# ---- notas_seq ----
### PDN straps and rails, notas_seq

Pins as bars on the die edge.
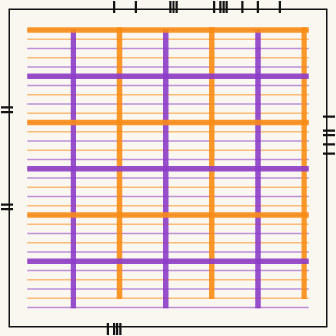

[src/rtl/notas_seq.sv]
// Note sequencer: buffers 4-bit note codes in a FIFO and plays them back with
// seven-segment display, note code output and square-wave tone generation.
module notas_seq #(
    parameter int unsigned DEPTH      = 8,
    parameter int unsigned NOTE_TICKS = 16,
    parameter int unsigned GAP_TICKS  = 4,
    parameter int unsigned TONE_BASE  = 8,
    parameter int unsigned TONE_STEP  = 2
) (
    input  logic       clock,
    input  logic       reset,
    input  logic [3:0] note_in,
    input  logic       ready,
    input  logic       play,
    input  logic       stop,
    output logic [6:0] seg,
    output logic [3:0] note_out,
    output logic       tone,
    output logic       busy,
    output logic       full,
    output logic       empty,
    output logic       err
);

    localparam int unsigned AW   = (DEPTH > 1) ? $clog2(DEPTH) : 1;
    localparam int unsigned CW   = $clog2(DEPTH) + 1;
    localparam int unsigned TMAX = (NOTE_TICKS > GAP_TICKS) ? NOTE_TICKS : GAP_TICKS;
    localparam int unsigned TKW  = $clog2(TMAX) + 1;
    localparam int unsigned TW   = $clog2(TONE_BASE + 2) + 1;

    localparam logic [6:0] SEG_DASH  = 7'b1000000;
    localparam logic [6:0] SEG_BLANK = 7'b0000000;
    localparam logic [3:0] CODE_REST = 4'd15;

    typedef enum logic [1:0] {
        S_IDLE,
        S_PLAY,
        S_GAP
    } state_t;

    state_t          state, state_nxt;
    logic [TKW-1:0]  tick, tick_nxt;
    logic [AW-1:0]   rd_ptr, wr_ptr;
    logic [CW-1:0]   count, count_nxt;
    logic [3:0]      mem [DEPTH];
    logic [3:0]      head;
    logic            push, pop, valid_code, is_full, is_empty;
    logic [3:0]      note_nxt;
    logic [6:0]      seg_nxt;
    logic            tone_nxt;
    logic [TW-1:0]   tcnt, tcnt_nxt;

    function automatic logic [6:0] seg_map(input logic [3:0] code);
        case (code)
            4'd0:    seg_map = 7'b0111001;
            4'd1:    seg_map = 7'b1011110;
            4'd2:    seg_map = 7'b1111001;
            4'd3:    seg_map = 7'b1110001;
            4'd4:    seg_map = 7'b0111101;
            4'd5:    seg_map = 7'b1110111;
            4'd6:    seg_map = 7'b1111100;
            default: seg_map = SEG_BLANK;
        endcase
    endfunction

    // Half-period shrinks with pitch; clamped so high notes still toggle every cycle.
    function automatic logic [TW-1:0] half_period(input logic [3:0] code);
        int h;
        h = int'(TONE_BASE) - int'(TONE_STEP) * int'(code);
        if (h < 1) h = 1;
        half_period = TW'(h);
    endfunction

    assign head       = mem[rd_ptr];
    assign is_full    = (count == CW'(DEPTH));
    assign is_empty   = (count == '0);
    assign valid_code = (note_in <= 4'd6) || (note_in == CODE_REST);

    // Next-state, FIFO control and next registered outputs.
    always_comb begin
        state_nxt = state;
        tick_nxt  = tick;
        pop       = 1'b0;
        note_nxt  = 4'd0;
        seg_nxt   = SEG_DASH;
        tone_nxt  = 1'b0;
        tcnt_nxt  = '0;

        case (state)
            S_IDLE: begin
                if (!stop && play && !is_empty) begin
                    pop       = 1'b1;
                    state_nxt = S_PLAY;
                    tick_nxt  = '0;
                end
            end
            S_PLAY: begin
                if (stop) begin
                    state_nxt = S_IDLE;
                end else if (tick == TKW'(NOTE_TICKS - 1)) begin
                    state_nxt = S_GAP;
                    tick_nxt  = '0;
                end else begin
                    tick_nxt = tick + TKW'(1);
                end
            end
            S_GAP: begin
                if (stop) begin
                    state_nxt = S_IDLE;
                end else if (tick == TKW'(GAP_TICKS - 1)) begin
                    tick_nxt = '0;
                    if (!is_empty) begin
                        pop       = 1'b1;
                        state_nxt = S_PLAY;
                    end else begin
                        state_nxt = S_IDLE;
                    end
                end else begin
                    tick_nxt = tick + TKW'(1);
                end
            end
            default: state_nxt = S_IDLE;
        endcase

        // A simultaneous pop frees the slot the incoming note lands in.
        push = ready && valid_code && (!is_full || pop);

        case ({push, pop})
            2'b10:   count_nxt = count + CW'(1);
            2'b01:   count_nxt = count - CW'(1);
            default: count_nxt = count;
        endcase

        if (state_nxt == S_PLAY) begin
            note_nxt = pop ? head : note_out;
            seg_nxt  = seg_map(note_nxt);
            if (!pop && note_out != CODE_REST) begin
                if (tcnt == half_period(note_out) - TW'(1)) begin
                    tone_nxt = ~tone;
                    tcnt_nxt = '0;
                end else begin
                    tone_nxt = tone;
                    tcnt_nxt = tcnt + TW'(1);
                end
            end
        end else if (state_nxt == S_GAP) begin
            seg_nxt = SEG_BLANK;
        end
    end

    always_ff @(posedge clock or negedge reset) begin
        if (!reset) begin
            state    <= S_IDLE;
            tick     <= '0;
            rd_ptr   <= '0;
            wr_ptr   <= '0;
            count    <= '0;
            note_out <= 4'd0;
            seg      <= SEG_DASH;
            tone     <= 1'b0;
            tcnt     <= '0;
            busy     <= 1'b0;
            full     <= 1'b0;
            empty    <= 1'b1;
            err      <= 1'b0;
        end else begin
            state    <= state_nxt;
            tick     <= tick_nxt;
            count    <= count_nxt;
            note_out <= note_nxt;
            seg      <= seg_nxt;
            tone     <= tone_nxt;
            tcnt     <= tcnt_nxt;
            busy     <= (state_nxt != S_IDLE);
            full     <= (count_nxt == CW'(DEPTH));
            empty    <= (count_nxt == '0);
            err      <= ready && !push;
            if (push) wr_ptr <= wr_ptr + AW'(1);
            if (pop)  rd_ptr <= rd_ptr + AW'(1);
        end
    end

    // Storage needs no reset; occupancy alone defines what is valid.
    always_ff @(posedge clock) begin
        if (push) mem[wr_ptr] <= note_in;
    end

endmodule
[config.mk]
export PLATFORM = sky130hd
export DESIGN_NAME = notas_seq
export DESIGN_NICKNAME = d
export VERILOG_FILES = /design/src/rtl/notas_seq.sv
export SDC_FILE = /design/constraint.sdc
export NUM_CORES = 1
export LEC_CHECK = 0
export ABC_AREA = 1
export CORE_MARGIN = 5
export CORE_UTILIZATION = 55
export DETAILED_ROUTE_END_ITERATION = 7
export GPL_ROUTABILITY_DRIVEN = 0
export GPL_TIMING_DRIVEN = 0
export PLACE_DENSITY = 0.86
export SLEW_MARGIN = 5
export SYNTH_ARGS = -nofsm -noshare
export SYNTH_HDL_FRONTEND = slang
export SYNTH_SLANG_ARGS = --single-unit
export TNS_END_PERCENT = 1
[constraint.sdc]
create_clock -name clock -period 5.9 [get_ports clock]
set_input_delay 1.77 -clock clock [delete_from_list [all_inputs] [get_ports clock]]
set_output_delay 1.77 -clock clock [all_outputs]
set_load 0.01 [all_outputs]
# ---- mm_display_sequencer ----
[src/rtl/mm_pkg.sv]
// rtl/mm_pkg.sv - shared matrix-multiplier constants and display sequencer state encoding
package mm_pkg;

    localparam int MM_N      = 3;
    localparam int MM_DATA_W = 16;
    localparam int MM_ADDR_W = 4;

    localparam logic [1:0] ST_IDLE  = 2'd0;
    localparam logic [1:0] ST_FETCH = 2'd1;
    localparam logic [1:0] ST_SHOW  = 2'd2;

    typedef enum logic [1:0] {
        S_IDLE  = ST_IDLE,
        S_FETCH = ST_FETCH,
        S_SHOW  = ST_SHOW
    } seq_state_t;

endpackage

[src/rtl/dwell_timer.sv]
// rtl/dwell_timer.sv - per-element dwell counter, expire asserted while counting at DWELL-1
module dwell_timer #(
    parameter int DWELL = 100_000_000
) (
    input  logic clk,
    input  logic rst_n,
    input  logic clear,
    input  logic enable,
    output logic expire
);

    localparam int CW = $clog2(DWELL);
    localparam logic [CW-1:0] LAST = CW'(DWELL - 1);

    logic [CW-1:0] count;

    // A frozen counter (enable low) never expires, so hold also blocks advance.
    assign expire = enable && (count == LAST);

    always_ff @(posedge clk) begin
        if (!rst_n) begin
            count <= '0;
        end else if (clear) begin
            count <= '0;
        end else if (enable) begin
            count <= (count == LAST) ? '0 : count + CW'(1);
        end
    end

endmodule

[src/rtl/mm_display_sequencer.sv]
// rtl/mm_display_sequencer.sv - walks the result matrix and drives the seven-segment display word
module mm_display_sequencer
    import mm_pkg::*;
#(
    parameter int N      = MM_N,
    parameter int DATA_W = MM_DATA_W,
    parameter int ADDR_W = MM_ADDR_W,
    parameter int DWELL  = 100_000_000
) (
    input  logic              clk,
    input  logic              rst_n,
    input  logic              mm_done,
    input  logic              btn_next,
    input  logic              btn_hold,
    output logic              rd_req,
    output logic [ADDR_W-1:0] rd_addr,
    input  logic              rd_ack,
    input  logic [DATA_W-1:0] rd_data,
    output logic [DATA_W-1:0] disp_value,
    output logic [ADDR_W-1:0] disp_idx,
    output logic              disp_valid,
    output logic              busy
);

    localparam logic [ADDR_W-1:0] LAST_IDX = ADDR_W'(N * N - 1);

    seq_state_t        state, next_state;
    logic [ADDR_W-1:0] idx, next_idx;
    logic              restart_pend, next_restart_pend;
    logic              latch_data;
    logic              timer_clear;
    logic              timer_enable;
    logic              expire;

    assign timer_enable = (state == S_SHOW) && !btn_hold;

    dwell_timer #(
        .DWELL(DWELL)
    ) u_dwell_timer (
        .clk    (clk),
        .rst_n  (rst_n),
        .clear  (timer_clear),
        .enable (timer_enable),
        .expire (expire)
    );

    always_comb begin
        next_state        = state;
        next_idx          = idx;
        next_restart_pend = restart_pend;
        latch_data        = 1'b0;
        timer_clear       = 1'b0;
        case (state)
            S_IDLE: begin
                if (mm_done) begin
                    next_state        = S_FETCH;
                    next_idx          = '0;
                    next_restart_pend = 1'b0;
                end
            end
            S_FETCH: begin
                if (rd_ack) begin
                    timer_clear = 1'b1;
                    // A restart seen before or with the ack discards this data and re-requests element 0.
                    if (restart_pend || mm_done) begin
                        next_idx          = '0;
                        next_restart_pend = 1'b0;
                    end else begin
                        latch_data = 1'b1;
                        next_state = S_SHOW;
                    end
                end else if (mm_done) begin
                    next_restart_pend = 1'b1;
                end
            end
            S_SHOW: begin
                if (mm_done) begin
                    next_state = S_FETCH;
                    next_idx   = '0;
                end else if (btn_next || expire) begin
                    next_state = S_FETCH;
                    next_idx   = (idx == LAST_IDX) ? '0 : idx + ADDR_W'(1);
                end
            end
            default: begin
                next_state        = S_IDLE;
                next_idx          = '0;
                next_restart_pend = 1'b0;
            end
        endcase
    end

    // Request outputs are registered from next-state values so no input reaches an output combinationally.
    always_ff @(posedge clk) begin
        if (!rst_n) begin
            state        <= S_IDLE;
            idx          <= '0;
            restart_pend <= 1'b0;
            rd_req       <= 1'b0;
            rd_addr      <= '0;
            busy         <= 1'b0;
            disp_value   <= '0;
            disp_idx     <= '0;
            disp_valid   <= 1'b0;
        end else begin
            state        <= next_state;
            idx          <= next_idx;
            restart_pend <= next_restart_pend;
            rd_req       <= (next_state == S_FETCH);
            rd_addr      <= next_idx;
            busy         <= (next_state != S_IDLE);
            if (latch_data) begin
                disp_value <= rd_data;
                disp_idx   <= idx;
                disp_valid <= 1'b1;
            end
        end
    end

endmodule

[config.mk]
export PLATFORM = sky130hd
export DESIGN_NAME = mm_display_sequencer
export DESIGN_NICKNAME = d
export VERILOG_FILES = /design/src/rtl/mm_pkg.sv /design/src/rtl/dwell_timer.sv /design/src/rtl/mm_display_sequencer.sv
export SDC_FILE = /design/constraint.sdc
export NUM_CORES = 1
export LEC_CHECK = 0
export CAP_MARGIN = 20
export CORE_UTILIZATION = 58
export CTS_BUF_LIST = sky130_fd_sc_hd__clkbuf_8
export DETAILED_ROUTE_END_ITERATION = 6
export GPL_ROUTABILITY_DRIVEN = 1
export MAX_ROUTING_LAYER = met4
export PLACE_DENSITY = 0.94
export SETUP_SLACK_MARGIN = 0.02
export SLEW_MARGIN = 20
export SYNTH_ARGS = -nofsm -noshare
export SYNTH_HDL_FRONTEND = slang
export SYNTH_SLANG_ARGS = --single-unit
[constraint.sdc]
create_clock -name clk -period 5.6 [get_ports clk]
set_input_delay 1.12 -clock clk [delete_from_list [all_inputs] [get_ports clk]]
set_output_delay 1.12 -clock clk [all_outputs]
set_load 0.01 [all_outputs]
# ---- stack_walk_ctrl ----
[src/rtl/ctrl_pkg.sv]
// Shared types for the stack-walk controller: FSM state encoding and error codes.
package ctrl_pkg;

  typedef enum logic [3:0] {
    IDLE     = 4'd0,
    LOAD     = 4'd1,
    MULT     = 4'd2,
    WAIT_UPD = 4'd3,
    ALU      = 4'd4,
    BACK     = 4'd5,
    PUSH     = 4'd6,
    POP      = 4'd7,
    POPER    = 4'd8,
    DONE     = 4'd9,
    ERR      = 4'd10
  } state_t;

  localparam logic [1:0] ERR_NONE     = 2'b00;
  localparam logic [1:0] ERR_TIMEOUT  = 2'b01;
  localparam logic [1:0] ERR_OVERFLOW = 2'b10;

endpackage

[src/rtl/stack_walk_ctrl_counter.sv]
// Up-counter with synchronous clear and terminal-count compare; used for phase timing.
module cycle_counter #(
  parameter int W = 4
) (
  input  logic         clk,
  input  logic         rst,
  input  logic         i_clr,
  input  logic         i_en,
  input  logic [W-1:0] i_term,
  output logic         o_term
);

  logic [W-1:0] r_cnt;

  always_ff @(posedge clk) begin
    if (rst)        r_cnt <= '0;
    else if (i_clr) r_cnt <= '0;
    else if (i_en)  r_cnt <= r_cnt + 1'b1;
  end

  assign o_term = (r_cnt == i_term);

endmodule

[src/rtl/stack_walk_ctrl.sv]
// Stack-walk search controller: sequences datapath phases and owns the stack pointer.
module stack_walk_ctrl
  import ctrl_pkg::*;
#(
  parameter  int DEPTH    = 16,
  parameter  int WAIT_MAX = 255,
  parameter  int MULT_CYC = 1,
  localparam int SP_W     = $clog2(DEPTH + 1)
) (
  input  logic            clk,
  input  logic            rst,
  input  logic            start,
  input  logic            updated,
  input  logic            backtrack,
  input  logic            abort,
  output logic            load_init,
  output logic            updater,
  output logic            alu,
  output logic            res_updater,
  output logic            cal_res,
  output logic            poping,
  output logic            busy,
  output logic            done,
  output logic            error,
  output logic [1:0]      err_code,
  output logic [SP_W-1:0] sp
);

  localparam int TO_W = $clog2(WAIT_MAX + 1);
  localparam int MC_W = $clog2(MULT_CYC + 1);
  localparam logic [SP_W-1:0] SP_MAX  = SP_W'(DEPTH);
  localparam logic [TO_W-1:0] TO_TERM = TO_W'(WAIT_MAX - 1);
  localparam logic [MC_W-1:0] MC_TERM = MC_W'(MULT_CYC - 1);

  state_t          r_state;
  state_t          w_next;
  logic [SP_W-1:0] r_sp;
  logic [1:0]      r_err;
  logic            w_mc_term;
  logic            w_to_term;
  logic            w_sp_full;
  logic            w_sp_empty;

  assign w_sp_full  = (r_sp == SP_MAX);
  assign w_sp_empty = (r_sp == '0);

  // Counters restart whenever their phase is (re)entered.
  cycle_counter #(.W(MC_W)) u_mult_cnt (
    .clk    (clk),
    .rst    (rst),
    .i_clr  (r_state != MULT),
    .i_en   (r_state == MULT),
    .i_term (MC_TERM),
    .o_term (w_mc_term)
  );

  cycle_counter #(.W(TO_W)) u_wait_cnt (
    .clk    (clk),
    .rst    (rst),
    .i_clr  (r_state != WAIT_UPD),
    .i_en   (r_state == WAIT_UPD),
    .i_term (TO_TERM),
    .o_term (w_to_term)
  );

  always_ff @(posedge clk) begin
    if (rst) r_state <= IDLE;
    else     r_state <= w_next;
  end

  always_comb begin
    w_next = r_state;
    case (r_state)
      IDLE:     if (start) w_next = LOAD;
      LOAD:     w_next = MULT;
      MULT:     if (w_mc_term) w_next = WAIT_UPD;
      WAIT_UPD: begin
        if (updated)        w_next = ALU;
        else if (w_to_term) w_next = ERR;
      end
      ALU:      w_next = BACK;
      BACK: begin
        if (backtrack)      w_next = POP;
        else if (w_sp_full) w_next = ERR;
        else                w_next = PUSH;
      end
      PUSH:     w_next = MULT;
      POP:      w_next = w_sp_empty ? DONE : POPER;
      POPER:    w_next = POP;
      DONE:     w_next = IDLE;
      ERR:      w_next = IDLE;
      default:  w_next = IDLE;
    endcase
    if (abort) w_next = IDLE;
  end

  // Abort freezes sp and err_code so software can inspect where the walk stopped.
  always_ff @(posedge clk) begin
    if (rst) begin
      r_sp  <= '0;
      r_err <= ERR_NONE;
    end else if (!abort) begin
      case (r_state)
        IDLE: if (start) begin
          r_sp  <= '0;
          r_err <= ERR_NONE;
        end
        WAIT_UPD: if (!updated && w_to_term) r_err <= ERR_TIMEOUT;
        BACK:     if (!backtrack && w_sp_full) r_err <= ERR_OVERFLOW;
        PUSH:     if (!w_sp_full) r_sp <= r_sp + 1'b1;
        POPER:    if (!w_sp_empty) r_sp <= r_sp - 1'b1;
        default:  ;
      endcase
    end
  end

  assign load_init   = (r_state == LOAD);
  assign updater     = (r_state == WAIT_UPD);
  assign alu         = (r_state == ALU);
  assign res_updater = (r_state == PUSH);
  assign cal_res     = (r_state == POP);
  assign poping      = (r_state == POPER);
  assign busy        = (r_state != IDLE);
  assign done        = (r_state == DONE);
  assign error       = (r_state == ERR);
  assign err_code    = r_err;
  assign sp          = r_sp;

endmodule

[config.mk]
export PLATFORM = sky130hd
export DESIGN_NAME = stack_walk_ctrl
export DESIGN_NICKNAME = d
export VERILOG_FILES = /design/src/rtl/ctrl_pkg.sv /design/src/rtl/stack_walk_ctrl_counter.sv /design/src/rtl/stack_walk_ctrl.sv
export SDC_FILE = /design/constraint.sdc
export NUM_CORES = 1
export LEC_CHECK = 0
export CORE_MARGIN = 1
export CORE_UTILIZATION = 48
export CTS_CLUSTER_DIAMETER = 120
export DETAILED_ROUTE_END_ITERATION = 8
export PLACE_DENSITY = 0.74
export RECOVER_POWER = 50
export SYNTH_ARGS = -nofsm -noshare
export SYNTH_HDL_FRONTEND = slang
export SYNTH_HIERARCHICAL = 1
export SYNTH_SLANG_ARGS = --single-unit
[constraint.sdc]
create_clock -name clk -period 2 [get_ports clk]
set_input_delay 0.3 -clock clk [delete_from_list [all_inputs] [get_ports clk]]
set_output_delay 0.3 -clock clk [all_outputs]
set_load 0.02 [all_outputs]
# ---- pc_gen ----
<file path="config.mk">
export PLATFORM = sky130hd
export DESIGN_NAME = pc_gen
export DESIGN_NICKNAME = d
export VERILOG_FILES = /design/src/rtl/pc_gen.sv
export SDC_FILE = /design/constraint.sdc
export NUM_CORES = 1
export LEC_CHECK = 0
export CAP_MARGIN = 0
export CORE_MARGIN = 4
export CORE_UTILIZATION = 50
export CTS_CLUSTER_SIZE = 25
export DETAILED_ROUTE_END_ITERATION = 7
export PLACE_DENSITY = 0.76
export SETUP_SLACK_MARGIN = 0.1
export SLEW_MARGIN = 5
export SYNTH_ARGS = -nofsm -noshare
export SYNTH_HDL_FRONTEND = slang
export SYNTH_SLANG_ARGS = --single-unit
export TNS_END_PERCENT = 20
</file>
<file path="constraint.sdc">
create_clock -name clk -period 6.34 [get_ports clk]
set_input_delay 1.268 -clock clk [delete_from_list [all_inputs] [get_ports clk]]
set_output_delay 1.268 -clock clk [all_outputs]
set_load 0.03 [all_outputs]
</file>
<file path="src/rtl/pc_gen.sv">
// pc_gen: program-counter generator for the RV32I fetch stage.
//
// Supplies the fetch address over a valid/ready handshake, applies
// execute-stage redirects and trap entry with a one-cycle bubble, and
// predicts call/return targets through a small return-address stack.
//
// Ports:
//   clk            clock, rising edge
//   rst            asynchronous active-high reset
//   fetch_ready_i  fetch accepts pc_o this cycle
//   redirect_i     execute-stage redirect request
//   redirect_pc_i  redirect target
//   trap_i         trap entry request
//   call_i         instruction at pc_o is a call (handshake qualified)
//   call_target_i  predecoded call target
//   ret_i          instruction at pc_o is a return (handshake qualified)
//   pc_o           current fetch address
//   pc_valid_o     pc_o valid for fetch
//   misalign_o     one-cycle pulse: misaligned redirect converted to trap
//   ras_count_o    number of valid RAS entries
//
// state  | meaning
// BOOT   | first cycle after reset, no fetch, redirect/trap ignored
// RUN    | pc_o valid, accepts advance the PC
// BUBBLE | one invalid cycle after a redirect or trap
module pc_gen #(
  parameter int unsigned            XLEN      = 32,
  parameter logic [XLEN-1:0]        RESET_VEC = '0,
  parameter logic [XLEN-1:0]        TRAP_VEC  = XLEN'('h100),
  parameter int unsigned            RAS_DEPTH = 4
) (
  input  logic                         clk,
  input  logic                         rst,
  input  logic                         fetch_ready_i,
  input  logic                         redirect_i,
  input  logic [XLEN-1:0]              redirect_pc_i,
  input  logic                         trap_i,
  input  logic                         call_i,
  input  logic [XLEN-1:0]              call_target_i,
  input  logic                         ret_i,
  output logic [XLEN-1:0]              pc_o,
  output logic                         pc_valid_o,
  output logic                         misalign_o,
  output logic [$clog2(RAS_DEPTH):0]   ras_count_o
);

  localparam int unsigned PW = $clog2(RAS_DEPTH);
  localparam int unsigned CW = PW + 1;
  localparam logic [CW-1:0] DEPTH_C = CW'(RAS_DEPTH);

  typedef enum logic [1:0] {BOOT, RUN, BUBBLE} state_t;

  state_t            state_q, state_n;
  logic [XLEN-1:0]   pc_n;
  logic [XLEN-1:0]   pc_plus4;
  logic              mis_n;
  logic [CW-1:0]     cnt_n;
  logic [PW-1:0]     top_q, top_n;
  logic              push;
  logic              accept;

  logic [XLEN-1:0]   ras_mem [RAS_DEPTH];

  assign pc_plus4 = pc_o + XLEN'(4);
  // pc_valid_o is high exactly in RUN, so it doubles as the RUN qualifier.
  assign accept   = pc_valid_o & fetch_ready_i;

  always_comb begin
    state_n = state_q;
    pc_n    = pc_o;
    mis_n   = 1'b0;
    cnt_n   = ras_count_o;
    top_n   = top_q;
    push    = 1'b0;
    case (state_q)
      BOOT: state_n = RUN;
      default: begin
        if (trap_i) begin
          pc_n    = TRAP_VEC;
          cnt_n   = '0;
          state_n = BUBBLE;
        end else if (redirect_i && (redirect_pc_i[1:0] != 2'b00)) begin
          pc_n    = TRAP_VEC;
          cnt_n   = '0;
          mis_n   = 1'b1;
          state_n = BUBBLE;
        end else if (redirect_i) begin
          pc_n    = redirect_pc_i;
          state_n = BUBBLE;
        end else begin
          state_n = RUN;
          if (accept) begin
            if (call_i) begin
              // Circular buffer: a push when full overwrites the oldest entry.
              push  = 1'b1;
              pc_n  = call_target_i;
              top_n = top_q + PW'(1);
              cnt_n = (ras_count_o == DEPTH_C) ? ras_count_o : ras_count_o + CW'(1);
            end else if (ret_i && (ras_count_o != '0)) begin
              pc_n  = ras_mem[top_q];
              top_n = top_q - PW'(1);
              cnt_n = ras_count_o - CW'(1);
            end else begin
              pc_n = pc_plus4;
            end
          end
        end
      end
    endcase
  end

  always_ff @(posedge clk or posedge rst) begin
    if (rst) begin
      state_q     <= BOOT;
      pc_o        <= RESET_VEC;
      pc_valid_o  <= 1'b0;
      misalign_o  <= 1'b0;
      ras_count_o <= '0;
      top_q       <= '0;
    end else begin
      state_q     <= state_n;
      pc_o        <= pc_n;
      pc_valid_o  <= (state_n == RUN);
      misalign_o  <= mis_n;
      ras_count_o <= cnt_n;
      top_q       <= top_n;
    end
  end

  // RAS contents are don't-care after reset; only the count is meaningful.
  always_ff @(posedge clk) begin
    if (push) begin
      ras_mem[top_n] <= pc_plus4;
    end
  end

endmodule

</file>
# ---- reset_sequencer ----
**config.mk**
```make
export PLATFORM = sky130hd
export DESIGN_NAME = reset_sequencer
export DESIGN_NICKNAME = d
export VERILOG_FILES = /design/src/rtl/reset_sequencer_pkg.sv /design/src/rtl/bit_sync.sv /design/src/rtl/reset_sequencer.sv
export SDC_FILE = /design/constraint.sdc
export NUM_CORES = 1
export LEC_CHECK = 0
export CAP_MARGIN = 10
export CORE_MARGIN = 1.5
export CORE_UTILIZATION = 25
export DETAILED_ROUTE_END_ITERATION = 7
export HOLD_SLACK_MARGIN = 0.03
export PLACE_DENSITY = 0.37
export SLEW_MARGIN = 20
export SYNTH_ARGS = -nofsm -noshare
export SYNTH_HDL_FRONTEND = slang
export SYNTH_SLANG_ARGS = --single-unit
```
**constraint.sdc**
```tcl
create_clock -name iCLK -period 5.1 [get_ports iCLK]
set_input_delay 0.765 -clock iCLK [delete_from_list [all_inputs] [get_ports iCLK]]
set_output_delay 0.765 -clock iCLK [all_outputs]
set_load 0.005 [all_outputs]
```
**src/rtl/reset_sequencer_pkg.sv**
```systemverilog
// Shared types and helpers for the ordered reset sequencer.
// Latency: n/a (declarations only).
// Backpressure: n/a.
package reset_sequencer_pkg;

  typedef enum logic [1:0] {ASSERT, COUNT, DONE, SHUTDOWN} rst_seq_state_t;

  // Counter width able to hold the terminal release count num_ch*step-1
  // without ever wrapping.
  function automatic int cnt_width(input int num_ch, input int step);
    return $clog2(num_ch * step + 1);
  endfunction

endpackage

```
**src/rtl/bit_sync.sv**
```systemverilog
// Multi-flop single-bit synchronizer with asynchronous clear to RST_VAL.
// Latency: STAGES cycles from d to q.
// Backpressure: none; level signal, always accepted.
//
// Ports: iCLK clock, iRSTN async active-low clear, d async input,
//        q synchronized output.
module bit_sync #(
  parameter int   STAGES  = 2,
  parameter logic RST_VAL = 1'b0
) (
  input  logic iCLK,
  input  logic iRSTN,
  input  logic d,
  output logic q
);

  logic [STAGES-1:0] sr;

  always_ff @(posedge iCLK or negedge iRSTN) begin
    if (!iRSTN) begin
      sr <= {STAGES{RST_VAL}};
    end else begin
      sr <= {sr[STAGES-2:0], d};
    end
  end

  assign q = sr[STAGES-1];

endmodule

```
**src/rtl/reset_sequencer.sv**
```systemverilog
// Ordered multi-channel reset release/shutdown with PLL-lock gating.
// Latency: COUNT entered SYNC_STAGES+1 edges after iRSTN rises; channel k
//          released (k+1)*STEP edges later. Backpressure: none, all outputs
//          registered; iSW_RST is a pulse, ignored in ASSERT and SHUTDOWN.
//
// Ports: iCLK, iRSTN (async active-low), iLOCKED (async PLL lock),
//        iSW_RST (sync pulse), oRSTN[NUM_CH] per-channel resets,
//        oREL[NUM_CH] release pulses, oDONE all released, oBUSY counting
//        or shutting down.
module reset_sequencer
  import reset_sequencer_pkg::*;
#(
  parameter int NUM_CH      = 4,
  parameter int STEP        = 2**20,
  parameter int SHUT_GAP    = 4,
  parameter int SYNC_STAGES = 2
) (
  input  logic              iCLK,
  input  logic              iRSTN,
  input  logic              iLOCKED,
  input  logic              iSW_RST,
  output logic [NUM_CH-1:0] oRSTN,
  output logic [NUM_CH-1:0] oREL,
  output logic              oDONE,
  output logic              oBUSY
);

  // The counter is reused as the shutdown gap timer, so it must also hold
  // SHUT_GAP-1 in the unusual case that SHUT_GAP exceeds the release span.
  localparam int CW_SEQ  = cnt_width(NUM_CH, STEP);
  localparam int CW_SHUT = cnt_width(1, SHUT_GAP);
  localparam int CW      = (CW_SEQ > CW_SHUT) ? CW_SEQ : CW_SHUT;

  localparam logic [CW-1:0] CNT_LAST    = CW'(NUM_CH * STEP - 1);
  localparam logic [CW-1:0] SHUT_RELOAD = CW'(SHUT_GAP - 1);

  logic           rst_s;
  logic           lock_s;
  logic [CW-1:0]  cnt;
  rst_seq_state_t state;
  logic [NUM_CH-1:0] rel_hit;

  bit_sync #(.STAGES(SYNC_STAGES), .RST_VAL(1'b0)) u_rst_sync (
    .iCLK  (iCLK),
    .iRSTN (iRSTN),
    .d     (1'b1),
    .q     (rst_s)
  );

  bit_sync #(.STAGES(SYNC_STAGES), .RST_VAL(1'b0)) u_lock_sync (
    .iCLK  (iCLK),
    .iRSTN (iRSTN),
    .d     (iLOCKED),
    .q     (lock_s)
  );

  // One-hot (at most) match of the counter against each channel's release
  // point; release points are distinct because STEP >= 2.
  always_comb begin
    rel_hit = '0;
    for (int k = 0; k < NUM_CH; k++) begin
      rel_hit[k] = (cnt == CW'((k + 1) * STEP - 1));
    end
  end

  always_ff @(posedge iCLK or negedge iRSTN) begin
    if (!iRSTN) begin
      state <= ASSERT;
      cnt   <= '0;
      oRSTN <= '0;
      oREL  <= '0;
      oDONE <= 1'b0;
      oBUSY <= 1'b0;
    end else begin
      oREL <= '0;
      if (state != ASSERT && !lock_s) begin
        // Lock loss wins over any software request.
        state <= ASSERT;
        cnt   <= '0;
        oRSTN <= '0;
        oDONE <= 1'b0;
        oBUSY <= 1'b0;
      end else begin
        case (state)
          ASSERT: begin
            cnt   <= '0;
            oRSTN <= '0;
            oDONE <= 1'b0;
            if (rst_s && lock_s) begin
              state <= COUNT;
              oBUSY <= 1'b1;
            end else begin
              oBUSY <= 1'b0;
            end
          end
          COUNT: begin
            if (iSW_RST) begin
              state <= ASSERT;
              cnt   <= '0;
              oRSTN <= '0;
              oBUSY <= 1'b0;
            end else begin
              oRSTN <= oRSTN | rel_hit;
              oREL  <= rel_hit;
              if (cnt == CNT_LAST) begin
                state <= DONE;
                oDONE <= 1'b1;
                oBUSY <= 1'b0;
              end else begin
                cnt <= cnt + 1'b1;
              end
            end
          end
          DONE: begin
            if (iSW_RST) begin
              state <= SHUTDOWN;
              cnt   <= '0;
              oBUSY <= 1'b1;
            end
          end
          SHUTDOWN: begin
            oDONE <= 1'b0;
            // Released channels are a contiguous low prefix, so dropping the
            // highest released channel is a right shift; cnt counts down the gap.
            if (oRSTN == '0) begin
              state <= ASSERT;
              oBUSY <= 1'b0;
            end else if (cnt == '0) begin
              oRSTN <= oRSTN >> 1;
              cnt   <= SHUT_RELOAD;
            end else begin
              cnt <= cnt - 1'b1;
            end
          end
          default: begin
            state <= ASSERT;
            cnt   <= '0;
            oRSTN <= '0;
            oDONE <= 1'b0;
            oBUSY <= 1'b0;
          end
        endcase
      end
    end
  end

endmodule

```
### PDN straps and rails, stack_walk_ctrl

Pins as bars on the die edge.
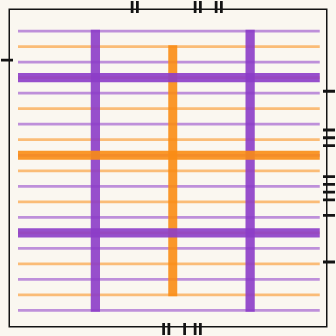
| color | net |
|---|---|
| purple | VSS |
| orange | VDD |
met5 straps: 3
met1 rails: 19
met4 straps: 3
signal pins: 22

==> results.txt, stack_walk_ctrl <==
run results: global route overflow=0, CP arrival=2.19 ns, Buf/Inv on CP=0, adder share=1.83%, Leading cell kind=multi-input combinational cells, cells on worst reg2reg path=8, FF+latch area=405 um2, Leak=0.749 nW, Layout Skew=0.00868 ns, Inverters excl. clock=6, DRT Pass-1 Iters=4, Levels on crit path=8, Setup crit start kind=register, Setup WS pre-CTS=0.0632 ns, status=finished, final reports clean, yosys aoi share=15.3%, Power Combinational=103 uW, cell mode on critical path=xor2_1, Psw=188 uW, #MultiIn Comb=141, Worst Setup SP=r_state[1]$_SDFFE_PP0P_, FFs & Latches=20, routability cong.=0.834, share of total power in combinational logic=13.8%, Ys Warns=6, hold wc startpoint=u_wait_cnt/r_cnt[5]$_SDFFE_PP0P_, area figure in the yosys stat output=1370 um2, CTS Hold Bufs=0, # IOs=22
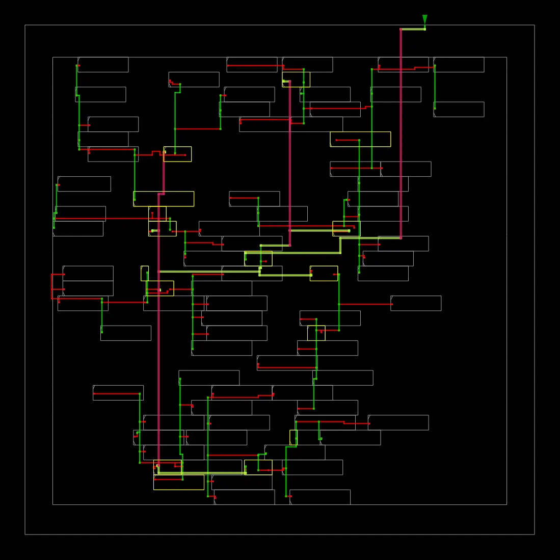
*Clock nets, notas_seq*
Layout Skew: 0.00751 ns
clkbuf count: 12
clk pwr: 446 uW
FFs & Latches: 70

About 'PDN straps and rails' of notas_seq:
| color | net |
|---|---|
| orange | VDD |
| purple | VSS |
met4 straps: 6
met5 straps: 6
met1 rails: 31
signal pins: 25
area of the core: 6760 um2
Chip Height: 92.9 um
width of the die: 92.9 um

==> results.txt, notas_seq <==
run results: yosys cell count=430, Inverters excl. clock=71, Max VDD drop=0.000284 V, # IOs=25, Setup crit start kind=primary input, share of total power in combinational logic=42.2%, status=finished, final reports clean, final std cells w/o fill=550, buffer share of cell area=6.73%, kind of critical path=in -> reg, Power Combinational=827 uW, Avg WL per Cell=12.8 um, power consumption=1.96 mW, Critical R2R Launch=state[0]$_DFF_PN0_, slowest stage delay, CP=0.66 ns, Post-DP HPWL=5180 um, chip area=8630 um2, nonclk buf count=30, M1 GR Usage=21.6%, ys async rst share=54.3%, filler cell count in the final layout=511, adder share=5.49%, Netlist Area Pre-Place=3780 um2, Synth top cell by count=nand2_1, max reg flops=32, Critical Path RT=6.18 ns, CTS Hold Bufs=0, post-route cell area=4350 um2, Ys Warns=0
### Clock nets, reset_sequencer

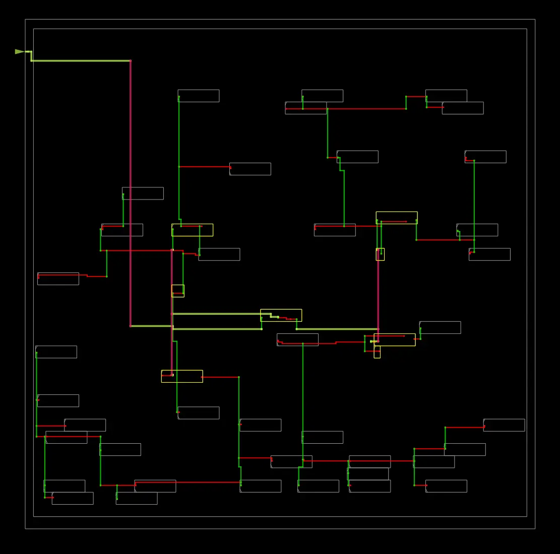
clk ins delay skew pair: 0.29 ns
clk sinks: 39
clkbuf count: 6

==> results.txt, reset_sequencer <==
run results: Max clock buf depth=2, kind of critical path=reg -> reg, #FFs+latches synth=39, vias in the first global route=2960, cells on worst reg2reg path=7, M1 WL=5300 um, Crit-path slowest cell=o21ai_2, period utilization=66.7%, nonclk buf count=18, status=finished, final reports clean, GR peak layer=met2, # IOs=14, most common logic cells in the final layout=39 x dfrtp_1, 20 x nor2_1, 19 x nor3_1, 19 x nand2_1, 16 x nand3_1, power consumption=1.28 mW, Synth top cell by count=dfrtp_1, Final min period=3.40 ns, Critical R2R Launch=cnt[0]$_DFFE_PN0P_, actual slew at the worst max-slew pin=1.05 ns, Ys Warns=0, final net count=363, Main logic family=AND-OR/OR-AND gates, Min-Delay Path Class=in -> async, distinct lib cells=72, sequential power=377 uW, area leader, netlist=dfrtp_1, Inverters excl. clock=15, Levels on crit path=7
### PDN straps and rails, mm_display_sequencer

Pins as bars on the die edge.
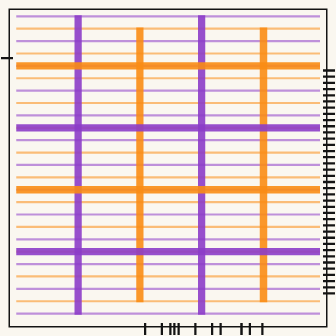
| color | net |
|---|---|
| orange | VDD |
| purple | VSS |
met4 straps: 4
met1 rails: 25
width of the die: 69.4 um
area of the core: 4350 um2
Chip Height: 69.4 um
Max VDD drop: 0.000199 V

==> results.txt, mm_display_sequencer <==
run results: adder share=1.43%, setup slack, reg-to-reg=3.29 ns, M1 GR Usage=27.3%, DRT Pass-1 Iters=4, Avg WL per Cell=13.8 um, Final Max Slew Viols=0, status=finished, final reports clean, total tool warning count=27, Setup TNS=0 ns, wire length on met3=324 um, distinct lib cells=40, xor/xnor share=8.65%, Crit Path Max Fanout=27, Total Wirelength=5570 um, Most common reg cell=dfxtp_1, tap cells=52, drt drc=0, Top cell excl fill/tap=nand2_1, worst reg2reg path endpoint=u_dwell_timer.count[6]$_SDFFE_PP0P_, Max Fclk=339 MHz
### Clock nets, pc_gen

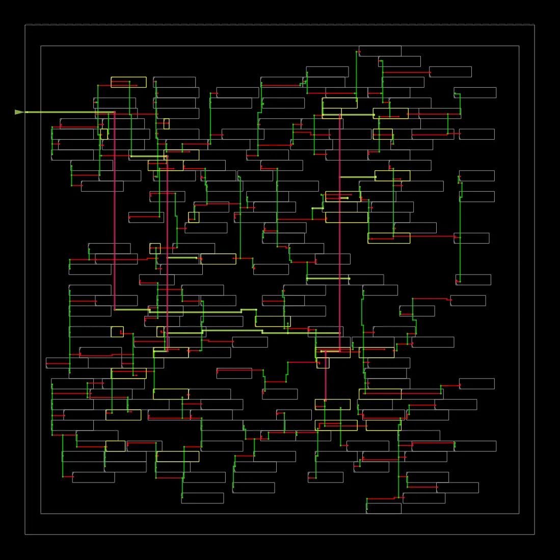
clkbuf count: 21
clk pwr: 1.15 mW
clk sinks: 169
Layout Skew: 0.00644 ns

==> results.txt, pc_gen <==
run results: top layer in use=met4, vias=5596, logic share of the area=28.4%, Max clock buf depth=2, Levels on crit path=8, Main logic family=AND-OR/OR-AND gates, Switching Share=26.4%, row count=45, Mapped Nets=615, clock share of power=36.9%, status=finished, final reports clean, CP Capture Type=register, antenna fix cells=0, root buffer cell=clkbuf_16, CTS tree=done, Int Pwr=2.29 mW, cell mode on critical path=buf_4

## Gallery

Clock wires, drivers and flops.
Plate I
Scale bar: 20 um.
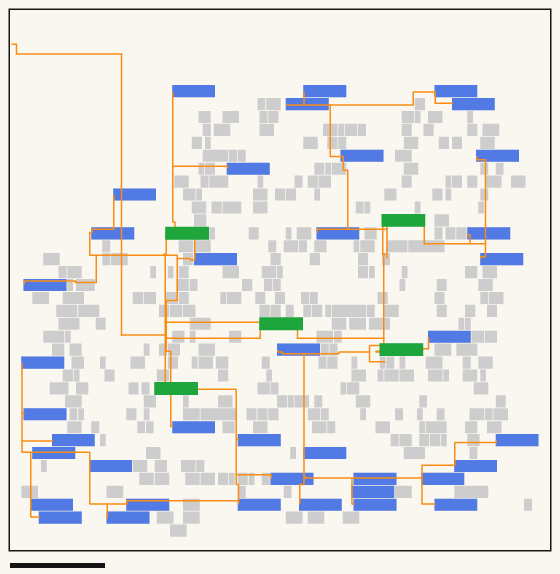
Plate II
Scale bar: 20 um.
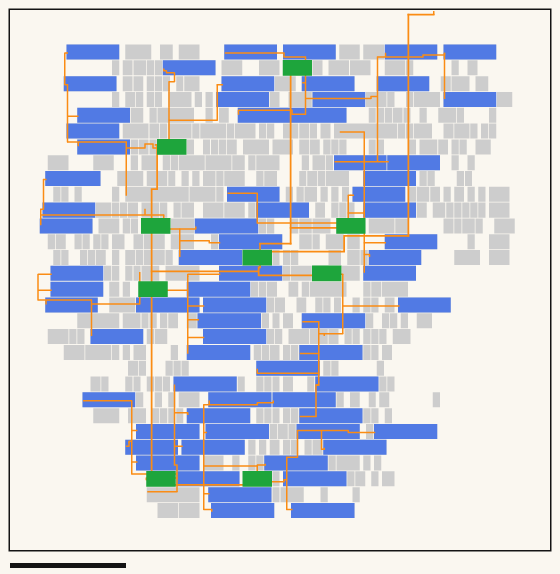
Plate III
Scale bar: 20 um.
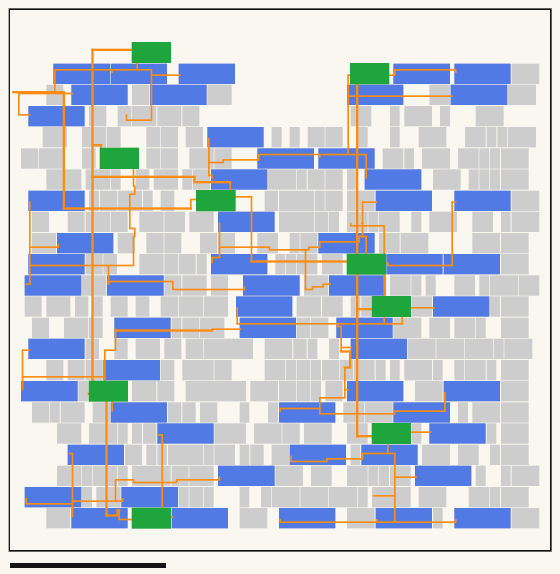
Plate IV
Scale bar: 50 um.
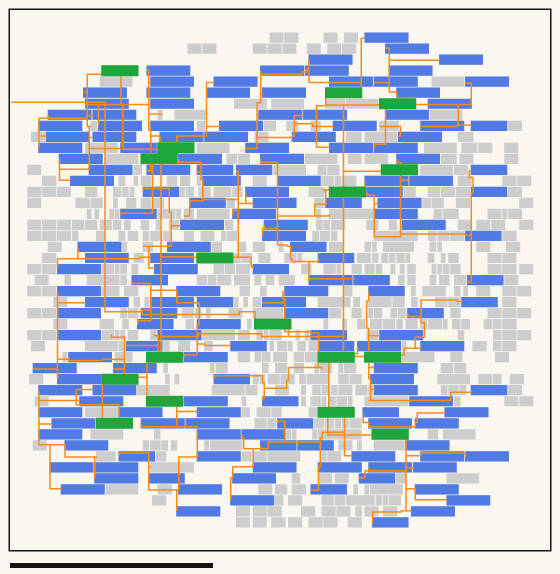
Plate V
Scale bar: 20 um.
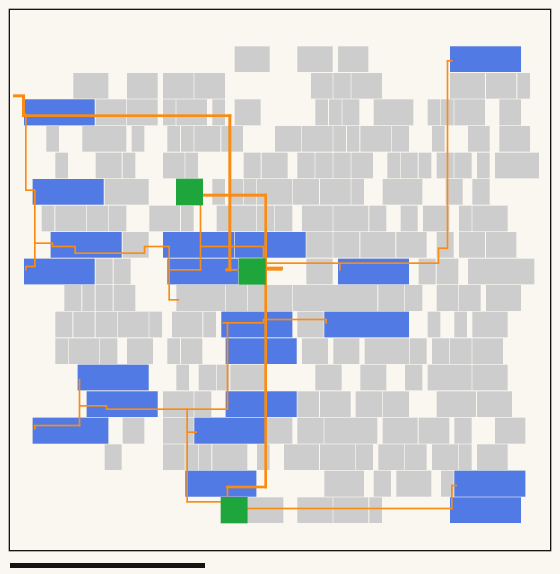
| from | picture |
|---|---|
| notas_seq | Plate II |
| stack_walk_ctrl | Plate V |
| mm_display_sequencer | Plate III |
| reset_sequencer | Plate I |
| pc_gen | Plate IV |
The one with the largest die is Plate IV.
The one with the smallest die is Plate V.

Key to Plate V:
[green] clock-net drivers | count: 3
[orange] clock wires | length: 275 um
[blue] flip-flops | count: 20
routed clock nets: 4


# ---- updown_mod_counter ----
===== config.mk =====
export PLATFORM = sky130hd
export DESIGN_NAME = updown_mod_counter
export DESIGN_NICKNAME = d
export VERILOG_FILES = /design/src/rtl/updown_mod_counter.sv
export SDC_FILE = /design/constraint.sdc
export NUM_CORES = 1
export LEC_CHECK = 0
export CAP_MARGIN = 5
export CORE_AREA = 10 10 47 49
export DETAILED_ROUTE_END_ITERATION = 12
export DIE_AREA = 0 0 57 59
export GPL_ROUTABILITY_DRIVEN = 0
export PLACE_DENSITY = 0.63
export SYNTH_ARGS = -nofsm -noshare
export SYNTH_HDL_FRONTEND = slang
export SYNTH_SLANG_ARGS = --single-unit
export TNS_END_PERCENT = 30

===== constraint.sdc =====
create_clock -name clk -period 1.7 [get_ports clk]
set_clock_uncertainty 0.05 [all_clocks]
set_input_delay 0.255 -clock clk [delete_from_list [all_inputs] [get_ports clk]]
set_output_delay 0.255 -clock clk [all_outputs]
set_load 0.005 [all_outputs]

===== src/rtl/updown_mod_counter.sv =====
// updown_mod_counter: up/down modulo counter with prescaler, parallel load and terminal-count pulse
//   clk       rising-edge clock
//   reset     synchronous active-low reset
//   en        count enable, advances the prescaler
//   up        direction, 1 = increment, 0 = decrement
//   load      parallel load strobe, clips load_val to MAX_COUNT
//   load_val  value to load
//   count     registered count
//   tc        registered one-cycle terminal-count pulse
//   UDC_SATURATE_EN defined: hold at the bound instead of wrapping
module updown_mod_counter #(
  parameter int WIDTH     = 4,
  parameter int MAX_COUNT = 15,
  parameter int PRESCALE  = 1
) (
  input  logic             clk,
  input  logic             reset,
  input  logic             en,
  input  logic             up,
  input  logic             load,
  input  logic [WIDTH-1:0] load_val,
  output logic [WIDTH-1:0] count,
  output logic             tc
);
  localparam int PW = PRESCALE > 1 ? $clog2(PRESCALE) : 1;
  localparam logic [WIDTH-1:0] MAXV = WIDTH'(MAX_COUNT);
  localparam logic [PW-1:0] PLAST = PW'(PRESCALE - 1);
  if (MAX_COUNT >= 2 ** WIDTH || PRESCALE < 1) begin : g_bad_params
    $error("updown_mod_counter: need MAX_COUNT < 2**WIDTH and PRESCALE >= 1");
  end
  logic [WIDTH-1:0] count_d, count_q, stepped, wrapped;
  logic [PW-1:0] psc_d, psc_q;
  logic tc_d, tc_q, step, at_bound;
  always_comb begin
    step = en && psc_q == PLAST;
    at_bound = up ? count_q == MAXV : count_q == '0;
`ifdef UDC_SATURATE_EN
    wrapped = count_q;
`else
    wrapped = up ? '0 : MAXV;
`endif
    stepped = at_bound ? wrapped : up ? count_q + WIDTH'(1) : count_q - WIDTH'(1);
    count_d = load ? (load_val > MAXV ? MAXV : load_val) : step ? stepped : count_q;
    psc_d = load ? '0 : !en ? psc_q : step ? '0 : psc_q + PW'(1);
    tc_d = !load && step && at_bound;
  end
  always_ff @(posedge clk) begin
    if (!reset) begin
      count_q <= '0;
      psc_q <= '0;
      tc_q <= 1'b0;
    end else begin
      count_q <= count_d;
      psc_q <= psc_d;
      tc_q <= tc_d;
    end
  end
  assign count = count_q;
  assign tc = tc_q;
endmodule


# ---- io_access_arbiter ----
**config.mk**
```make
export PLATFORM = sky130hd
export DESIGN_NAME = io_access_arbiter
export DESIGN_NICKNAME = d
export VERILOG_FILES = /design/src/rtl/io_access_arbiter.sv
export SDC_FILE = /design/constraint.sdc
export NUM_CORES = 1
export LEC_CHECK = 0
export CELL_PAD_IN_SITES_DETAIL_PLACEMENT = 2
export CELL_PAD_IN_SITES_GLOBAL_PLACEMENT = 2
export CORE_ASPECT_RATIO = 0.9
export CORE_MARGIN = 3
export CORE_UTILIZATION = 34
export CTS_BUF_LIST = sky130_fd_sc_hd__clkbuf_8
export CTS_CLUSTER_SIZE = 30
export DETAILED_ROUTE_END_ITERATION = 8
export PLACE_DENSITY = 0.86
export SYNTH_ARGS = -nofsm -noshare
export SYNTH_HDL_FRONTEND = slang
export SYNTH_SLANG_ARGS = --single-unit
```
**constraint.sdc**
```tcl
create_clock -name i_clk -period 2.5 [get_ports i_clk]
set_input_delay 0.5 -clock i_clk [delete_from_list [all_inputs] [get_ports i_clk]]
set_output_delay 0.5 -clock i_clk [all_outputs]
set_load 0.1 [all_outputs]
```
**src/rtl/io_access_arbiter.sv**
```systemverilog
// CPU programmed-IO vs. four-channel rotating-priority DMA arbiter.
// Sequences each DMA grant through SETUP/XFER/DONE and aborts a stalled XFER after TIMEOUT cycles.
module io_access_arbiter #(
  parameter int unsigned TIMEOUT = 15
) (
  input  logic       i_clk,
  input  logic       i_rst,
  input  logic       i_cpu_req,
  input  logic       i_cpu_wr,
  output logic       o_cpu_gnt,
  output logic       o_iorp,
  output logic       o_iowp,
  input  logic [3:0] i_dreq,
  input  logic [3:0] i_dir,
  output logic [3:0] o_dack,
  output logic [1:0] o_aen,
  output logic       o_ior,
  output logic       o_iow,
  input  logic       i_ready_io,
  input  logic       i_ready_mem,
  input  logic       i_cfg_we,
  input  logic [1:0] i_cfg_ch,
  input  logic [3:0] i_cfg_cnt,
  input  logic [3:0] i_cfg_mask,
  output logic [3:0] o_tc,
  output logic       o_busy,
  output logic       o_timeout_err
);

  localparam int unsigned NCH  = 4;
  localparam int unsigned CHW  = 2;
  localparam int unsigned CNTW = 4;
  localparam int unsigned TMOW = $clog2(TIMEOUT + 1);

  typedef enum logic [2:0] {
    S_IDLE  = 3'd0,
    S_CPU   = 3'd1,
    S_SETUP = 3'd2,
    S_XFER  = 3'd3,
    S_DONE  = 3'd4
  } state_t;

  state_t          r_state, w_state_nxt;
  logic [CHW-1:0]  r_ch, w_ch_nxt;
  logic [CHW-1:0]  r_prio, w_prio_nxt;
  logic [CHW-1:0]  w_sel;
  logic [TMOW-1:0] r_tmo, w_tmo_nxt;
  logic [CNTW-1:0] r_cnt [NCH];
  logic [NCH-1:0]  r_mask;
  logic [NCH-1:0]  w_elig;
  logic            w_found;
  logic            w_done_ok;
  logic            w_abort;

  logic            r_cpu_gnt, w_cpu_gnt_nxt;
  logic            r_iorp, w_iorp_nxt;
  logic            r_iowp, w_iowp_nxt;
  logic [NCH-1:0]  r_dack, w_dack_nxt;
  logic [1:0]      r_aen, w_aen_nxt;
  logic            r_ior, w_ior_nxt;
  logic            r_iow, w_iow_nxt;
  logic [NCH-1:0]  r_tc, w_tc_nxt;
  logic            r_busy, w_busy_nxt;
  logic            r_terr, w_terr_nxt;

  // Rotating-priority search starting at r_prio.
  always_comb begin
    w_elig  = '0;
    w_found = 1'b0;
    w_sel   = r_prio;
    for (int unsigned i = 0; i < NCH; i++) begin
      w_elig[i] = i_dreq[i] & ~r_mask[i] & (r_cnt[i] != '0);
    end
    for (int unsigned i = 0; i < NCH; i++) begin
      if (!w_found && w_elig[r_prio + CHW'(i)]) begin
        w_found = 1'b1;
        w_sel   = r_prio + CHW'(i);
      end
    end
  end

  // Next-state and next-output logic; outputs are registered from the next state.
  always_comb begin
    w_state_nxt   = r_state;
    w_ch_nxt      = r_ch;
    w_prio_nxt    = r_prio;
    w_tmo_nxt     = r_tmo;
    w_done_ok     = 1'b0;
    w_abort       = 1'b0;
    w_cpu_gnt_nxt = 1'b0;
    w_iorp_nxt    = 1'b0;
    w_iowp_nxt    = 1'b0;
    w_dack_nxt    = '0;
    w_aen_nxt     = 2'b00;
    w_ior_nxt     = 1'b0;
    w_iow_nxt     = 1'b0;
    w_tc_nxt      = '0;
    w_busy_nxt    = 1'b0;
    w_terr_nxt    = 1'b0;

    case (r_state)
      S_IDLE: begin
        if (i_cpu_req) begin
          w_state_nxt = S_CPU;
        end else if (w_found) begin
          w_state_nxt = S_SETUP;
          w_ch_nxt    = w_sel;
        end
      end
      S_CPU:   w_state_nxt = S_IDLE;
      S_SETUP: begin
        w_state_nxt = S_XFER;
        w_tmo_nxt   = '0;
      end
      S_XFER: begin
        if (i_ready_io && i_ready_mem) begin
          w_state_nxt = S_DONE;
          w_done_ok   = 1'b1;
        end else if (r_tmo == TMOW'(TIMEOUT - 1)) begin
          w_state_nxt = S_DONE;
          w_abort     = 1'b1;
        end else begin
          w_tmo_nxt = r_tmo + TMOW'(1);
        end
      end
      S_DONE: begin
        w_state_nxt = S_IDLE;
        w_prio_nxt  = r_ch + CHW'(1);
      end
      default: w_state_nxt = S_IDLE;
    endcase

    w_busy_nxt = (w_state_nxt != S_IDLE);
    if (w_state_nxt == S_CPU) begin
      w_cpu_gnt_nxt = 1'b1;
      w_iowp_nxt    = i_cpu_wr;
      w_iorp_nxt    = ~i_cpu_wr;
    end
    if (w_state_nxt == S_SETUP || w_state_nxt == S_XFER) begin
      w_dack_nxt = NCH'(1) << w_ch_nxt;
      w_aen_nxt  = 2'b11;
    end
    if (w_state_nxt == S_XFER) begin
      w_iow_nxt = i_dir[w_ch_nxt];
      w_ior_nxt = ~i_dir[w_ch_nxt];
    end
    // A same-cycle config load of this channel overrides the decrement, so no terminal count.
    if (w_done_ok && r_cnt[r_ch] == CNTW'(1) && !(i_cfg_we && i_cfg_ch == r_ch)) begin
      w_tc_nxt[r_ch] = 1'b1;
    end
    w_terr_nxt = w_abort;
  end

  always_ff @(posedge i_clk) begin
    if (i_rst) begin
      r_state <= S_IDLE;
      r_ch    <= '0;
      r_prio  <= '0;
      r_tmo   <= '0;
    end else begin
      r_state <= w_state_nxt;
      r_ch    <= w_ch_nxt;
      r_prio  <= w_prio_nxt;
      r_tmo   <= w_tmo_nxt;
    end
  end

  always_ff @(posedge i_clk) begin
    if (i_rst) begin
      r_cpu_gnt <= 1'b0;
      r_iorp    <= 1'b0;
      r_iowp    <= 1'b0;
      r_dack    <= '0;
      r_aen     <= 2'b00;
      r_ior     <= 1'b0;
      r_iow     <= 1'b0;
      r_tc      <= '0;
      r_busy    <= 1'b0;
      r_terr    <= 1'b0;
    end else begin
      r_cpu_gnt <= w_cpu_gnt_nxt;
      r_iorp    <= w_iorp_nxt;
      r_iowp    <= w_iowp_nxt;
      r_dack    <= w_dack_nxt;
      r_aen     <= w_aen_nxt;
      r_ior     <= w_ior_nxt;
      r_iow     <= w_iow_nxt;
      r_tc      <= w_tc_nxt;
      r_busy    <= w_busy_nxt;
      r_terr    <= w_terr_nxt;
    end
  end

  // Channel counts and mask; counts saturate at zero, which also disables the channel.
  always_ff @(posedge i_clk) begin
    if (i_rst) begin
      r_mask <= '1;
      for (int unsigned i = 0; i < NCH; i++) begin
        r_cnt[i] <= '0;
      end
    end else begin
      if (i_cfg_we) begin
        r_mask <= i_cfg_mask;
      end
      for (int unsigned i = 0; i < NCH; i++) begin
        if (i_cfg_we && i_cfg_ch == CHW'(i)) begin
          r_cnt[i] <= i_cfg_cnt;
        end else if (w_done_ok && r_ch == CHW'(i) && r_cnt[i] != '0) begin
          r_cnt[i] <= r_cnt[i] - CNTW'(1);
        end
      end
    end
  end

  assign o_cpu_gnt     = r_cpu_gnt;
  assign o_iorp        = r_iorp;
  assign o_iowp        = r_iowp;
  assign o_dack        = r_dack;
  assign o_aen         = r_aen;
  assign o_ior         = r_ior;
  assign o_iow         = r_iow;
  assign o_tc          = r_tc;
  assign o_busy        = r_busy;
  assign o_timeout_err = r_terr;

endmodule

```
# ---- mem_port_arbiter ----
===== config.mk =====
export PLATFORM = sky130hd
export DESIGN_NAME = mem_port_arbiter
export DESIGN_NICKNAME = d
export VERILOG_FILES = /design/src/rtl/mem_port_arbiter.sv
export SDC_FILE = /design/constraint.sdc
export NUM_CORES = 1
export LEC_CHECK = 0
export CORE_MARGIN = 2
export CORE_UTILIZATION = 38
export DETAILED_ROUTE_END_ITERATION = 7
export PLACE_DENSITY = 0.77
export SETUP_SLACK_MARGIN = 0.15
export SLEW_MARGIN = 10
export SYNTH_ARGS = -nofsm -noshare
export SYNTH_HDL_FRONTEND = slang
export SYNTH_SLANG_ARGS = --single-unit

===== constraint.sdc =====
create_clock -name clk -period 1.8 [get_ports clk]
set_input_delay 0.36 -clock clk [delete_from_list [all_inputs] [get_ports clk]]
set_output_delay 0.36 -clock clk [all_outputs]
set_load 0.02 [all_outputs]

===== src/rtl/mem_port_arbiter.sv =====
// Round-robin arbiter sharing one single-ported memory between the CPU
// control unit (port 0) and the debug/loader port (port 1).
module mem_port_arbiter #(
    parameter int AWIDTH  = 5,
    parameter int DWIDTH  = 8,
    parameter int MEM_LAT = 1
) (
    input  logic              clk,
    input  logic              rst,
    input  logic              cpu_req,
    input  logic              cpu_we,
    input  logic [AWIDTH-1:0] cpu_addr,
    input  logic [DWIDTH-1:0] cpu_wdata,
    output logic              cpu_gnt,
    output logic              cpu_ack,
    output logic [DWIDTH-1:0] cpu_rdata,
    input  logic              dbg_req,
    input  logic              dbg_we,
    input  logic [AWIDTH-1:0] dbg_addr,
    input  logic [DWIDTH-1:0] dbg_wdata,
    output logic              dbg_gnt,
    output logic              dbg_ack,
    output logic [DWIDTH-1:0] dbg_rdata,
    output logic              mem_en,
    output logic              mem_we,
    output logic [AWIDTH-1:0] mem_addr,
    output logic [DWIDTH-1:0] mem_wdata,
    input  logic [DWIDTH-1:0] mem_rdata,
    output logic              busy
);

    typedef enum logic [1:0] {
        S_IDLE,
        S_ISSUE,
        S_WAIT,
        S_ACK
    } state_t;

    state_t     state;
    state_t     state_nx;
    logic       owner;
    logic       last_owner;
    logic       lat_we;
    logic [3:0] cnt;
    logic       any_req;
    logic       win;

    // owner/last_owner encoding: 0 = cpu, 1 = dbg
    assign any_req = cpu_req | dbg_req;
    assign win     = (cpu_req && dbg_req) ? ~last_owner : dbg_req;

    always_ff @(posedge clk or negedge rst) begin
        if (!rst) begin
            state <= S_IDLE;
        end else begin
            state <= state_nx;
        end
    end

    always_ff @(posedge clk or negedge rst) begin
        if (!rst) begin
            owner      <= 1'b0;
            last_owner <= 1'b1;
            lat_we     <= 1'b0;
            cnt        <= '0;
            mem_addr   <= '0;
            mem_wdata  <= '0;
            cpu_rdata  <= '0;
            dbg_rdata  <= '0;
        end else begin
            unique case (state)
                S_IDLE: begin
                    if (any_req) begin
                        owner      <= win;
                        last_owner <= win;
                        lat_we     <= win ? dbg_we : cpu_we;
                        mem_addr   <= win ? dbg_addr : cpu_addr;
                        mem_wdata  <= win ? dbg_wdata : cpu_wdata;
                    end
                end
                S_ISSUE: begin
                    cnt <= 4'(MEM_LAT);
                end
                S_WAIT: begin
                    cnt <= cnt - 4'd1;
                    if (cnt == 4'd1 && !lat_we) begin
                        if (owner) begin
                            dbg_rdata <= mem_rdata;
                        end else begin
                            cpu_rdata <= mem_rdata;
                        end
                    end
                end
                S_ACK: begin
                end
                default: begin
                end
            endcase
        end
    end

    always_comb begin
        state_nx = state;
        unique case (state)
            S_IDLE:  if (any_req) state_nx = S_ISSUE;
            S_ISSUE: state_nx = S_WAIT;
            S_WAIT:  if (cnt == 4'd1) state_nx = S_ACK;
            S_ACK:   state_nx = S_IDLE;
            default: state_nx = S_IDLE;
        endcase
    end

    always_comb begin
        cpu_gnt = 1'b0;
        dbg_gnt = 1'b0;
        cpu_ack = 1'b0;
        dbg_ack = 1'b0;
        mem_en  = 1'b0;
        mem_we  = 1'b0;
        busy    = 1'b0;
        unique case (state)
            S_IDLE: begin
            end
            S_ISSUE: begin
                cpu_gnt = ~owner;
                dbg_gnt = owner;
                mem_en  = 1'b1;
                mem_we  = lat_we;
                busy    = 1'b1;
            end
            S_WAIT: begin
                cpu_gnt = ~owner;
                dbg_gnt = owner;
                busy    = 1'b1;
            end
            S_ACK: begin
                cpu_gnt = ~owner;
                dbg_gnt = owner;
                cpu_ack = ~owner;
                dbg_ack = owner;
                busy    = 1'b1;
            end
            default: begin
            end
        endcase
    end

endmodule


# ---- mdu_div_sequencer_flat ----
[config.mk]
export PLATFORM = sky130hd
export DESIGN_NAME = mdu_div_sequencer_flat
export DESIGN_NICKNAME = d
export VERILOG_FILES = /design/src/rtl/mdu_div_sequencer_pkg.sv /design/src/rtl/mdu_div_sequencer_if.sv /design/src/rtl/mdu_div_sequencer_seu_regs.sv /design/src/rtl/mdu_div_sequencer.sv /design/src/flat_wrapper.sv
export SDC_FILE = /design/constraint.sdc
export NUM_CORES = 1
export LEC_CHECK = 0
export ABC_CLOCK_PERIOD_IN_PS = 7100
export CAP_MARGIN = 30
export CORE_MARGIN = 3
export CORE_UTILIZATION = 45
export DETAILED_ROUTE_END_ITERATION = 10
export HOLD_SLACK_MARGIN = 0.08
export PLACE_DENSITY = 0.76
export SLEW_MARGIN = 20
export SYNTH_ARGS = -nofsm -noshare
export SYNTH_HDL_FRONTEND = slang
export SYNTH_HIERARCHICAL = 1
export SYNTH_SLANG_ARGS = --single-unit
[constraint.sdc]
create_clock -name s_clk_i -period 7.1 [get_ports s_clk_i]
set_input_delay 1.42 -clock s_clk_i [delete_from_list [all_inputs] [get_ports s_clk_i]]
set_output_delay 1.42 -clock s_clk_i [all_outputs]
set_load 0.05 [all_outputs]
[src/rtl/mdu_div_sequencer_pkg.sv]
// Shared types, encodings and helpers for the hardisc EX-stage multiply/divide unit.
package p_hardisc;

  typedef enum logic [1:0] {
    IDLE = 2'b00,
    CALC = 2'b01,
    DONE = 2'b10
  } div_state;

  typedef logic [1:0] f_part;

  localparam f_part MDU_DIV  = 2'b00;
  localparam f_part MDU_DIVU = 2'b01;
  localparam f_part MDU_REM  = 2'b10;
  localparam f_part MDU_REMU = 2'b11;

  localparam int DIV_CNT_W = 5;

  function automatic logic [31:0] f_cond_neg(input logic [31:0] value, input logic neg);
    return neg ? (~value + 32'd1) : value;
  endfunction

  function automatic logic f_is_signed(input f_part fn);
    return (fn == MDU_DIV) || (fn == MDU_REM);
  endfunction

  function automatic logic f_is_rem(input f_part fn);
    return (fn == MDU_REM) || (fn == MDU_REMU);
  endfunction

endpackage

[src/rtl/mdu_div_sequencer_if.sv]
// EX-stage handshake and data bundle between the pipeline and the divide sequencer.
interface mdu_div_sequencer_if;
  import p_hardisc::*;

  logic        s_start_i;
  logic        s_flush_i;
  logic        s_stall_i;
  f_part       s_function_i;
  logic [31:0] s_operand1_i;
  logic [31:0] s_operand2_i;
  logic        s_finished_o;
  logic [31:0] s_result_o;
  logic        s_busy_o;

  modport slave (
    input  s_start_i, s_flush_i, s_stall_i, s_function_i, s_operand1_i, s_operand2_i,
    output s_finished_o, s_result_o, s_busy_o
  );

  modport master (
    output s_start_i, s_flush_i, s_stall_i, s_function_i, s_operand1_i, s_operand2_i,
    input  s_finished_o, s_result_o, s_busy_o
  );

endinterface

[src/rtl/mdu_div_sequencer_seu_regs.sv]
// Labelled register bank (N words of W bits) that fault-injection campaigns target by LABEL.
module seu_regs #(
  parameter string LABEL = "NONE",
  parameter int    W     = 1,
  parameter int    N     = 1
) (
  input  logic                s_c_i,
  input  logic                s_r_i,
  input  logic [N-1:0][W-1:0] s_d_i,
  output logic [N-1:0][W-1:0] s_q_o
);

  logic [N-1:0][W-1:0] regs_q;

  // Bank storage, cleared asynchronously by the active-low reset.
  always_ff @(posedge s_c_i or negedge s_r_i) begin
    if (!s_r_i) begin
      regs_q <= '0;
    end else begin
      regs_q <= s_d_i;
    end
  end

  assign s_q_o = regs_q;

  // An empty label marks a bank the injection campaign does not address.
  if (LABEL == "") begin : g_unlabeled
  end

endmodule

[src/rtl/mdu_div_sequencer.sv]
// Radix-2 restoring divider sequencer for DIV/DIVU/REM/REMU; one quotient bit per cycle,
// divide-by-zero and signed overflow resolve combinationally in IDLE.
module mdu_div_sequencer
  import p_hardisc::*;
(
  input  logic                s_clk_i,
  input  logic                s_resetn_i,
  mdu_div_sequencer_if.slave  bus
);

  div_state             state_q, state_d;
  logic [1:0]           state_raw_s;
  logic [DIV_CNT_W-1:0] cnt_q, cnt_d;
  logic [31:0]          dvd_q, dvd_d;
  logic [31:0]          rem_q, rem_d;
  logic [31:0]          dsr_q, dsr_d;
  logic                 qneg_q, qneg_d;
  logic                 rneg_q, rneg_d;
  f_part                fn_q, fn_d;
  logic [31:0]          res_q, res_d;

  logic                 op_signed_s, dsr_zero_s, ovf_s, special_s, idle_req_s, fire_special_s;
  logic [31:0]          spec_res_s;
  logic [32:0]          rem_sh_s, diff_s;
  logic                 qbit_s;
  logic [31:0]          quot_nx_s, rem_nx_s;

  seu_regs #(.LABEL("DIV_ST"),  .W(2),         .N(1)) u_div_st  (.s_c_i(s_clk_i), .s_r_i(s_resetn_i), .s_d_i(state_d), .s_q_o(state_raw_s));
  seu_regs #(.LABEL("DIV_CNT"), .W(DIV_CNT_W), .N(1)) u_div_cnt (.s_c_i(s_clk_i), .s_r_i(s_resetn_i), .s_d_i(cnt_d),   .s_q_o(cnt_q));
  seu_regs #(.LABEL("DIV_DVD"), .W(32),        .N(1)) u_div_dvd (.s_c_i(s_clk_i), .s_r_i(s_resetn_i), .s_d_i(dvd_d),   .s_q_o(dvd_q));
  seu_regs #(.LABEL("DIV_REM"), .W(32),        .N(1)) u_div_rem (.s_c_i(s_clk_i), .s_r_i(s_resetn_i), .s_d_i(rem_d),   .s_q_o(rem_q));
  seu_regs #(.LABEL("DIV_DSR"), .W(32),        .N(1)) u_div_dsr (.s_c_i(s_clk_i), .s_r_i(s_resetn_i), .s_d_i(dsr_d),   .s_q_o(dsr_q));

  assign state_q = div_state'(state_raw_s);

  // Sign/function context and the DONE result register.
  always_ff @(posedge s_clk_i or negedge s_resetn_i) begin
    if (!s_resetn_i) begin
      qneg_q <= 1'b0;
      rneg_q <= 1'b0;
      fn_q   <= MDU_DIV;
      res_q  <= 32'd0;
    end else begin
      qneg_q <= qneg_d;
      rneg_q <= rneg_d;
      fn_q   <= fn_d;
      res_q  <= res_d;
    end
  end

  // Special-operand detection on the live EX operands.
  always_comb begin
    op_signed_s = f_is_signed(bus.s_function_i);
    dsr_zero_s  = (bus.s_operand2_i == 32'd0);
    ovf_s       = op_signed_s && (bus.s_operand1_i == 32'h8000_0000) && (bus.s_operand2_i == 32'hFFFF_FFFF);
    special_s   = dsr_zero_s || ovf_s;
    idle_req_s  = (state_q == IDLE) && bus.s_start_i && !bus.s_flush_i;
    fire_special_s = idle_req_s && special_s;
    if (dsr_zero_s) begin
      spec_res_s = f_is_rem(bus.s_function_i) ? bus.s_operand1_i : 32'hFFFF_FFFF;
    end else begin
      spec_res_s = f_is_rem(bus.s_function_i) ? 32'd0 : 32'h8000_0000;
    end
  end

  // One restoring step; bit 32 of the 33-bit difference is set exactly when rem' < divisor.
  always_comb begin
    rem_sh_s  = {rem_q, dvd_q[31]};
    diff_s    = rem_sh_s - {1'b0, dsr_q};
    qbit_s    = ~diff_s[32];
    rem_nx_s  = qbit_s ? diff_s[31:0] : rem_sh_s[31:0];
    quot_nx_s = {dvd_q[30:0], qbit_s};
  end

  // Next-state and datapath update; the quotient accumulates in the dividend register.
  always_comb begin
    state_d = state_q;
    cnt_d   = cnt_q;
    dvd_d   = dvd_q;
    rem_d   = rem_q;
    dsr_d   = dsr_q;
    qneg_d  = qneg_q;
    rneg_d  = rneg_q;
    fn_d    = fn_q;
    res_d   = res_q;
    case (state_q)
      IDLE: begin
        if (idle_req_s && !special_s) begin
          state_d = CALC;
          cnt_d   = DIV_CNT_W'(31);
          dvd_d   = f_cond_neg(bus.s_operand1_i, op_signed_s && bus.s_operand1_i[31]);
          dsr_d   = f_cond_neg(bus.s_operand2_i, op_signed_s && bus.s_operand2_i[31]);
          rem_d   = 32'd0;
          qneg_d  = op_signed_s && (bus.s_operand1_i[31] ^ bus.s_operand2_i[31]);
          rneg_d  = op_signed_s && bus.s_operand1_i[31];
          fn_d    = bus.s_function_i;
        end else begin
          state_d = IDLE;
        end
      end
      CALC: begin
        dvd_d = quot_nx_s;
        rem_d = rem_nx_s;
        if (cnt_q == DIV_CNT_W'(0)) begin
          state_d = DONE;
          res_d   = f_is_rem(fn_q) ? f_cond_neg(rem_nx_s, rneg_q) : f_cond_neg(quot_nx_s, qneg_q);
        end else begin
          cnt_d = cnt_q - DIV_CNT_W'(1);
        end
      end
      DONE: begin
        if (!bus.s_stall_i) begin
          state_d = IDLE;
        end else begin
          state_d = DONE;
        end
      end
      default: begin
        state_d = IDLE;
      end
    endcase
    if (bus.s_flush_i) begin
      state_d = IDLE;
    end else begin
      state_d = state_d;
    end
  end

  assign bus.s_finished_o = (state_q == DONE) || fire_special_s;
  assign bus.s_result_o   = (state_q == DONE) ? res_q : (fire_special_s ? spec_res_s : 32'd0);
  assign bus.s_busy_o     = (state_q != IDLE);

endmodule

[src/flat_wrapper.sv]
// flat-port wrapper written by rule: the top's interface ports become plain ports
module mdu_div_sequencer_flat import p_hardisc::*;
  (s_clk_i, s_resetn_i, bus_s_start_i, bus_s_flush_i, bus_s_stall_i, bus_s_function_i, bus_s_operand1_i, bus_s_operand2_i, bus_s_finished_o, bus_s_result_o, bus_s_busy_o);
  mdu_div_sequencer_if bus_i ();
  input  logic s_clk_i;
  input  logic s_resetn_i;
  input wire logic [$bits(bus_i.s_start_i)-1:0] bus_s_start_i;
  input wire logic [$bits(bus_i.s_flush_i)-1:0] bus_s_flush_i;
  input wire logic [$bits(bus_i.s_stall_i)-1:0] bus_s_stall_i;
  input wire logic [$bits(bus_i.s_function_i)-1:0] bus_s_function_i;
  input wire logic [$bits(bus_i.s_operand1_i)-1:0] bus_s_operand1_i;
  input wire logic [$bits(bus_i.s_operand2_i)-1:0] bus_s_operand2_i;
  output wire logic [$bits(bus_i.s_finished_o)-1:0] bus_s_finished_o;
  output wire logic [$bits(bus_i.s_result_o)-1:0] bus_s_result_o;
  output wire logic [$bits(bus_i.s_busy_o)-1:0] bus_s_busy_o;
  assign bus_i.s_start_i = bus_s_start_i;
  assign bus_i.s_flush_i = bus_s_flush_i;
  assign bus_i.s_stall_i = bus_s_stall_i;
  assign bus_i.s_function_i = bus_s_function_i;
  assign bus_i.s_operand1_i = bus_s_operand1_i;
  assign bus_i.s_operand2_i = bus_s_operand2_i;
  assign bus_s_finished_o = bus_i.s_finished_o;
  assign bus_s_result_o = bus_i.s_result_o;
  assign bus_s_busy_o = bus_i.s_busy_o;
  mdu_div_sequencer u_core (.s_clk_i(s_clk_i), .s_resetn_i(s_resetn_i), .bus(bus_i));
endmodule
### Routed metal, one color a layer, updown_mod_counter

Two of the layers only.
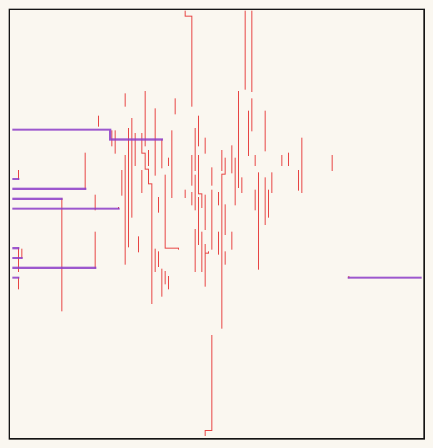
| color | layer | wire length |
|---|---|---|
| red | M2 | 434 um |
| purple | M3 | 77.3 um |
vias: 390
total global routing track utilization: 6.23%
Avg WL per Cell: 12.6 um
Total Wirelength: 994 um

==> results.txt, updown_mod_counter <==
run results: number of enable flip-flop cells=0, kind of critical path=reg -> out, register share after synthesis=31.1%, worst-path cell chain=buf_4 > clkdlybuf4s50_1, area share, top type=31.1%, DRT iter0 DRCs=5, most common logic cells in the final layout=12 x clkdlybuf4s50_1, 6 x dfxtp_1, 5 x o21ai_0, 5 x nor3_1, 4 x buf_4, final hold slack=0.433 ns, status=finished, final reports clean, Most common reg cell=dfxtp_1, H-tree depth=1, Buf/Inv on CP=2, logic share of the area=43.7%, FFs & Latches=6, total tool warning count=26, Int Pwr=306 uW, total CTS buffers=3, sequential power=168 uW, Max Fclk=617 MHz, Max clock buf depth=2, CTS Hold Bufs=0, Final ANT Viol Nets=0, Power Combinational=125 uW, met2 WL post-DR=434 um, hold wc startpoint=psc_q$_SDFFE_PP0P_
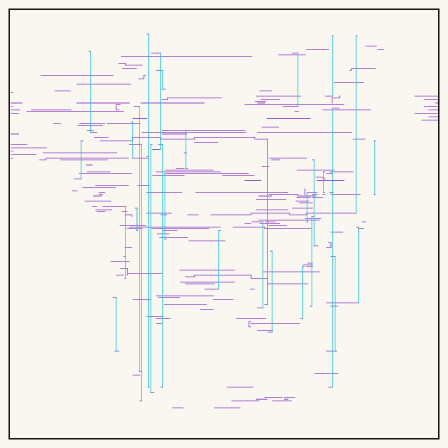
*Routed metal, one color a layer, mdu_div_sequencer_flat*
Two of the layers only.
| color | layer | wire length |
|---|---|---|
| cyan | M4 | 1320 um |
| purple | M3 | 2020 um |

==> results.txt, mdu_div_sequencer_flat <==
run results: status=finished, final reports clean, Inverters excl. clock=61, CTS tree=done, register share after synthesis=28.9%, vias in the first global route=11164, kind of critical path=in -> out, clk ins delay skew pair=0.43 ns, ys async rst share=100%, tap cells=335, CP Capture Type=primary output, Final ANT Viol Nets=0, top layer in use=met4, Mapped Nets=1613, CP arrival=5.31 ns, chip area=28600 um2, Main logic family=AND-OR/OR-AND gates, filler cell count in the final layout=2422, Psw=2.72 mW, Min-Delay Path Class=reg -> reg, share of total power in combinational logic=62.5%, Avg WL per Cell=19.5 um, M1 WL=15600 um, slowest stage delay, CP=0.81 ns, final std cells w/o fill=1907, nonclk buf count=128, first-pass GRT wire length=59000 um, xor/xnor share=9.53%, Max Fclk=149 MHz, H-tree depth=4, GR peak layer=met2
### Routed metal, one color a layer, mem_port_arbiter

Two of the layers only.
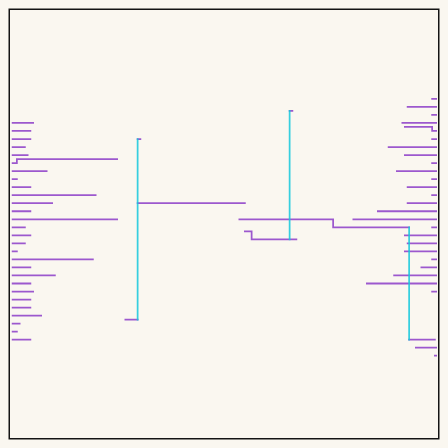
| color | layer | wire length |
|---|---|---|
| cyan | M4 | 71.4 um |
| purple | M3 | 319 um |
Total Wirelength: 4040 um
Avg WL per Cell: 13.8 um
vias: 1405

### PDN straps and rails, mem_port_arbiter

Pins as bars on the die edge.
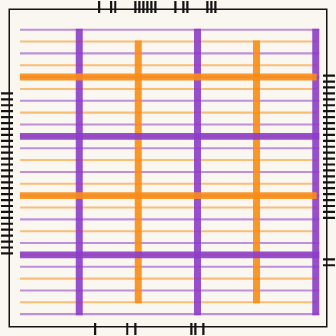
| color | net |
|---|---|
| purple | VSS |
| orange | VDD |
met5 straps: 4
met4 straps: 5
rows: 24
met1 rails: 25

==> results.txt, mem_port_arbiter <==
run results: status=complete, but fails checks, failing checks=negative setup slack, total tool warning count=34, area of the core=4440 um2, Worst Setup EP=cpu_rdata[4]$_DFFE_PN0P_, Setup violations, final=16, antenna fix cells=0, setup ws final=-0.176 ns, area leader, netlist=dfrtp_1, buffer share of cell area=32.3%, slowest stage delay, CP=0.55 ns, sequential power=1.54 mW, clk sinks=38, root buffer cell=clkbuf_8, period utilization=110%, Setup WS pre-CTS=-0.159 ns, Layout Skew=0.00514 ns, Buffers on Ports=75, Final min period=1.98 ns
### Cells colored by class, io_access_arbiter

Scale bar: 20 um.
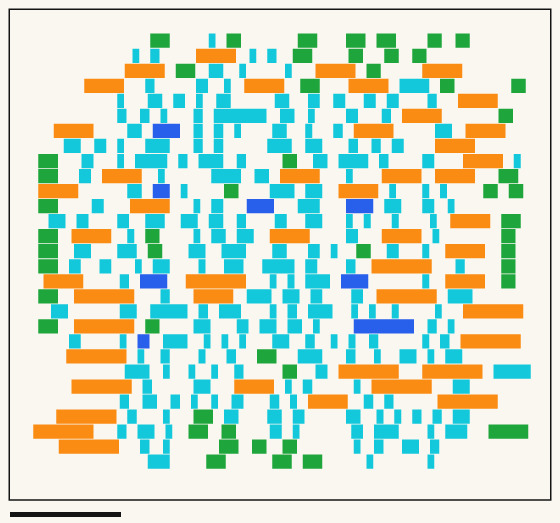
| color | class | cells |
|---|---|---|
| orange | registers | 47 |
| blue | clock drivers and dummy loads | 8 |
| green | remaining buffers and delay cells | 51 |
| cyan | remaining logic cells | 224 |

==> results.txt, io_access_arbiter <==
run results: post-CTS resize count=0, Max clock buf depth=2, Final min period=2.36 ns, # IOs=42, CP arrival=2.58 ns, Placed Instance Area=3060 um2, FFs & Latches=47, FP Core Util=35.8%, Worst Setup SP=r_cnt[0][0]$_SDFFCE_PN0P_, Buffers on Ports=41, wire length on met3=169 um, status=finished, final reports clean, vias=2245, GR peak layer=met2, CP Capture Type=register, row count=29, Max Fclk=423 MHz, Leak=1.21 nW, area of the core=7180 um2, share of total power in combinational logic=20.4%, setup bufs post-CTS=0, sequential power=859 uW, most common logic cells in the final layout=33 x nand2_1, 31 x dfxtp_1, 27 x nor2_1, hold depth=2, met2 WL post-DR=3880 um, Total Wirelength=7760 um, FF+latch area=1100 um2, Mapped Nets=314

==> gallery <==
Clock nets.
image #1
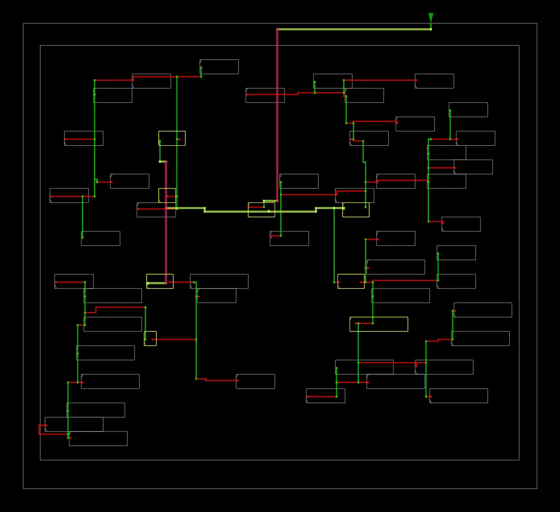
image #2
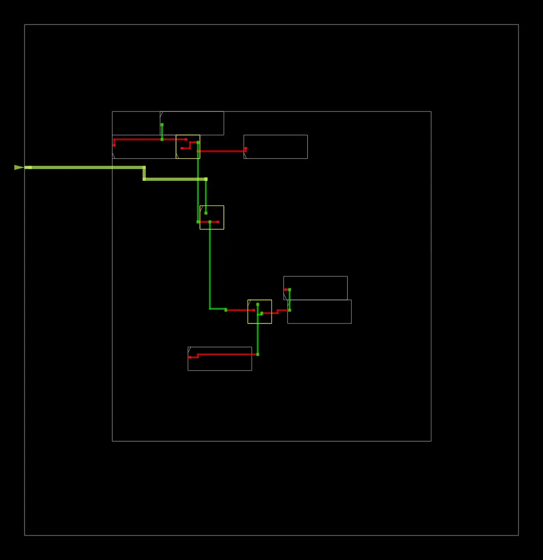
image #3
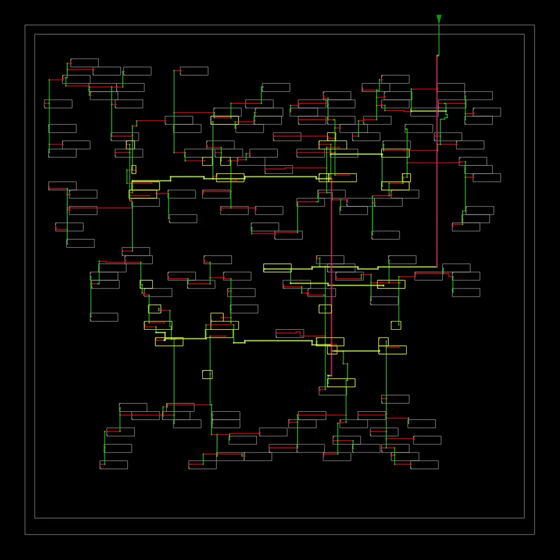
image #4
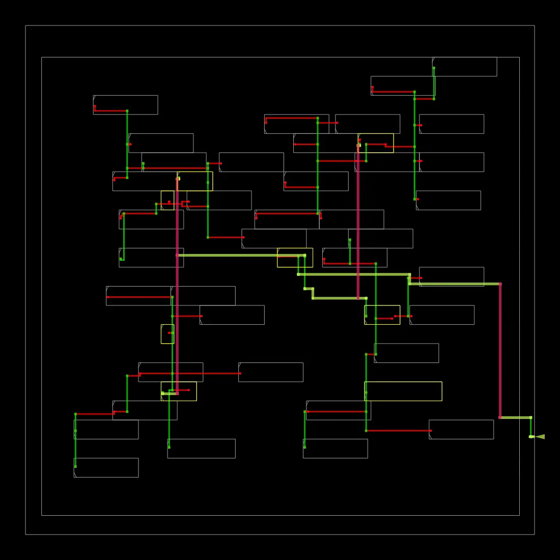
updown_mod_counter: image #2
io_access_arbiter: image #1
mem_port_arbiter: image #4
mdu_div_sequencer_flat: image #3
The one with the fewest sequential cells is image #2.


# ---- jpeg_dequantizer ----
### Routed metal, one color a layer, jpeg_dequantizer

Two of the layers only.
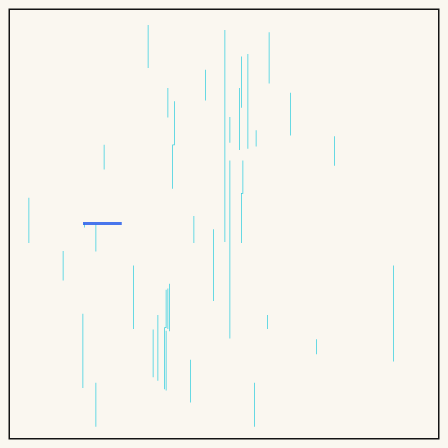

$ cat src/rtl/jpeg_dq_pkg.sv
// Shared types, widths and the output saturation helper for the JPEG dequantizer.
package jpeg_dq_pkg;

    localparam int unsigned COEF_W    = 12;
    localparam int unsigned Q_W       = 8;
    localparam int unsigned OUT_W     = 16;
    localparam int unsigned IDX_W     = 6;
    localparam int unsigned BLK_COEFS = 64;
    localparam int unsigned PROD_W    = COEF_W + Q_W + 1;

    typedef logic [IDX_W-1:0]         coef_idx_t;
    typedef logic signed [COEF_W-1:0] q_coef_t;
    typedef logic [Q_W-1:0]           q_entry_t;
    typedef logic signed [PROD_W-1:0] prod_t;
    typedef logic signed [OUT_W-1:0]  dq_coef_t;

    // Coefficient plus its raster tag as it travels down the pipeline
    typedef struct packed {
        q_coef_t   coef;
        coef_idx_t idx;
    } dq_beat_t;

    localparam prod_t SAT_MAX = prod_t'((1 << (OUT_W - 1)) - 1);
    localparam prod_t SAT_MIN = prod_t'(-(1 << (OUT_W - 1)));

    // Clamp a full-width product into the signed output range
    function automatic dq_coef_t sat_s(input prod_t p);
        dq_coef_t r;
        if (p > SAT_MAX) begin
            r = dq_coef_t'(SAT_MAX);
        end else if (p < SAT_MIN) begin
            r = dq_coef_t'(SAT_MIN);
        end else begin
            r = dq_coef_t'(p);
        end
        return r;
    endfunction

endpackage

$ cat src/rtl/jpeg_dq_qtable.sv
// 64-entry quantization table: one write port, one registered read-before-write read port.
module jpeg_dq_qtable
    import jpeg_dq_pkg::*;
(
    input  logic      clk,
    input  logic      rst_n,
    input  logic      we,
    input  coef_idx_t waddr,
    input  q_entry_t  wdata,
    input  logic      rd_en,
    input  coef_idx_t raddr,
    output q_entry_t  rdata
);

    q_entry_t mem [BLK_COEFS];

    always_ff @(posedge clk) begin
        if (we) begin
            mem[waddr] <= wdata;
        end
    end

    // Read register only moves on enable so it stays aligned with the stage it feeds
    always_ff @(posedge clk or negedge rst_n) begin
        if (!rst_n) begin
            rdata <= '0;
        end else if (rd_en) begin
            rdata <= mem[raddr];
        end
    end

endmodule

$ cat src/rtl/jpeg_dequantizer.sv
// Streaming JPEG dequantizer: coef * qtable[idx], saturated, 3-stage valid/ready pipeline.
module jpeg_dequantizer
    import jpeg_dq_pkg::*;
(
    input  logic      clk,
    input  logic      rst_n,
    input  logic      qt_we,
    input  coef_idx_t qt_addr,
    input  q_entry_t  qt_data,
    input  logic      blk_restart,
    input  logic      in_valid,
    output logic      in_ready,
    input  q_coef_t   in_coef,
    output logic      out_valid,
    input  logic      out_ready,
    output dq_coef_t  out_coef,
    output coef_idx_t out_idx,
    output logic      out_eob,
    output logic      busy
);

    logic      s1_v, s2_v, s3_v;
    logic      advance, en2, accept;
    coef_idx_t cnt, tag_c;
    dq_beat_t  s1;
    q_entry_t  q;
    prod_t     prod_c, s2_prod;
    coef_idx_t s2_idx;

    // Stages advance together; an empty stage may still be filled behind a held one
    assign advance  = !s3_v || out_ready;
    assign en2      = !s2_v || advance;
    assign in_ready = !s1_v || advance;
    assign accept   = in_valid && in_ready;

    assign tag_c = blk_restart ? '0 : cnt;

    always_ff @(posedge clk or negedge rst_n) begin
        if (!rst_n) begin
            cnt <= '0;
        end else if (accept) begin
            cnt <= tag_c + coef_idx_t'(1);
        end else if (blk_restart) begin
            cnt <= '0;
        end
    end

    jpeg_dq_qtable u_qtable (
        .clk   (clk),
        .rst_n (rst_n),
        .we    (qt_we),
        .waddr (qt_addr),
        .wdata (qt_data),
        .rd_en (accept),
        .raddr (tag_c),
        .rdata (q)
    );

    // S1: register coefficient and tag alongside the table read
    always_ff @(posedge clk or negedge rst_n) begin
        if (!rst_n) begin
            s1_v <= 1'b0;
            s1   <= '0;
        end else begin
            if (in_ready || en2) begin
                s1_v <= accept;
            end
            if (accept) begin
                s1 <= '{coef: in_coef, idx: tag_c};
            end
        end
    end

    assign prod_c = prod_t'(s1.coef) * prod_t'(signed'({1'b0, q}));

    // S2: full-width signed product
    always_ff @(posedge clk or negedge rst_n) begin
        if (!rst_n) begin
            s2_v    <= 1'b0;
            s2_prod <= '0;
            s2_idx  <= '0;
        end else if (en2) begin
            s2_v <= s1_v;
            if (s1_v) begin
                s2_prod <= prod_c;
                s2_idx  <= s1.idx;
            end
        end
    end

    // S3: saturate into the output register
    always_ff @(posedge clk or negedge rst_n) begin
        if (!rst_n) begin
            s3_v     <= 1'b0;
            out_coef <= '0;
            out_idx  <= '0;
            out_eob  <= 1'b0;
        end else if (advance) begin
            s3_v    <= s2_v;
            out_eob <= s2_v && (s2_idx == coef_idx_t'(BLK_COEFS - 1));
            if (s2_v) begin
                out_coef <= sat_s(s2_prod);
                out_idx  <= s2_idx;
            end
        end
    end

    assign out_valid = s3_v;
    assign busy      = s1_v || s2_v || s3_v;

endmodule
$ cat config.mk
export PLATFORM = sky130hd
export DESIGN_NAME = jpeg_dequantizer
export DESIGN_NICKNAME = d
export VERILOG_FILES = /design/src/rtl/jpeg_dq_pkg.sv /design/src/rtl/jpeg_dq_qtable.sv /design/src/rtl/jpeg_dequantizer.sv
export SDC_FILE = /design/constraint.sdc
export NUM_CORES = 1
export LEC_CHECK = 0
export CELL_PAD_IN_SITES_DETAIL_PLACEMENT = 0
export CELL_PAD_IN_SITES_GLOBAL_PLACEMENT = 1
export CORE_MARGIN = 4
export CORE_UTILIZATION = 50
export CTS_BUF_LIST = sky130_fd_sc_hd__clkbuf_8
export CTS_CLUSTER_SIZE = 24
export DETAILED_ROUTE_END_ITERATION = 12
export PLACE_DENSITY_LB_ADDON = 0.1
export SETUP_SLACK_MARGIN = 0.3
export SLEW_MARGIN = 20
export SYNTH_ARGS = -nofsm -noshare
export SYNTH_HDL_FRONTEND = slang
export SYNTH_HIERARCHICAL = 1
export SYNTH_SLANG_ARGS = --single-unit
export TNS_END_PERCENT = 50
$ cat constraint.sdc
create_clock -name clk -period 7.11 [get_ports clk]
set_input_delay 1.0665 -clock clk [delete_from_list [all_inputs] [get_ports clk]]
set_output_delay 1.0665 -clock clk [all_outputs]
set_load 0.02 [all_outputs]
# ---- lfsr_cascade_counter_flat ----
--- src/rtl/lfsr_cascade_counter_pkg.sv ---
// Shared constants and constant functions for the LFSR cascade counter.
// Latency: none (compile-time only).
// Backpressure: not applicable.
package lfsr_cascade_counter_pkg;

  localparam int DEF_LFSR_W = 3;
  localparam int DEF_BIN_W  = 5;

  // Maximal-length right-shift Galois feedback masks for widths 2..16.
  function automatic logic [15:0] max_taps(input int w);
    logic [15:0] t;
    t = 16'h0000;
    case (w)
      2:  t = 16'h0003;
      3:  t = 16'h0006;
      4:  t = 16'h000C;
      5:  t = 16'h0014;
      6:  t = 16'h0030;
      7:  t = 16'h0060;
      8:  t = 16'h00B8;
      9:  t = 16'h0110;
      10: t = 16'h0240;
      11: t = 16'h0500;
      12: t = 16'h0E08;
      13: t = 16'h1C80;
      14: t = 16'h3802;
      15: t = 16'h6000;
      16: t = 16'hB400;
      default: t = 16'h0000;
    endcase
    return t;
  endfunction

  // Inverse Galois step. The top tap is always set, so the MSB of the
  // successor tells whether the predecessor's LSB was 1.
  function automatic logic [15:0] lfsr_prev(input logic [15:0] s,
                                            input logic [15:0] taps,
                                            input int          w);
    logic        b0;
    logic [15:0] t;
    logic [15:0] mask;
    mask = 16'((32'd1 << w) - 32'd1);
    b0   = s[4'(w - 1)];
    t    = s ^ (b0 ? taps : 16'h0000);
    return ((t << 1) | {15'h0000, b0}) & mask;
  endfunction

endpackage

--- src/rtl/lfsr_cascade_counter_if.sv ---
// Control and status bundle of the cascade counter.
// Latency: wires only.
// Backpressure: none; every enabled cycle is consumed.
interface lfsr_cascade_counter_if
  import lfsr_cascade_counter_pkg::*;
#(
  parameter int LFSR_W = DEF_LFSR_W,
  parameter int BIN_W  = DEF_BIN_W
);
  logic                    en;
  logic                    clr;
  logic                    load;
  logic [LFSR_W-1:0]       load_lfsr;
  logic [BIN_W-1:0]        load_bin;
  logic [BIN_W+LFSR_W-1:0] q;
  logic                    carry;
  logic                    tc;
  logic                    wrap;
  logic                    load_err;

  modport master (
    output en, clr, load, load_lfsr, load_bin,
    input  q, carry, tc, wrap, load_err
  );

  modport slave (
    input  en, clr, load, load_lfsr, load_bin,
    output q, carry, tc, wrap, load_err
  );
endinterface

--- src/rtl/lfsr_cascade_counter_lfsr.sv ---
// Maximal-length right-shift Galois LFSR with clear, load and zero-seed guard.
// Latency: 1 clk from en/load/clr to state.
// Backpressure: none; steps on every enabled cycle.
module galois_lfsr
  import lfsr_cascade_counter_pkg::*;
#(
  parameter int                LFSR_W = 3,
  parameter logic [LFSR_W-1:0] TAPS   = 3'b110,
  parameter logic [LFSR_W-1:0] SEED   = '1
) (
  input  logic              clk,
  input  logic              rst,
  input  logic              clr,
  input  logic              load,
  input  logic [LFSR_W-1:0] load_val,
  input  logic              en,
  output logic [LFSR_W-1:0] state,
  output logic              carry,
  output logic              last
);
  // Predecessor of SEED: the state whose step wraps the sequence.
  localparam logic [LFSR_W-1:0] LAST =
    LFSR_W'(lfsr_prev(16'(SEED), 16'(TAPS), LFSR_W));

  logic [LFSR_W-1:0] nxt;

  assign nxt   = (state >> 1) ^ (state[0] ? TAPS : '0);
  assign last  = (state == LAST);
  assign carry = en & last;

  // State register; a zero load is replaced by SEED so the lock-up state is never entered.
  always_ff @(posedge clk or posedge rst) begin
    if (rst)       state <= SEED;
    else if (clr)  state <= SEED;
    else if (load) state <= (load_val == '0) ? SEED : load_val;
    else if (en)   state <= nxt;
  end
endmodule

--- src/rtl/lfsr_cascade_counter.sv ---
// Two-stage event counter: Galois LFSR low stage, binary high stage on LFSR wrap.
// Latency: 1 clk to q/wrap/load_err; carry and tc are combinational decodes.
// Backpressure: none; en is sampled every cycle, SATURATE holds at terminal count.
module lfsr_cascade_counter
  import lfsr_cascade_counter_pkg::*;
#(
  parameter int                LFSR_W   = 3,
  parameter logic [LFSR_W-1:0] TAPS     = LFSR_W'(max_taps(LFSR_W)),
  parameter logic [LFSR_W-1:0] SEED     = '1,
  parameter int                BIN_W    = 5,
  parameter bit                SATURATE = 1'b0
) (
  input logic                   clk,
  input logic                   rst,
  lfsr_cascade_counter_if.slave bus
);
  logic [BIN_W-1:0]  bin_q;
  logic [LFSR_W-1:0] lfsr_q;
  logic              lfsr_last;
  logic              lfsr_carry;
  logic              tc;
  logic              step_en;

  assign tc = lfsr_last & (bin_q == '1);
  // In saturate mode the low stage freezes at terminal count, which also kills carry.
  assign step_en = bus.en & ~(SATURATE & tc);

  galois_lfsr #(
    .LFSR_W (LFSR_W),
    .TAPS   (TAPS),
    .SEED   (SEED)
  ) u_lfsr (
    .clk      (clk),
    .rst      (rst),
    .clr      (bus.clr),
    .load     (bus.load),
    .load_val (bus.load_lfsr),
    .en       (step_en),
    .state    (lfsr_q),
    .carry    (lfsr_carry),
    .last     (lfsr_last)
  );

  // Binary high stage advances on the same edge the LFSR wraps.
  always_ff @(posedge clk or posedge rst) begin
    if (rst)            bin_q <= '0;
    else if (bus.clr)   bin_q <= '0;
    else if (bus.load)  bin_q <= bus.load_bin;
    else if (lfsr_carry) bin_q <= bin_q + 1'b1;
  end

  // One-cycle status pulses; clr and load discard the count step, so no wrap then.
  always_ff @(posedge clk or posedge rst) begin
    if (rst) begin
      bus.wrap     <= 1'b0;
      bus.load_err <= 1'b0;
    end else begin
      bus.wrap     <= ~bus.clr & ~bus.load & bus.en & tc;
      bus.load_err <= ~bus.clr & bus.load & (bus.load_lfsr == '0);
    end
  end

  assign bus.q     = {bin_q, lfsr_q};
  assign bus.carry = lfsr_carry;
  assign bus.tc    = tc;
endmodule

--- src/flat_wrapper.sv ---
// flat-port wrapper written by rule: the top's interface ports become plain ports
module lfsr_cascade_counter_flat import lfsr_cascade_counter_pkg::*;
#(
  parameter int                LFSR_W   = 3,
  parameter logic [LFSR_W-1:0] TAPS     = LFSR_W'(max_taps(LFSR_W)),
  parameter logic [LFSR_W-1:0] SEED     = '1,
  parameter int                BIN_W    = 5,
  parameter bit                SATURATE = 1'b0
)
  (clk, rst, bus_en, bus_clr, bus_load, bus_load_lfsr, bus_load_bin, bus_q, bus_carry, bus_tc, bus_wrap, bus_load_err);
  lfsr_cascade_counter_if #(.LFSR_W(LFSR_W), .BIN_W(BIN_W)) bus_i ();
  input logic clk;
  input logic rst;
  input wire logic [$bits(bus_i.en)-1:0] bus_en;
  input wire logic [$bits(bus_i.clr)-1:0] bus_clr;
  input wire logic [$bits(bus_i.load)-1:0] bus_load;
  input wire logic [$bits(bus_i.load_lfsr)-1:0] bus_load_lfsr;
  input wire logic [$bits(bus_i.load_bin)-1:0] bus_load_bin;
  output wire logic [$bits(bus_i.q)-1:0] bus_q;
  output wire logic [$bits(bus_i.carry)-1:0] bus_carry;
  output wire logic [$bits(bus_i.tc)-1:0] bus_tc;
  output wire logic [$bits(bus_i.wrap)-1:0] bus_wrap;
  output wire logic [$bits(bus_i.load_err)-1:0] bus_load_err;
  assign bus_i.en = bus_en;
  assign bus_i.clr = bus_clr;
  assign bus_i.load = bus_load;
  assign bus_i.load_lfsr = bus_load_lfsr;
  assign bus_i.load_bin = bus_load_bin;
  assign bus_q = bus_i.q;
  assign bus_carry = bus_i.carry;
  assign bus_tc = bus_i.tc;
  assign bus_wrap = bus_i.wrap;
  assign bus_load_err = bus_i.load_err;
  lfsr_cascade_counter #(.LFSR_W(LFSR_W), .TAPS(TAPS), .SEED(SEED), .BIN_W(BIN_W), .SATURATE(SATURATE)) u_core (.clk(clk), .rst(rst), .bus(bus_i));
endmodule
--- config.mk ---
export PLATFORM = sky130hd
export DESIGN_NAME = lfsr_cascade_counter_flat
export DESIGN_NICKNAME = d
export VERILOG_FILES = /design/src/rtl/lfsr_cascade_counter_pkg.sv /design/src/rtl/lfsr_cascade_counter_if.sv /design/src/rtl/lfsr_cascade_counter_lfsr.sv /design/src/rtl/lfsr_cascade_counter.sv /design/src/flat_wrapper.sv
export SDC_FILE = /design/constraint.sdc
export NUM_CORES = 1
export LEC_CHECK = 0
export CAP_MARGIN = 20
export CORE_MARGIN = 5
export CORE_UTILIZATION = 43
export DETAILED_ROUTE_END_ITERATION = 6
export GPL_ROUTABILITY_DRIVEN = 0
export PLACE_DENSITY_LB_ADDON = 0.3
export SLEW_MARGIN = 20
export SYNTH_ARGS = -nofsm -noshare
export SYNTH_HDL_FRONTEND = slang
export SYNTH_HIERARCHICAL = 1
export SYNTH_SLANG_ARGS = --single-unit
--- constraint.sdc ---
create_clock -name clk -period 5.1 [get_ports clk]
set_clock_uncertainty 0.05 [all_clocks]
set_input_delay 0.51 -clock clk [delete_from_list [all_inputs] [get_ports clk]]
set_output_delay 0.51 -clock clk [all_outputs]
set_load 0.02 [all_outputs]
# ---- axil_bram_bridge ----
--- src/rtl/sys_cfg_pkg.sv ---
// Shared configuration package for the AXI4-Lite to register-file bridge.
// Provides the bridge FSM state encoding and the AXI response codes.
package sys_cfg_pkg;

  typedef enum logic [2:0] {
    IDLE,
    WR,
    WR_RESP,
    RD,
    RD_WAIT,
    RD_RESP
  } state_t;

  localparam logic [1:0] RESP_OKAY   = 2'b00;
  localparam logic [1:0] RESP_SLVERR = 2'b10;

endpackage

--- src/rtl/axil_bram_bridge.sv ---
// axil_bram_bridge
// Bridges a single AXI4-Lite slave port onto a synchronous register file
// (BRAM-style: read data appears one cycle after the enable strobe).
// One transaction is in flight at a time; writes need AW and W together.
//
// Ports
//   clk, rst                     single clock, synchronous active-high reset
//   s_aw*/s_w*/s_b*              AXI4-Lite write address, data, response
//   s_ar*/s_r*                   AXI4-Lite read address, data
//   bram_en/we/addr/din          register file access (word-aligned address)
//   bram_dout                    register file read data (1-cycle latency)
//
// Build option
//   AXIL_BRAM_STRB_CHECK_EN  when defined, partial-strobe writes are refused:
//                            no register file access, SLVERR response.
module axil_bram_bridge
  import sys_cfg_pkg::*;
#(
  parameter int ADDR_WIDTH = 32,
  parameter int DATA_WIDTH = 32,
  parameter int BYTE_NUM   = DATA_WIDTH / 8
) (
  input  logic                  clk,
  input  logic                  rst,
  input  logic [ADDR_WIDTH-1:0] s_awaddr,
  input  logic                  s_awvalid,
  output logic                  s_awready,
  input  logic [DATA_WIDTH-1:0] s_wdata,
  input  logic [BYTE_NUM-1:0]   s_wstrb,
  input  logic                  s_wvalid,
  output logic                  s_wready,
  output logic [1:0]            s_bresp,
  output logic                  s_bvalid,
  input  logic                  s_bready,
  input  logic [ADDR_WIDTH-1:0] s_araddr,
  input  logic                  s_arvalid,
  output logic                  s_arready,
  output logic [DATA_WIDTH-1:0] s_rdata,
  output logic [1:0]            s_rresp,
  output logic                  s_rvalid,
  input  logic                  s_rready,
  output logic                  bram_en,
  output logic [BYTE_NUM-1:0]   bram_we,
  output logic [ADDR_WIDTH-1:0] bram_addr,
  output logic [DATA_WIDTH-1:0] bram_din,
  input  logic [DATA_WIDTH-1:0] bram_dout
);

  // Clears the byte-offset bits so the register file always sees word addresses.
  localparam logic [ADDR_WIDTH-1:0] ADDR_MASK = ~ADDR_WIDTH'(BYTE_NUM - 1);

  state_t                r_state;
  logic                  r_last_wr;  // 1 when the most recent grant was a write
  logic                  r_bvalid;
  logic [1:0]            r_bresp;
  logic                  r_rvalid;
  logic [DATA_WIDTH-1:0] r_rdata;
  logic                  r_bram_en;
  logic [BYTE_NUM-1:0]   r_bram_we;
  logic [ADDR_WIDTH-1:0] r_bram_addr;
  logic [DATA_WIDTH-1:0] r_bram_din;

  logic w_idle;
  logic w_wr_grant;
  logic w_rd_grant;
  logic w_strb_ok;

`ifdef AXIL_BRAM_STRB_CHECK_EN
  assign w_strb_ok = &s_wstrb;
`else
  assign w_strb_ok = 1'b1;
`endif

  // Grants are combinational from IDLE. On contention the type that did not
  // win last time goes first; r_last_wr resets to 0 so writes win first.
  assign w_idle     = (r_state == IDLE);
  assign w_wr_grant = w_idle & s_awvalid & s_wvalid & (~s_arvalid | ~r_last_wr);
  assign w_rd_grant = w_idle & s_arvalid & ~w_wr_grant;

  assign s_awready = w_wr_grant;
  assign s_wready  = w_wr_grant;
  assign s_arready = w_rd_grant;
  assign s_bvalid  = r_bvalid;
  assign s_bresp   = r_bresp;
  assign s_rvalid  = r_rvalid;
  assign s_rdata   = r_rdata;
  assign s_rresp   = RESP_OKAY;
  assign bram_en   = r_bram_en;
  assign bram_we   = r_bram_we;
  assign bram_addr = r_bram_addr;
  assign bram_din  = r_bram_din;

  always_ff @(posedge clk) begin
    if (rst) begin
      r_state     <= IDLE;
      r_last_wr   <= 1'b0;
      r_bvalid    <= 1'b0;
      r_bresp     <= RESP_OKAY;
      r_rvalid    <= 1'b0;
      r_rdata     <= '0;
      r_bram_en   <= 1'b0;
      r_bram_we   <= '0;
      r_bram_addr <= '0;
      r_bram_din  <= '0;
    end else begin
      // Enable and write strobes are single-cycle pulses in WR/RD only.
      r_bram_en <= 1'b0;
      r_bram_we <= '0;
      case (r_state)
        IDLE: begin
          if (w_wr_grant) begin
            r_state     <= WR;
            r_last_wr   <= 1'b1;
            r_bram_en   <= w_strb_ok;
            r_bram_we   <= w_strb_ok ? s_wstrb : '0;
            r_bram_addr <= s_awaddr & ADDR_MASK;
            r_bram_din  <= s_wdata;
            r_bresp     <= w_strb_ok ? RESP_OKAY : RESP_SLVERR;
          end else if (w_rd_grant) begin
            r_state     <= RD;
            r_last_wr   <= 1'b0;
            r_bram_en   <= 1'b1;
            r_bram_addr <= s_araddr & ADDR_MASK;
          end
        end
        WR: begin
          r_state  <= WR_RESP;
          r_bvalid <= 1'b1;
        end
        WR_RESP: begin
          if (s_bready) begin
            r_bvalid <= 1'b0;
            r_state  <= IDLE;
          end
        end
        RD: begin
          r_state <= RD_WAIT;
        end
        RD_WAIT: begin
          // Register file output is valid now, one cycle after the enable.
          r_rdata  <= bram_dout;
          r_rvalid <= 1'b1;
          r_state  <= RD_RESP;
        end
        RD_RESP: begin
          if (s_rready) begin
            r_rvalid <= 1'b0;
            r_state  <= IDLE;
          end
        end
        default: r_state <= IDLE;
      endcase
    end
  end

endmodule

--- config.mk ---
export PLATFORM = sky130hd
export DESIGN_NAME = axil_bram_bridge
export DESIGN_NICKNAME = d
export VERILOG_FILES = /design/src/rtl/sys_cfg_pkg.sv /design/src/rtl/axil_bram_bridge.sv
export SDC_FILE = /design/constraint.sdc
export NUM_CORES = 1
export LEC_CHECK = 0
export ABC_AREA = 1
export CORE_ASPECT_RATIO = 2
export CORE_MARGIN = 4
export CORE_UTILIZATION = 34
export DETAILED_ROUTE_END_ITERATION = 6
export PLACE_DENSITY = 0.77
export SLEW_MARGIN = 25
export SYNTH_ARGS = -nofsm -noshare
export SYNTH_HDL_FRONTEND = slang
export SYNTH_SLANG_ARGS = --single-unit
--- constraint.sdc ---
create_clock -name clk -period 1.5 [get_ports clk]
set_input_delay 0.375 -clock clk [delete_from_list [all_inputs] [get_ports clk]]
set_output_delay 0.375 -clock clk [all_outputs]
set_load 0.03 [all_outputs]
# ---- muldiv_sequencer_flat ----
--- src/rtl/muldiv_if.sv ---
// muldiv_if: request/response bundle between the execute stage and the M-extension sequencer
interface muldiv_if #(parameter int XLEN = 32);
    logic            start;
    logic            flush;
    logic [2:0]      funct3;
    logic [XLEN-1:0] op_a;
    logic [XLEN-1:0] op_b;
    logic            busy;
    logic            done;
    logic [XLEN-1:0] result;
    modport master(output start, flush, funct3, op_a, op_b, input busy, done, result);
    modport slave(input start, flush, funct3, op_a, op_b, output busy, done, result);
endinterface

--- src/rtl/muldiv_sequencer.sv ---
// muldiv_sequencer: iterative RV32M multiply/divide with sign fix-up and a one-cycle done pulse
module muldiv_sequencer #(
    parameter int XLEN  = 32,
    parameter int CNT_W = $clog2(XLEN)
) (
    input logic      clk,
    input logic      rst_n,
    muldiv_if.slave  bus
);
    typedef enum logic [1:0] {IDLE, CALC, FIX, DONE} state_t;
    localparam logic [XLEN-1:0] INT_MIN = {1'b1, {(XLEN-1){1'b0}}};
    state_t            state;
    logic [2:0]        f3;
    logic              a_neg;
    logic              b_neg;
    logic [2*XLEN-1:0] acc;
    logic [XLEN-1:0]   opd;
    logic [CNT_W-1:0]  cnt;
    logic              done_q;
    logic [XLEN-1:0]   res_q;
    logic              a_sgn;
    logic              b_sgn;
    logic              div0;
    logic              ovf;
    logic [XLEN-1:0]   a_mag;
    logic [XLEN-1:0]   b_mag;
    logic [XLEN-1:0]   spec_res;
    logic [XLEN:0]     mul_sum;
    logic [XLEN:0]     div_trial;
    logic [2*XLEN-1:0] acc_next;
    logic [2*XLEN-1:0] prod_fix;
    logic [XLEN-1:0]   q_fix;
    logic [XLEN-1:0]   r_fix;
    logic [XLEN-1:0]   fix_res;
    // accept-time decode, one shift-add / restoring step, and the final sign fix-up selection
    always_comb begin
        a_sgn     = bus.funct3 inside {3'b001, 3'b010, 3'b100, 3'b110};
        b_sgn     = bus.funct3 inside {3'b001, 3'b100, 3'b110};
        a_mag     = (a_sgn && bus.op_a[XLEN-1]) ? -bus.op_a : bus.op_a;
        b_mag     = (b_sgn && bus.op_b[XLEN-1]) ? -bus.op_b : bus.op_b;
        div0      = bus.funct3[2] && bus.op_b == '0;
        ovf       = bus.funct3[2] && !bus.funct3[0] && bus.op_a == INT_MIN && bus.op_b == '1;
        spec_res  = div0 ? (bus.funct3[1] ? bus.op_a : '1) : (bus.funct3[1] ? '0 : INT_MIN);
        mul_sum   = {1'b0, acc[2*XLEN-1:XLEN]} + (acc[0] ? {1'b0, opd} : '0);
        div_trial = acc[2*XLEN-1:XLEN-1] - {1'b0, opd};
        acc_next  = f3[2] ? (div_trial[XLEN] ? {acc[2*XLEN-2:0], 1'b0}
                                             : {div_trial[XLEN-1:0], acc[XLEN-2:0], 1'b1})
                          : {mul_sum, acc[XLEN-1:1]};
        prod_fix  = (a_neg ^ b_neg) ? -acc : acc;
        q_fix     = (a_neg ^ b_neg) ? -acc[XLEN-1:0] : acc[XLEN-1:0];
        r_fix     = a_neg ? -acc[2*XLEN-1:XLEN] : acc[2*XLEN-1:XLEN];
        fix_res   = f3[2] ? (f3[1] ? r_fix : q_fix)
                          : (f3 == 3'b000 ? prod_fix[XLEN-1:0] : prod_fix[2*XLEN-1:XLEN]);
    end
    // sequencer FSM with registered done pulse and result
    always_ff @(posedge clk or negedge rst_n) begin
        if (!rst_n) begin
            state  <= IDLE;
            f3     <= '0;
            a_neg  <= 1'b0;
            b_neg  <= 1'b0;
            acc    <= '0;
            opd    <= '0;
            cnt    <= '0;
            done_q <= 1'b0;
            res_q  <= '0;
        end else begin
            done_q <= 1'b0;
            case (state)
                IDLE: if (bus.start && !bus.flush) begin
                    f3    <= bus.funct3;
                    a_neg <= a_sgn && bus.op_a[XLEN-1];
                    b_neg <= b_sgn && bus.op_b[XLEN-1];
                    cnt   <= '0;
                    if (div0 || ovf) begin
                        res_q  <= spec_res;
                        done_q <= 1'b1;
                        state  <= DONE;
                    end else begin
                        acc   <= {{XLEN{1'b0}}, bus.funct3[2] ? a_mag : b_mag};
                        opd   <= bus.funct3[2] ? b_mag : a_mag;
                        state <= CALC;
                    end
                end
                CALC: if (bus.flush) state <= IDLE;
                else begin
                    acc <= acc_next;
                    cnt <= cnt + 1'b1;
                    if (cnt == CNT_W'(XLEN-1)) state <= FIX;
                end
                FIX: if (bus.flush) state <= IDLE;
                else begin
                    res_q  <= fix_res;
                    done_q <= 1'b1;
                    state  <= DONE;
                end
                default: state <= IDLE;
            endcase
        end
    end
    assign bus.busy   = state != IDLE;
    assign bus.done   = done_q;
    assign bus.result = res_q;
endmodule
--- src/flat_wrapper.sv ---
// flat-port wrapper written by rule: the top's interface ports become plain ports
module muldiv_sequencer_flat 
#(
    parameter int XLEN  = 32,
    parameter int CNT_W = $clog2(XLEN)
)
  (clk, rst_n, bus_start, bus_flush, bus_funct3, bus_op_a, bus_op_b, bus_busy, bus_done, bus_result);
  muldiv_if #(.XLEN(XLEN)) bus_i ();
  input logic clk;
  input logic rst_n;
  input wire logic [$bits(bus_i.start)-1:0] bus_start;
  input wire logic [$bits(bus_i.flush)-1:0] bus_flush;
  input wire logic [$bits(bus_i.funct3)-1:0] bus_funct3;
  input wire logic [$bits(bus_i.op_a)-1:0] bus_op_a;
  input wire logic [$bits(bus_i.op_b)-1:0] bus_op_b;
  output wire logic [$bits(bus_i.busy)-1:0] bus_busy;
  output wire logic [$bits(bus_i.done)-1:0] bus_done;
  output wire logic [$bits(bus_i.result)-1:0] bus_result;
  assign bus_i.start = bus_start;
  assign bus_i.flush = bus_flush;
  assign bus_i.funct3 = bus_funct3;
  assign bus_i.op_a = bus_op_a;
  assign bus_i.op_b = bus_op_b;
  assign bus_busy = bus_i.busy;
  assign bus_done = bus_i.done;
  assign bus_result = bus_i.result;
  muldiv_sequencer #(.XLEN(XLEN), .CNT_W(CNT_W)) u_core (.clk(clk), .rst_n(rst_n), .bus(bus_i));
endmodule
--- config.mk ---
export PLATFORM = sky130hd
export DESIGN_NAME = muldiv_sequencer_flat
export DESIGN_NICKNAME = d
export VERILOG_FILES = /design/src/rtl/muldiv_if.sv /design/src/rtl/muldiv_sequencer.sv /design/src/flat_wrapper.sv
export SDC_FILE = /design/constraint.sdc
export NUM_CORES = 1
export LEC_CHECK = 0
export CORE_MARGIN = 5
export CORE_UTILIZATION = 66
export CTS_CLUSTER_DIAMETER = 50
export DETAILED_ROUTE_END_ITERATION = 10
export PLACE_DENSITY = 0.88
export SLEW_MARGIN = 5
export SYNTH_ARGS = -nofsm -noshare
export SYNTH_HDL_FRONTEND = slang
export SYNTH_SLANG_ARGS = --single-unit
--- constraint.sdc ---
create_clock -name clk -period 10.65 [get_ports clk]
set_clock_uncertainty 0.05 [all_clocks]
set_input_delay 2.13 -clock clk [delete_from_list [all_inputs] [get_ports clk]]
set_output_delay 2.13 -clock clk [all_outputs]
set_load 0.02 [all_outputs]
### Routed metal, one color a layer, axil_bram_bridge

Two of the layers only.
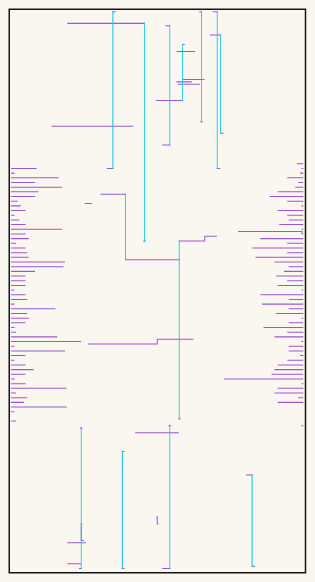
| color | layer | wire length |
|---|---|---|
| cyan | M4 | 479 um |
| purple | M3 | 810 um |

==> results.txt, axil_bram_bridge <==
run results: status=complete, but fails checks, failing checks=negative setup slack, sequential share of power=34.3%, worst reg2reg path endpoint=bram_addr[11]$_SDFFE_PP0P_, drt drc=0, slowest stage delay, CP=0.34 ns, Critical R2R Launch=r_state[0]$_SDFFE_PP0P_, Setup violations, final=47, yosys aoi share=12.7%, Worst Setup EP=s_arready, tap cells=145, CTS tree=done, setup ws final=-0.197 ns, area figure in the yosys stat output=4100 um2, final std cells w/o fill=976, Final min period=1.70 ns, distinct lib cells=20, antenna violations before repair=0
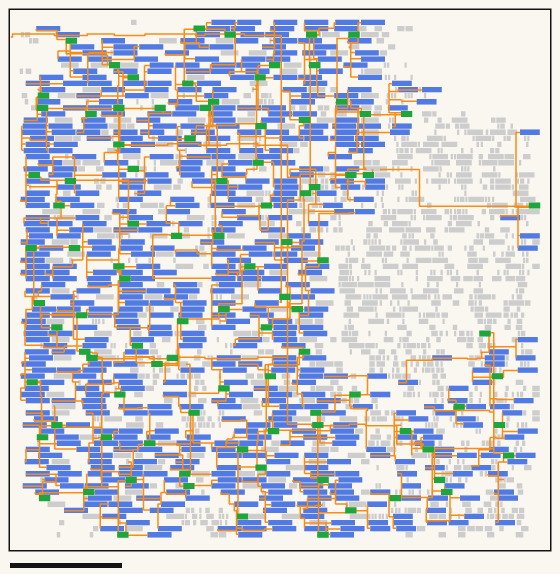
*Clock wires, drivers and flops, jpeg_dequantizer*
Scale bar: 50 um.
[blue] flip-flops | count: 597
[green] clock-net drivers | count: 96
[orange] clock wires | length: 7210 um
routed clock nets: 97
clk pwr: 2.75 mW
Layout Skew: 0.0534 ns
clock share of power: 27.4%
clk ins delay skew pair: 0.71 ns

About 'Routed metal, one color a layer' of jpeg_dequantizer:
| color | layer | wire length |
|---|---|---|
| cyan | M4 | 1130 um |
| blue | M5 | 20.2 um |

==> results.txt, jpeg_dequantizer <==
run results: Placed Instance Area=28300 um2, logic share of the area=28.8%, CTS Hold Bufs=0, setup bufs post-CTS=0, Setup WS pre-CTS=2.21 ns, GR peak layer=met2, Post-DP HPWL=37600 um, Buf/Inv on CP=3, Buffers on Ports=57, Setup violations, final=0, pwr dens=333 nW/um2, Critical R2R Launch=u_qtable/rdata[0]$_DFFE_PN0P_, setup ws final=2.24 ns, actual slew at the worst max-slew pin=0.939 ns, worst-path cell chain=nand2_1 > inv_1 > fa_1 > inv_1 > fa_1 > fa_1 > fa_1 > inv_1 > ha_1 > a21oi_1 > o21bai_1 > a211oi_1 > a211o_1 > o211ai_1, final hold slack=0.241 ns, area figure in the yosys stat output=27100 um2, status=finished, final reports clean, max reg flops=512, nonclk buf count=81, FF+latch area=17500 um2
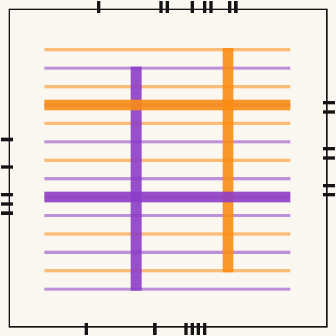
*PDN straps and rails, lfsr_cascade_counter_flat*
Pins as bars on the die edge.
| color | net |
|---|---|
| purple | VSS |
| orange | VDD |
met5 straps: 2
met4 straps: 2
rows: 13
area of the core: 1280 um2
Max VDD drop: 0.000125 V
width of the die: 46.7 um
Chip Height: 46.7 um

==> results.txt, lfsr_cascade_counter_flat <==
run results: Syn Inst Count=59, first-pass GRT wire length=2240 um, status=finished, final reports clean, Psw=56.1 uW, Critical R2R Launch=u_core/bin_q[0]$_DFFE_PP0P_, Int Pwr=153 uW, share of total power in combinational logic=22.1%, ClkCell Share=4.19%, cell mode on critical path=clkdlybuf4s50_1, Crit-path slowest cell=clkdlybuf4s50_1, filler cell count in the final layout=116, root buffer cell=clkbuf_4, Post-synth top cells=8 x nor2_1, 7 x dfrtp_1, 4 x inv_1, 4 x mux2i_1, yosys aoi share=12.6%, kind of critical path=in -> out, distinct lib cells=23, slowest stage delay, CP=0.63 ns, Worst Setup EP=bus_carry, register share after synthesis=43.9%, Final Max Slew Viols=0, worst reg2reg path endpoint=u_core/bin_q[4]$_DFFE_PP0P_, global route overflow=0, Min-Delay Path Class=in -> async
### Clock nets, muldiv_sequencer_flat

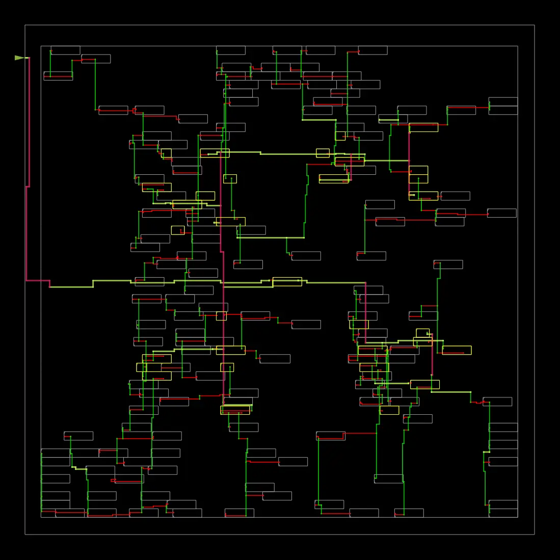
FFs & Latches: 141
clkbuf count: 17
clk ins delay skew pair: 0.46 ns
clk pwr: 631 uW
clk sinks: 141

### Clock wires, drivers and flops, muldiv_sequencer_flat

Scale bar: 50 um.
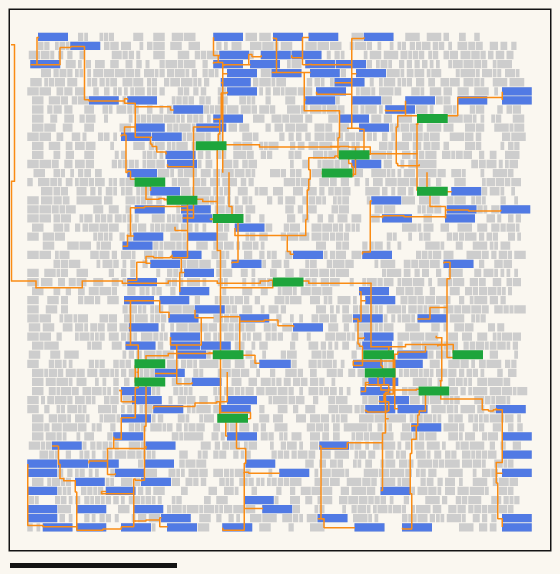
[green] clock-net drivers | count: 17
[orange] clock wires | length: 2260 um
[blue] flip-flops | count: 141
routed clock nets: 18
flops lie: spread over the die

==> results.txt, muldiv_sequencer_flat <==
run results: status=finished, final reports clean, M1 GR Usage=53.6%, Global Route met2 Usage=65.7%, antenna violations before repair=1, vias per cell=7.06, critical path's top delay family=simple AND/OR/NAND/NOR gates, Avg WL per Cell=23.4 um, CTS Hold Bufs=0, area of the core=22600 um2, Crit Path Max Fanout=60, final net count=2220, root buffer cell=clkbuf_16, DRT Pass-1 Iters=8, Max Fclk=152 MHz, largest net degree at the start of global routing=107, Leak=7.15 nW, routability cong.=1.05, setup ws final=4.07 ns, hold wc startpoint=u_core.opd[27]$_DFFE_PN0P_, ys async rst share=100%, Inverters excl. clock=60, CP arrival=6.86 ns, post-route cell area=16800 um2


==> gallery <==
Cells colored by class.
panel A
Scale bar: 50 um.
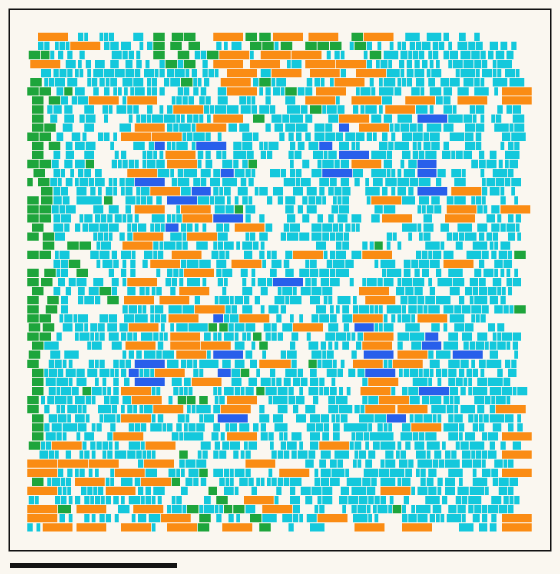
panel B
Scale bar: 20 um.
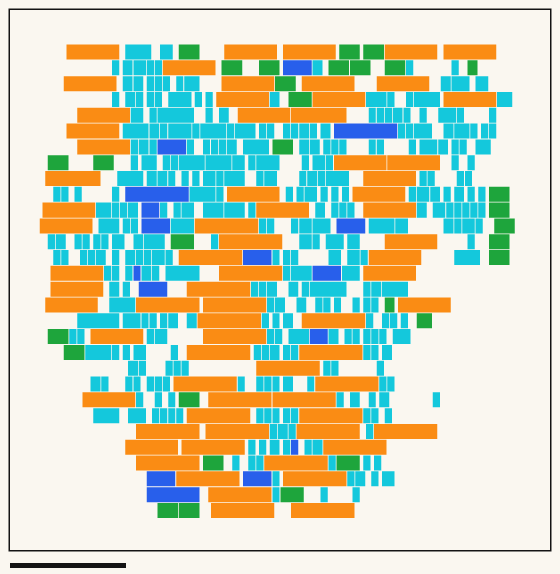
panel C
Scale bar: 20 um.
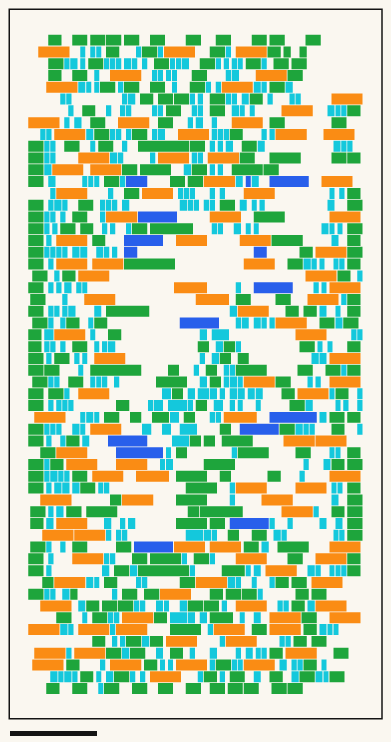
panel D
Scale bar: 20 um.
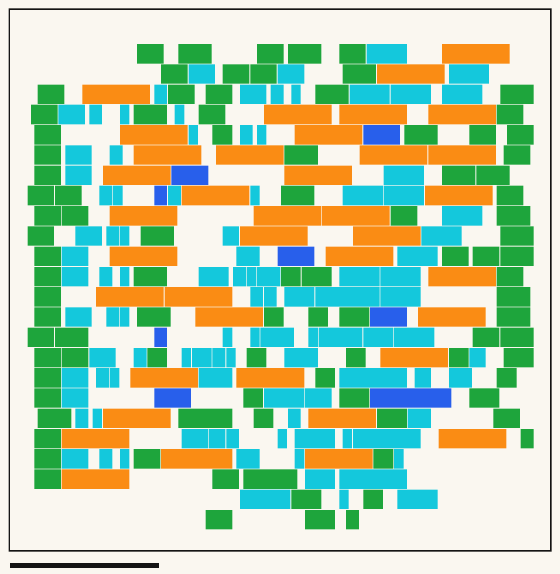
panel E
Scale bar: 20 um.
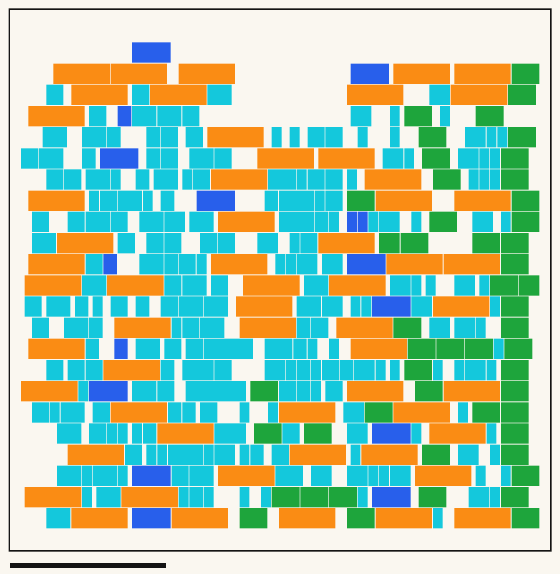
panel F
Scale bar: 20 um.
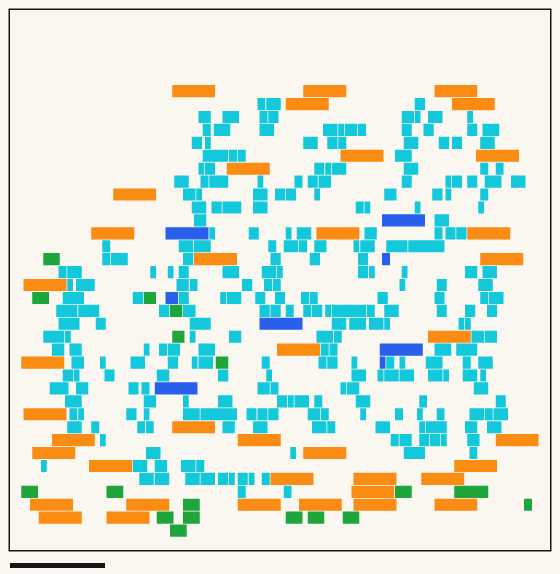
Of these, most cells: panel A
Panel B is notas_seq.
Panel D is mem_port_arbiter.
Panel F is reset_sequencer.
Panel C is axil_bram_bridge.
Panel A is muldiv_sequencer_flat.
Panel E is mm_display_sequencer.


==> layout pictures side by side <==
PDN straps and rails.
Pins as bars on the die edge.
(a)
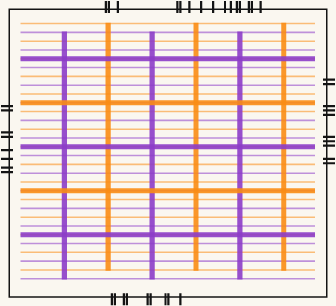
(b)
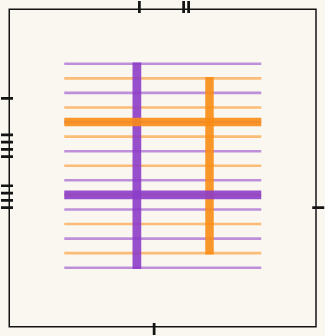
(c)
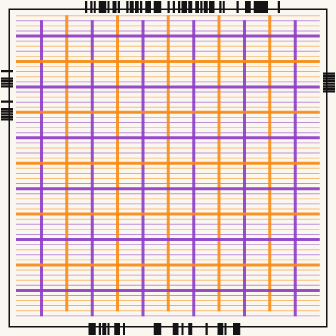
(d)
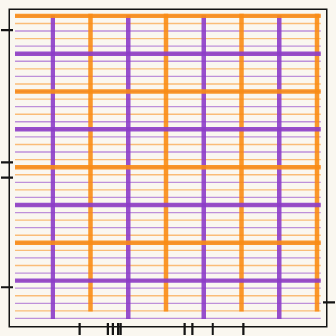
(e)
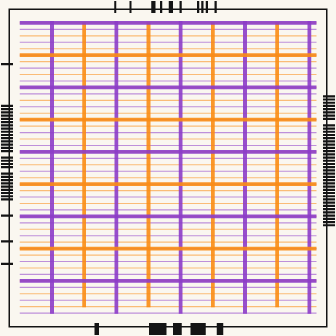
(f)
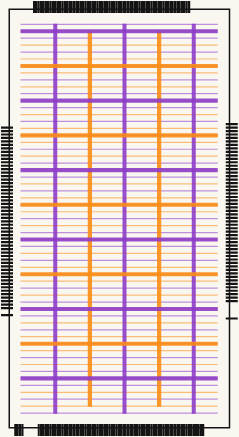
- (a) = io_access_arbiter
- (f) = axil_bram_bridge
- (b) = updown_mod_counter
- (d) = reset_sequencer
- (e) = pc_gen
- (c) = mdu_div_sequencer_flat

Power figures rest on the tool's default switching activity, not on a simulated workload.
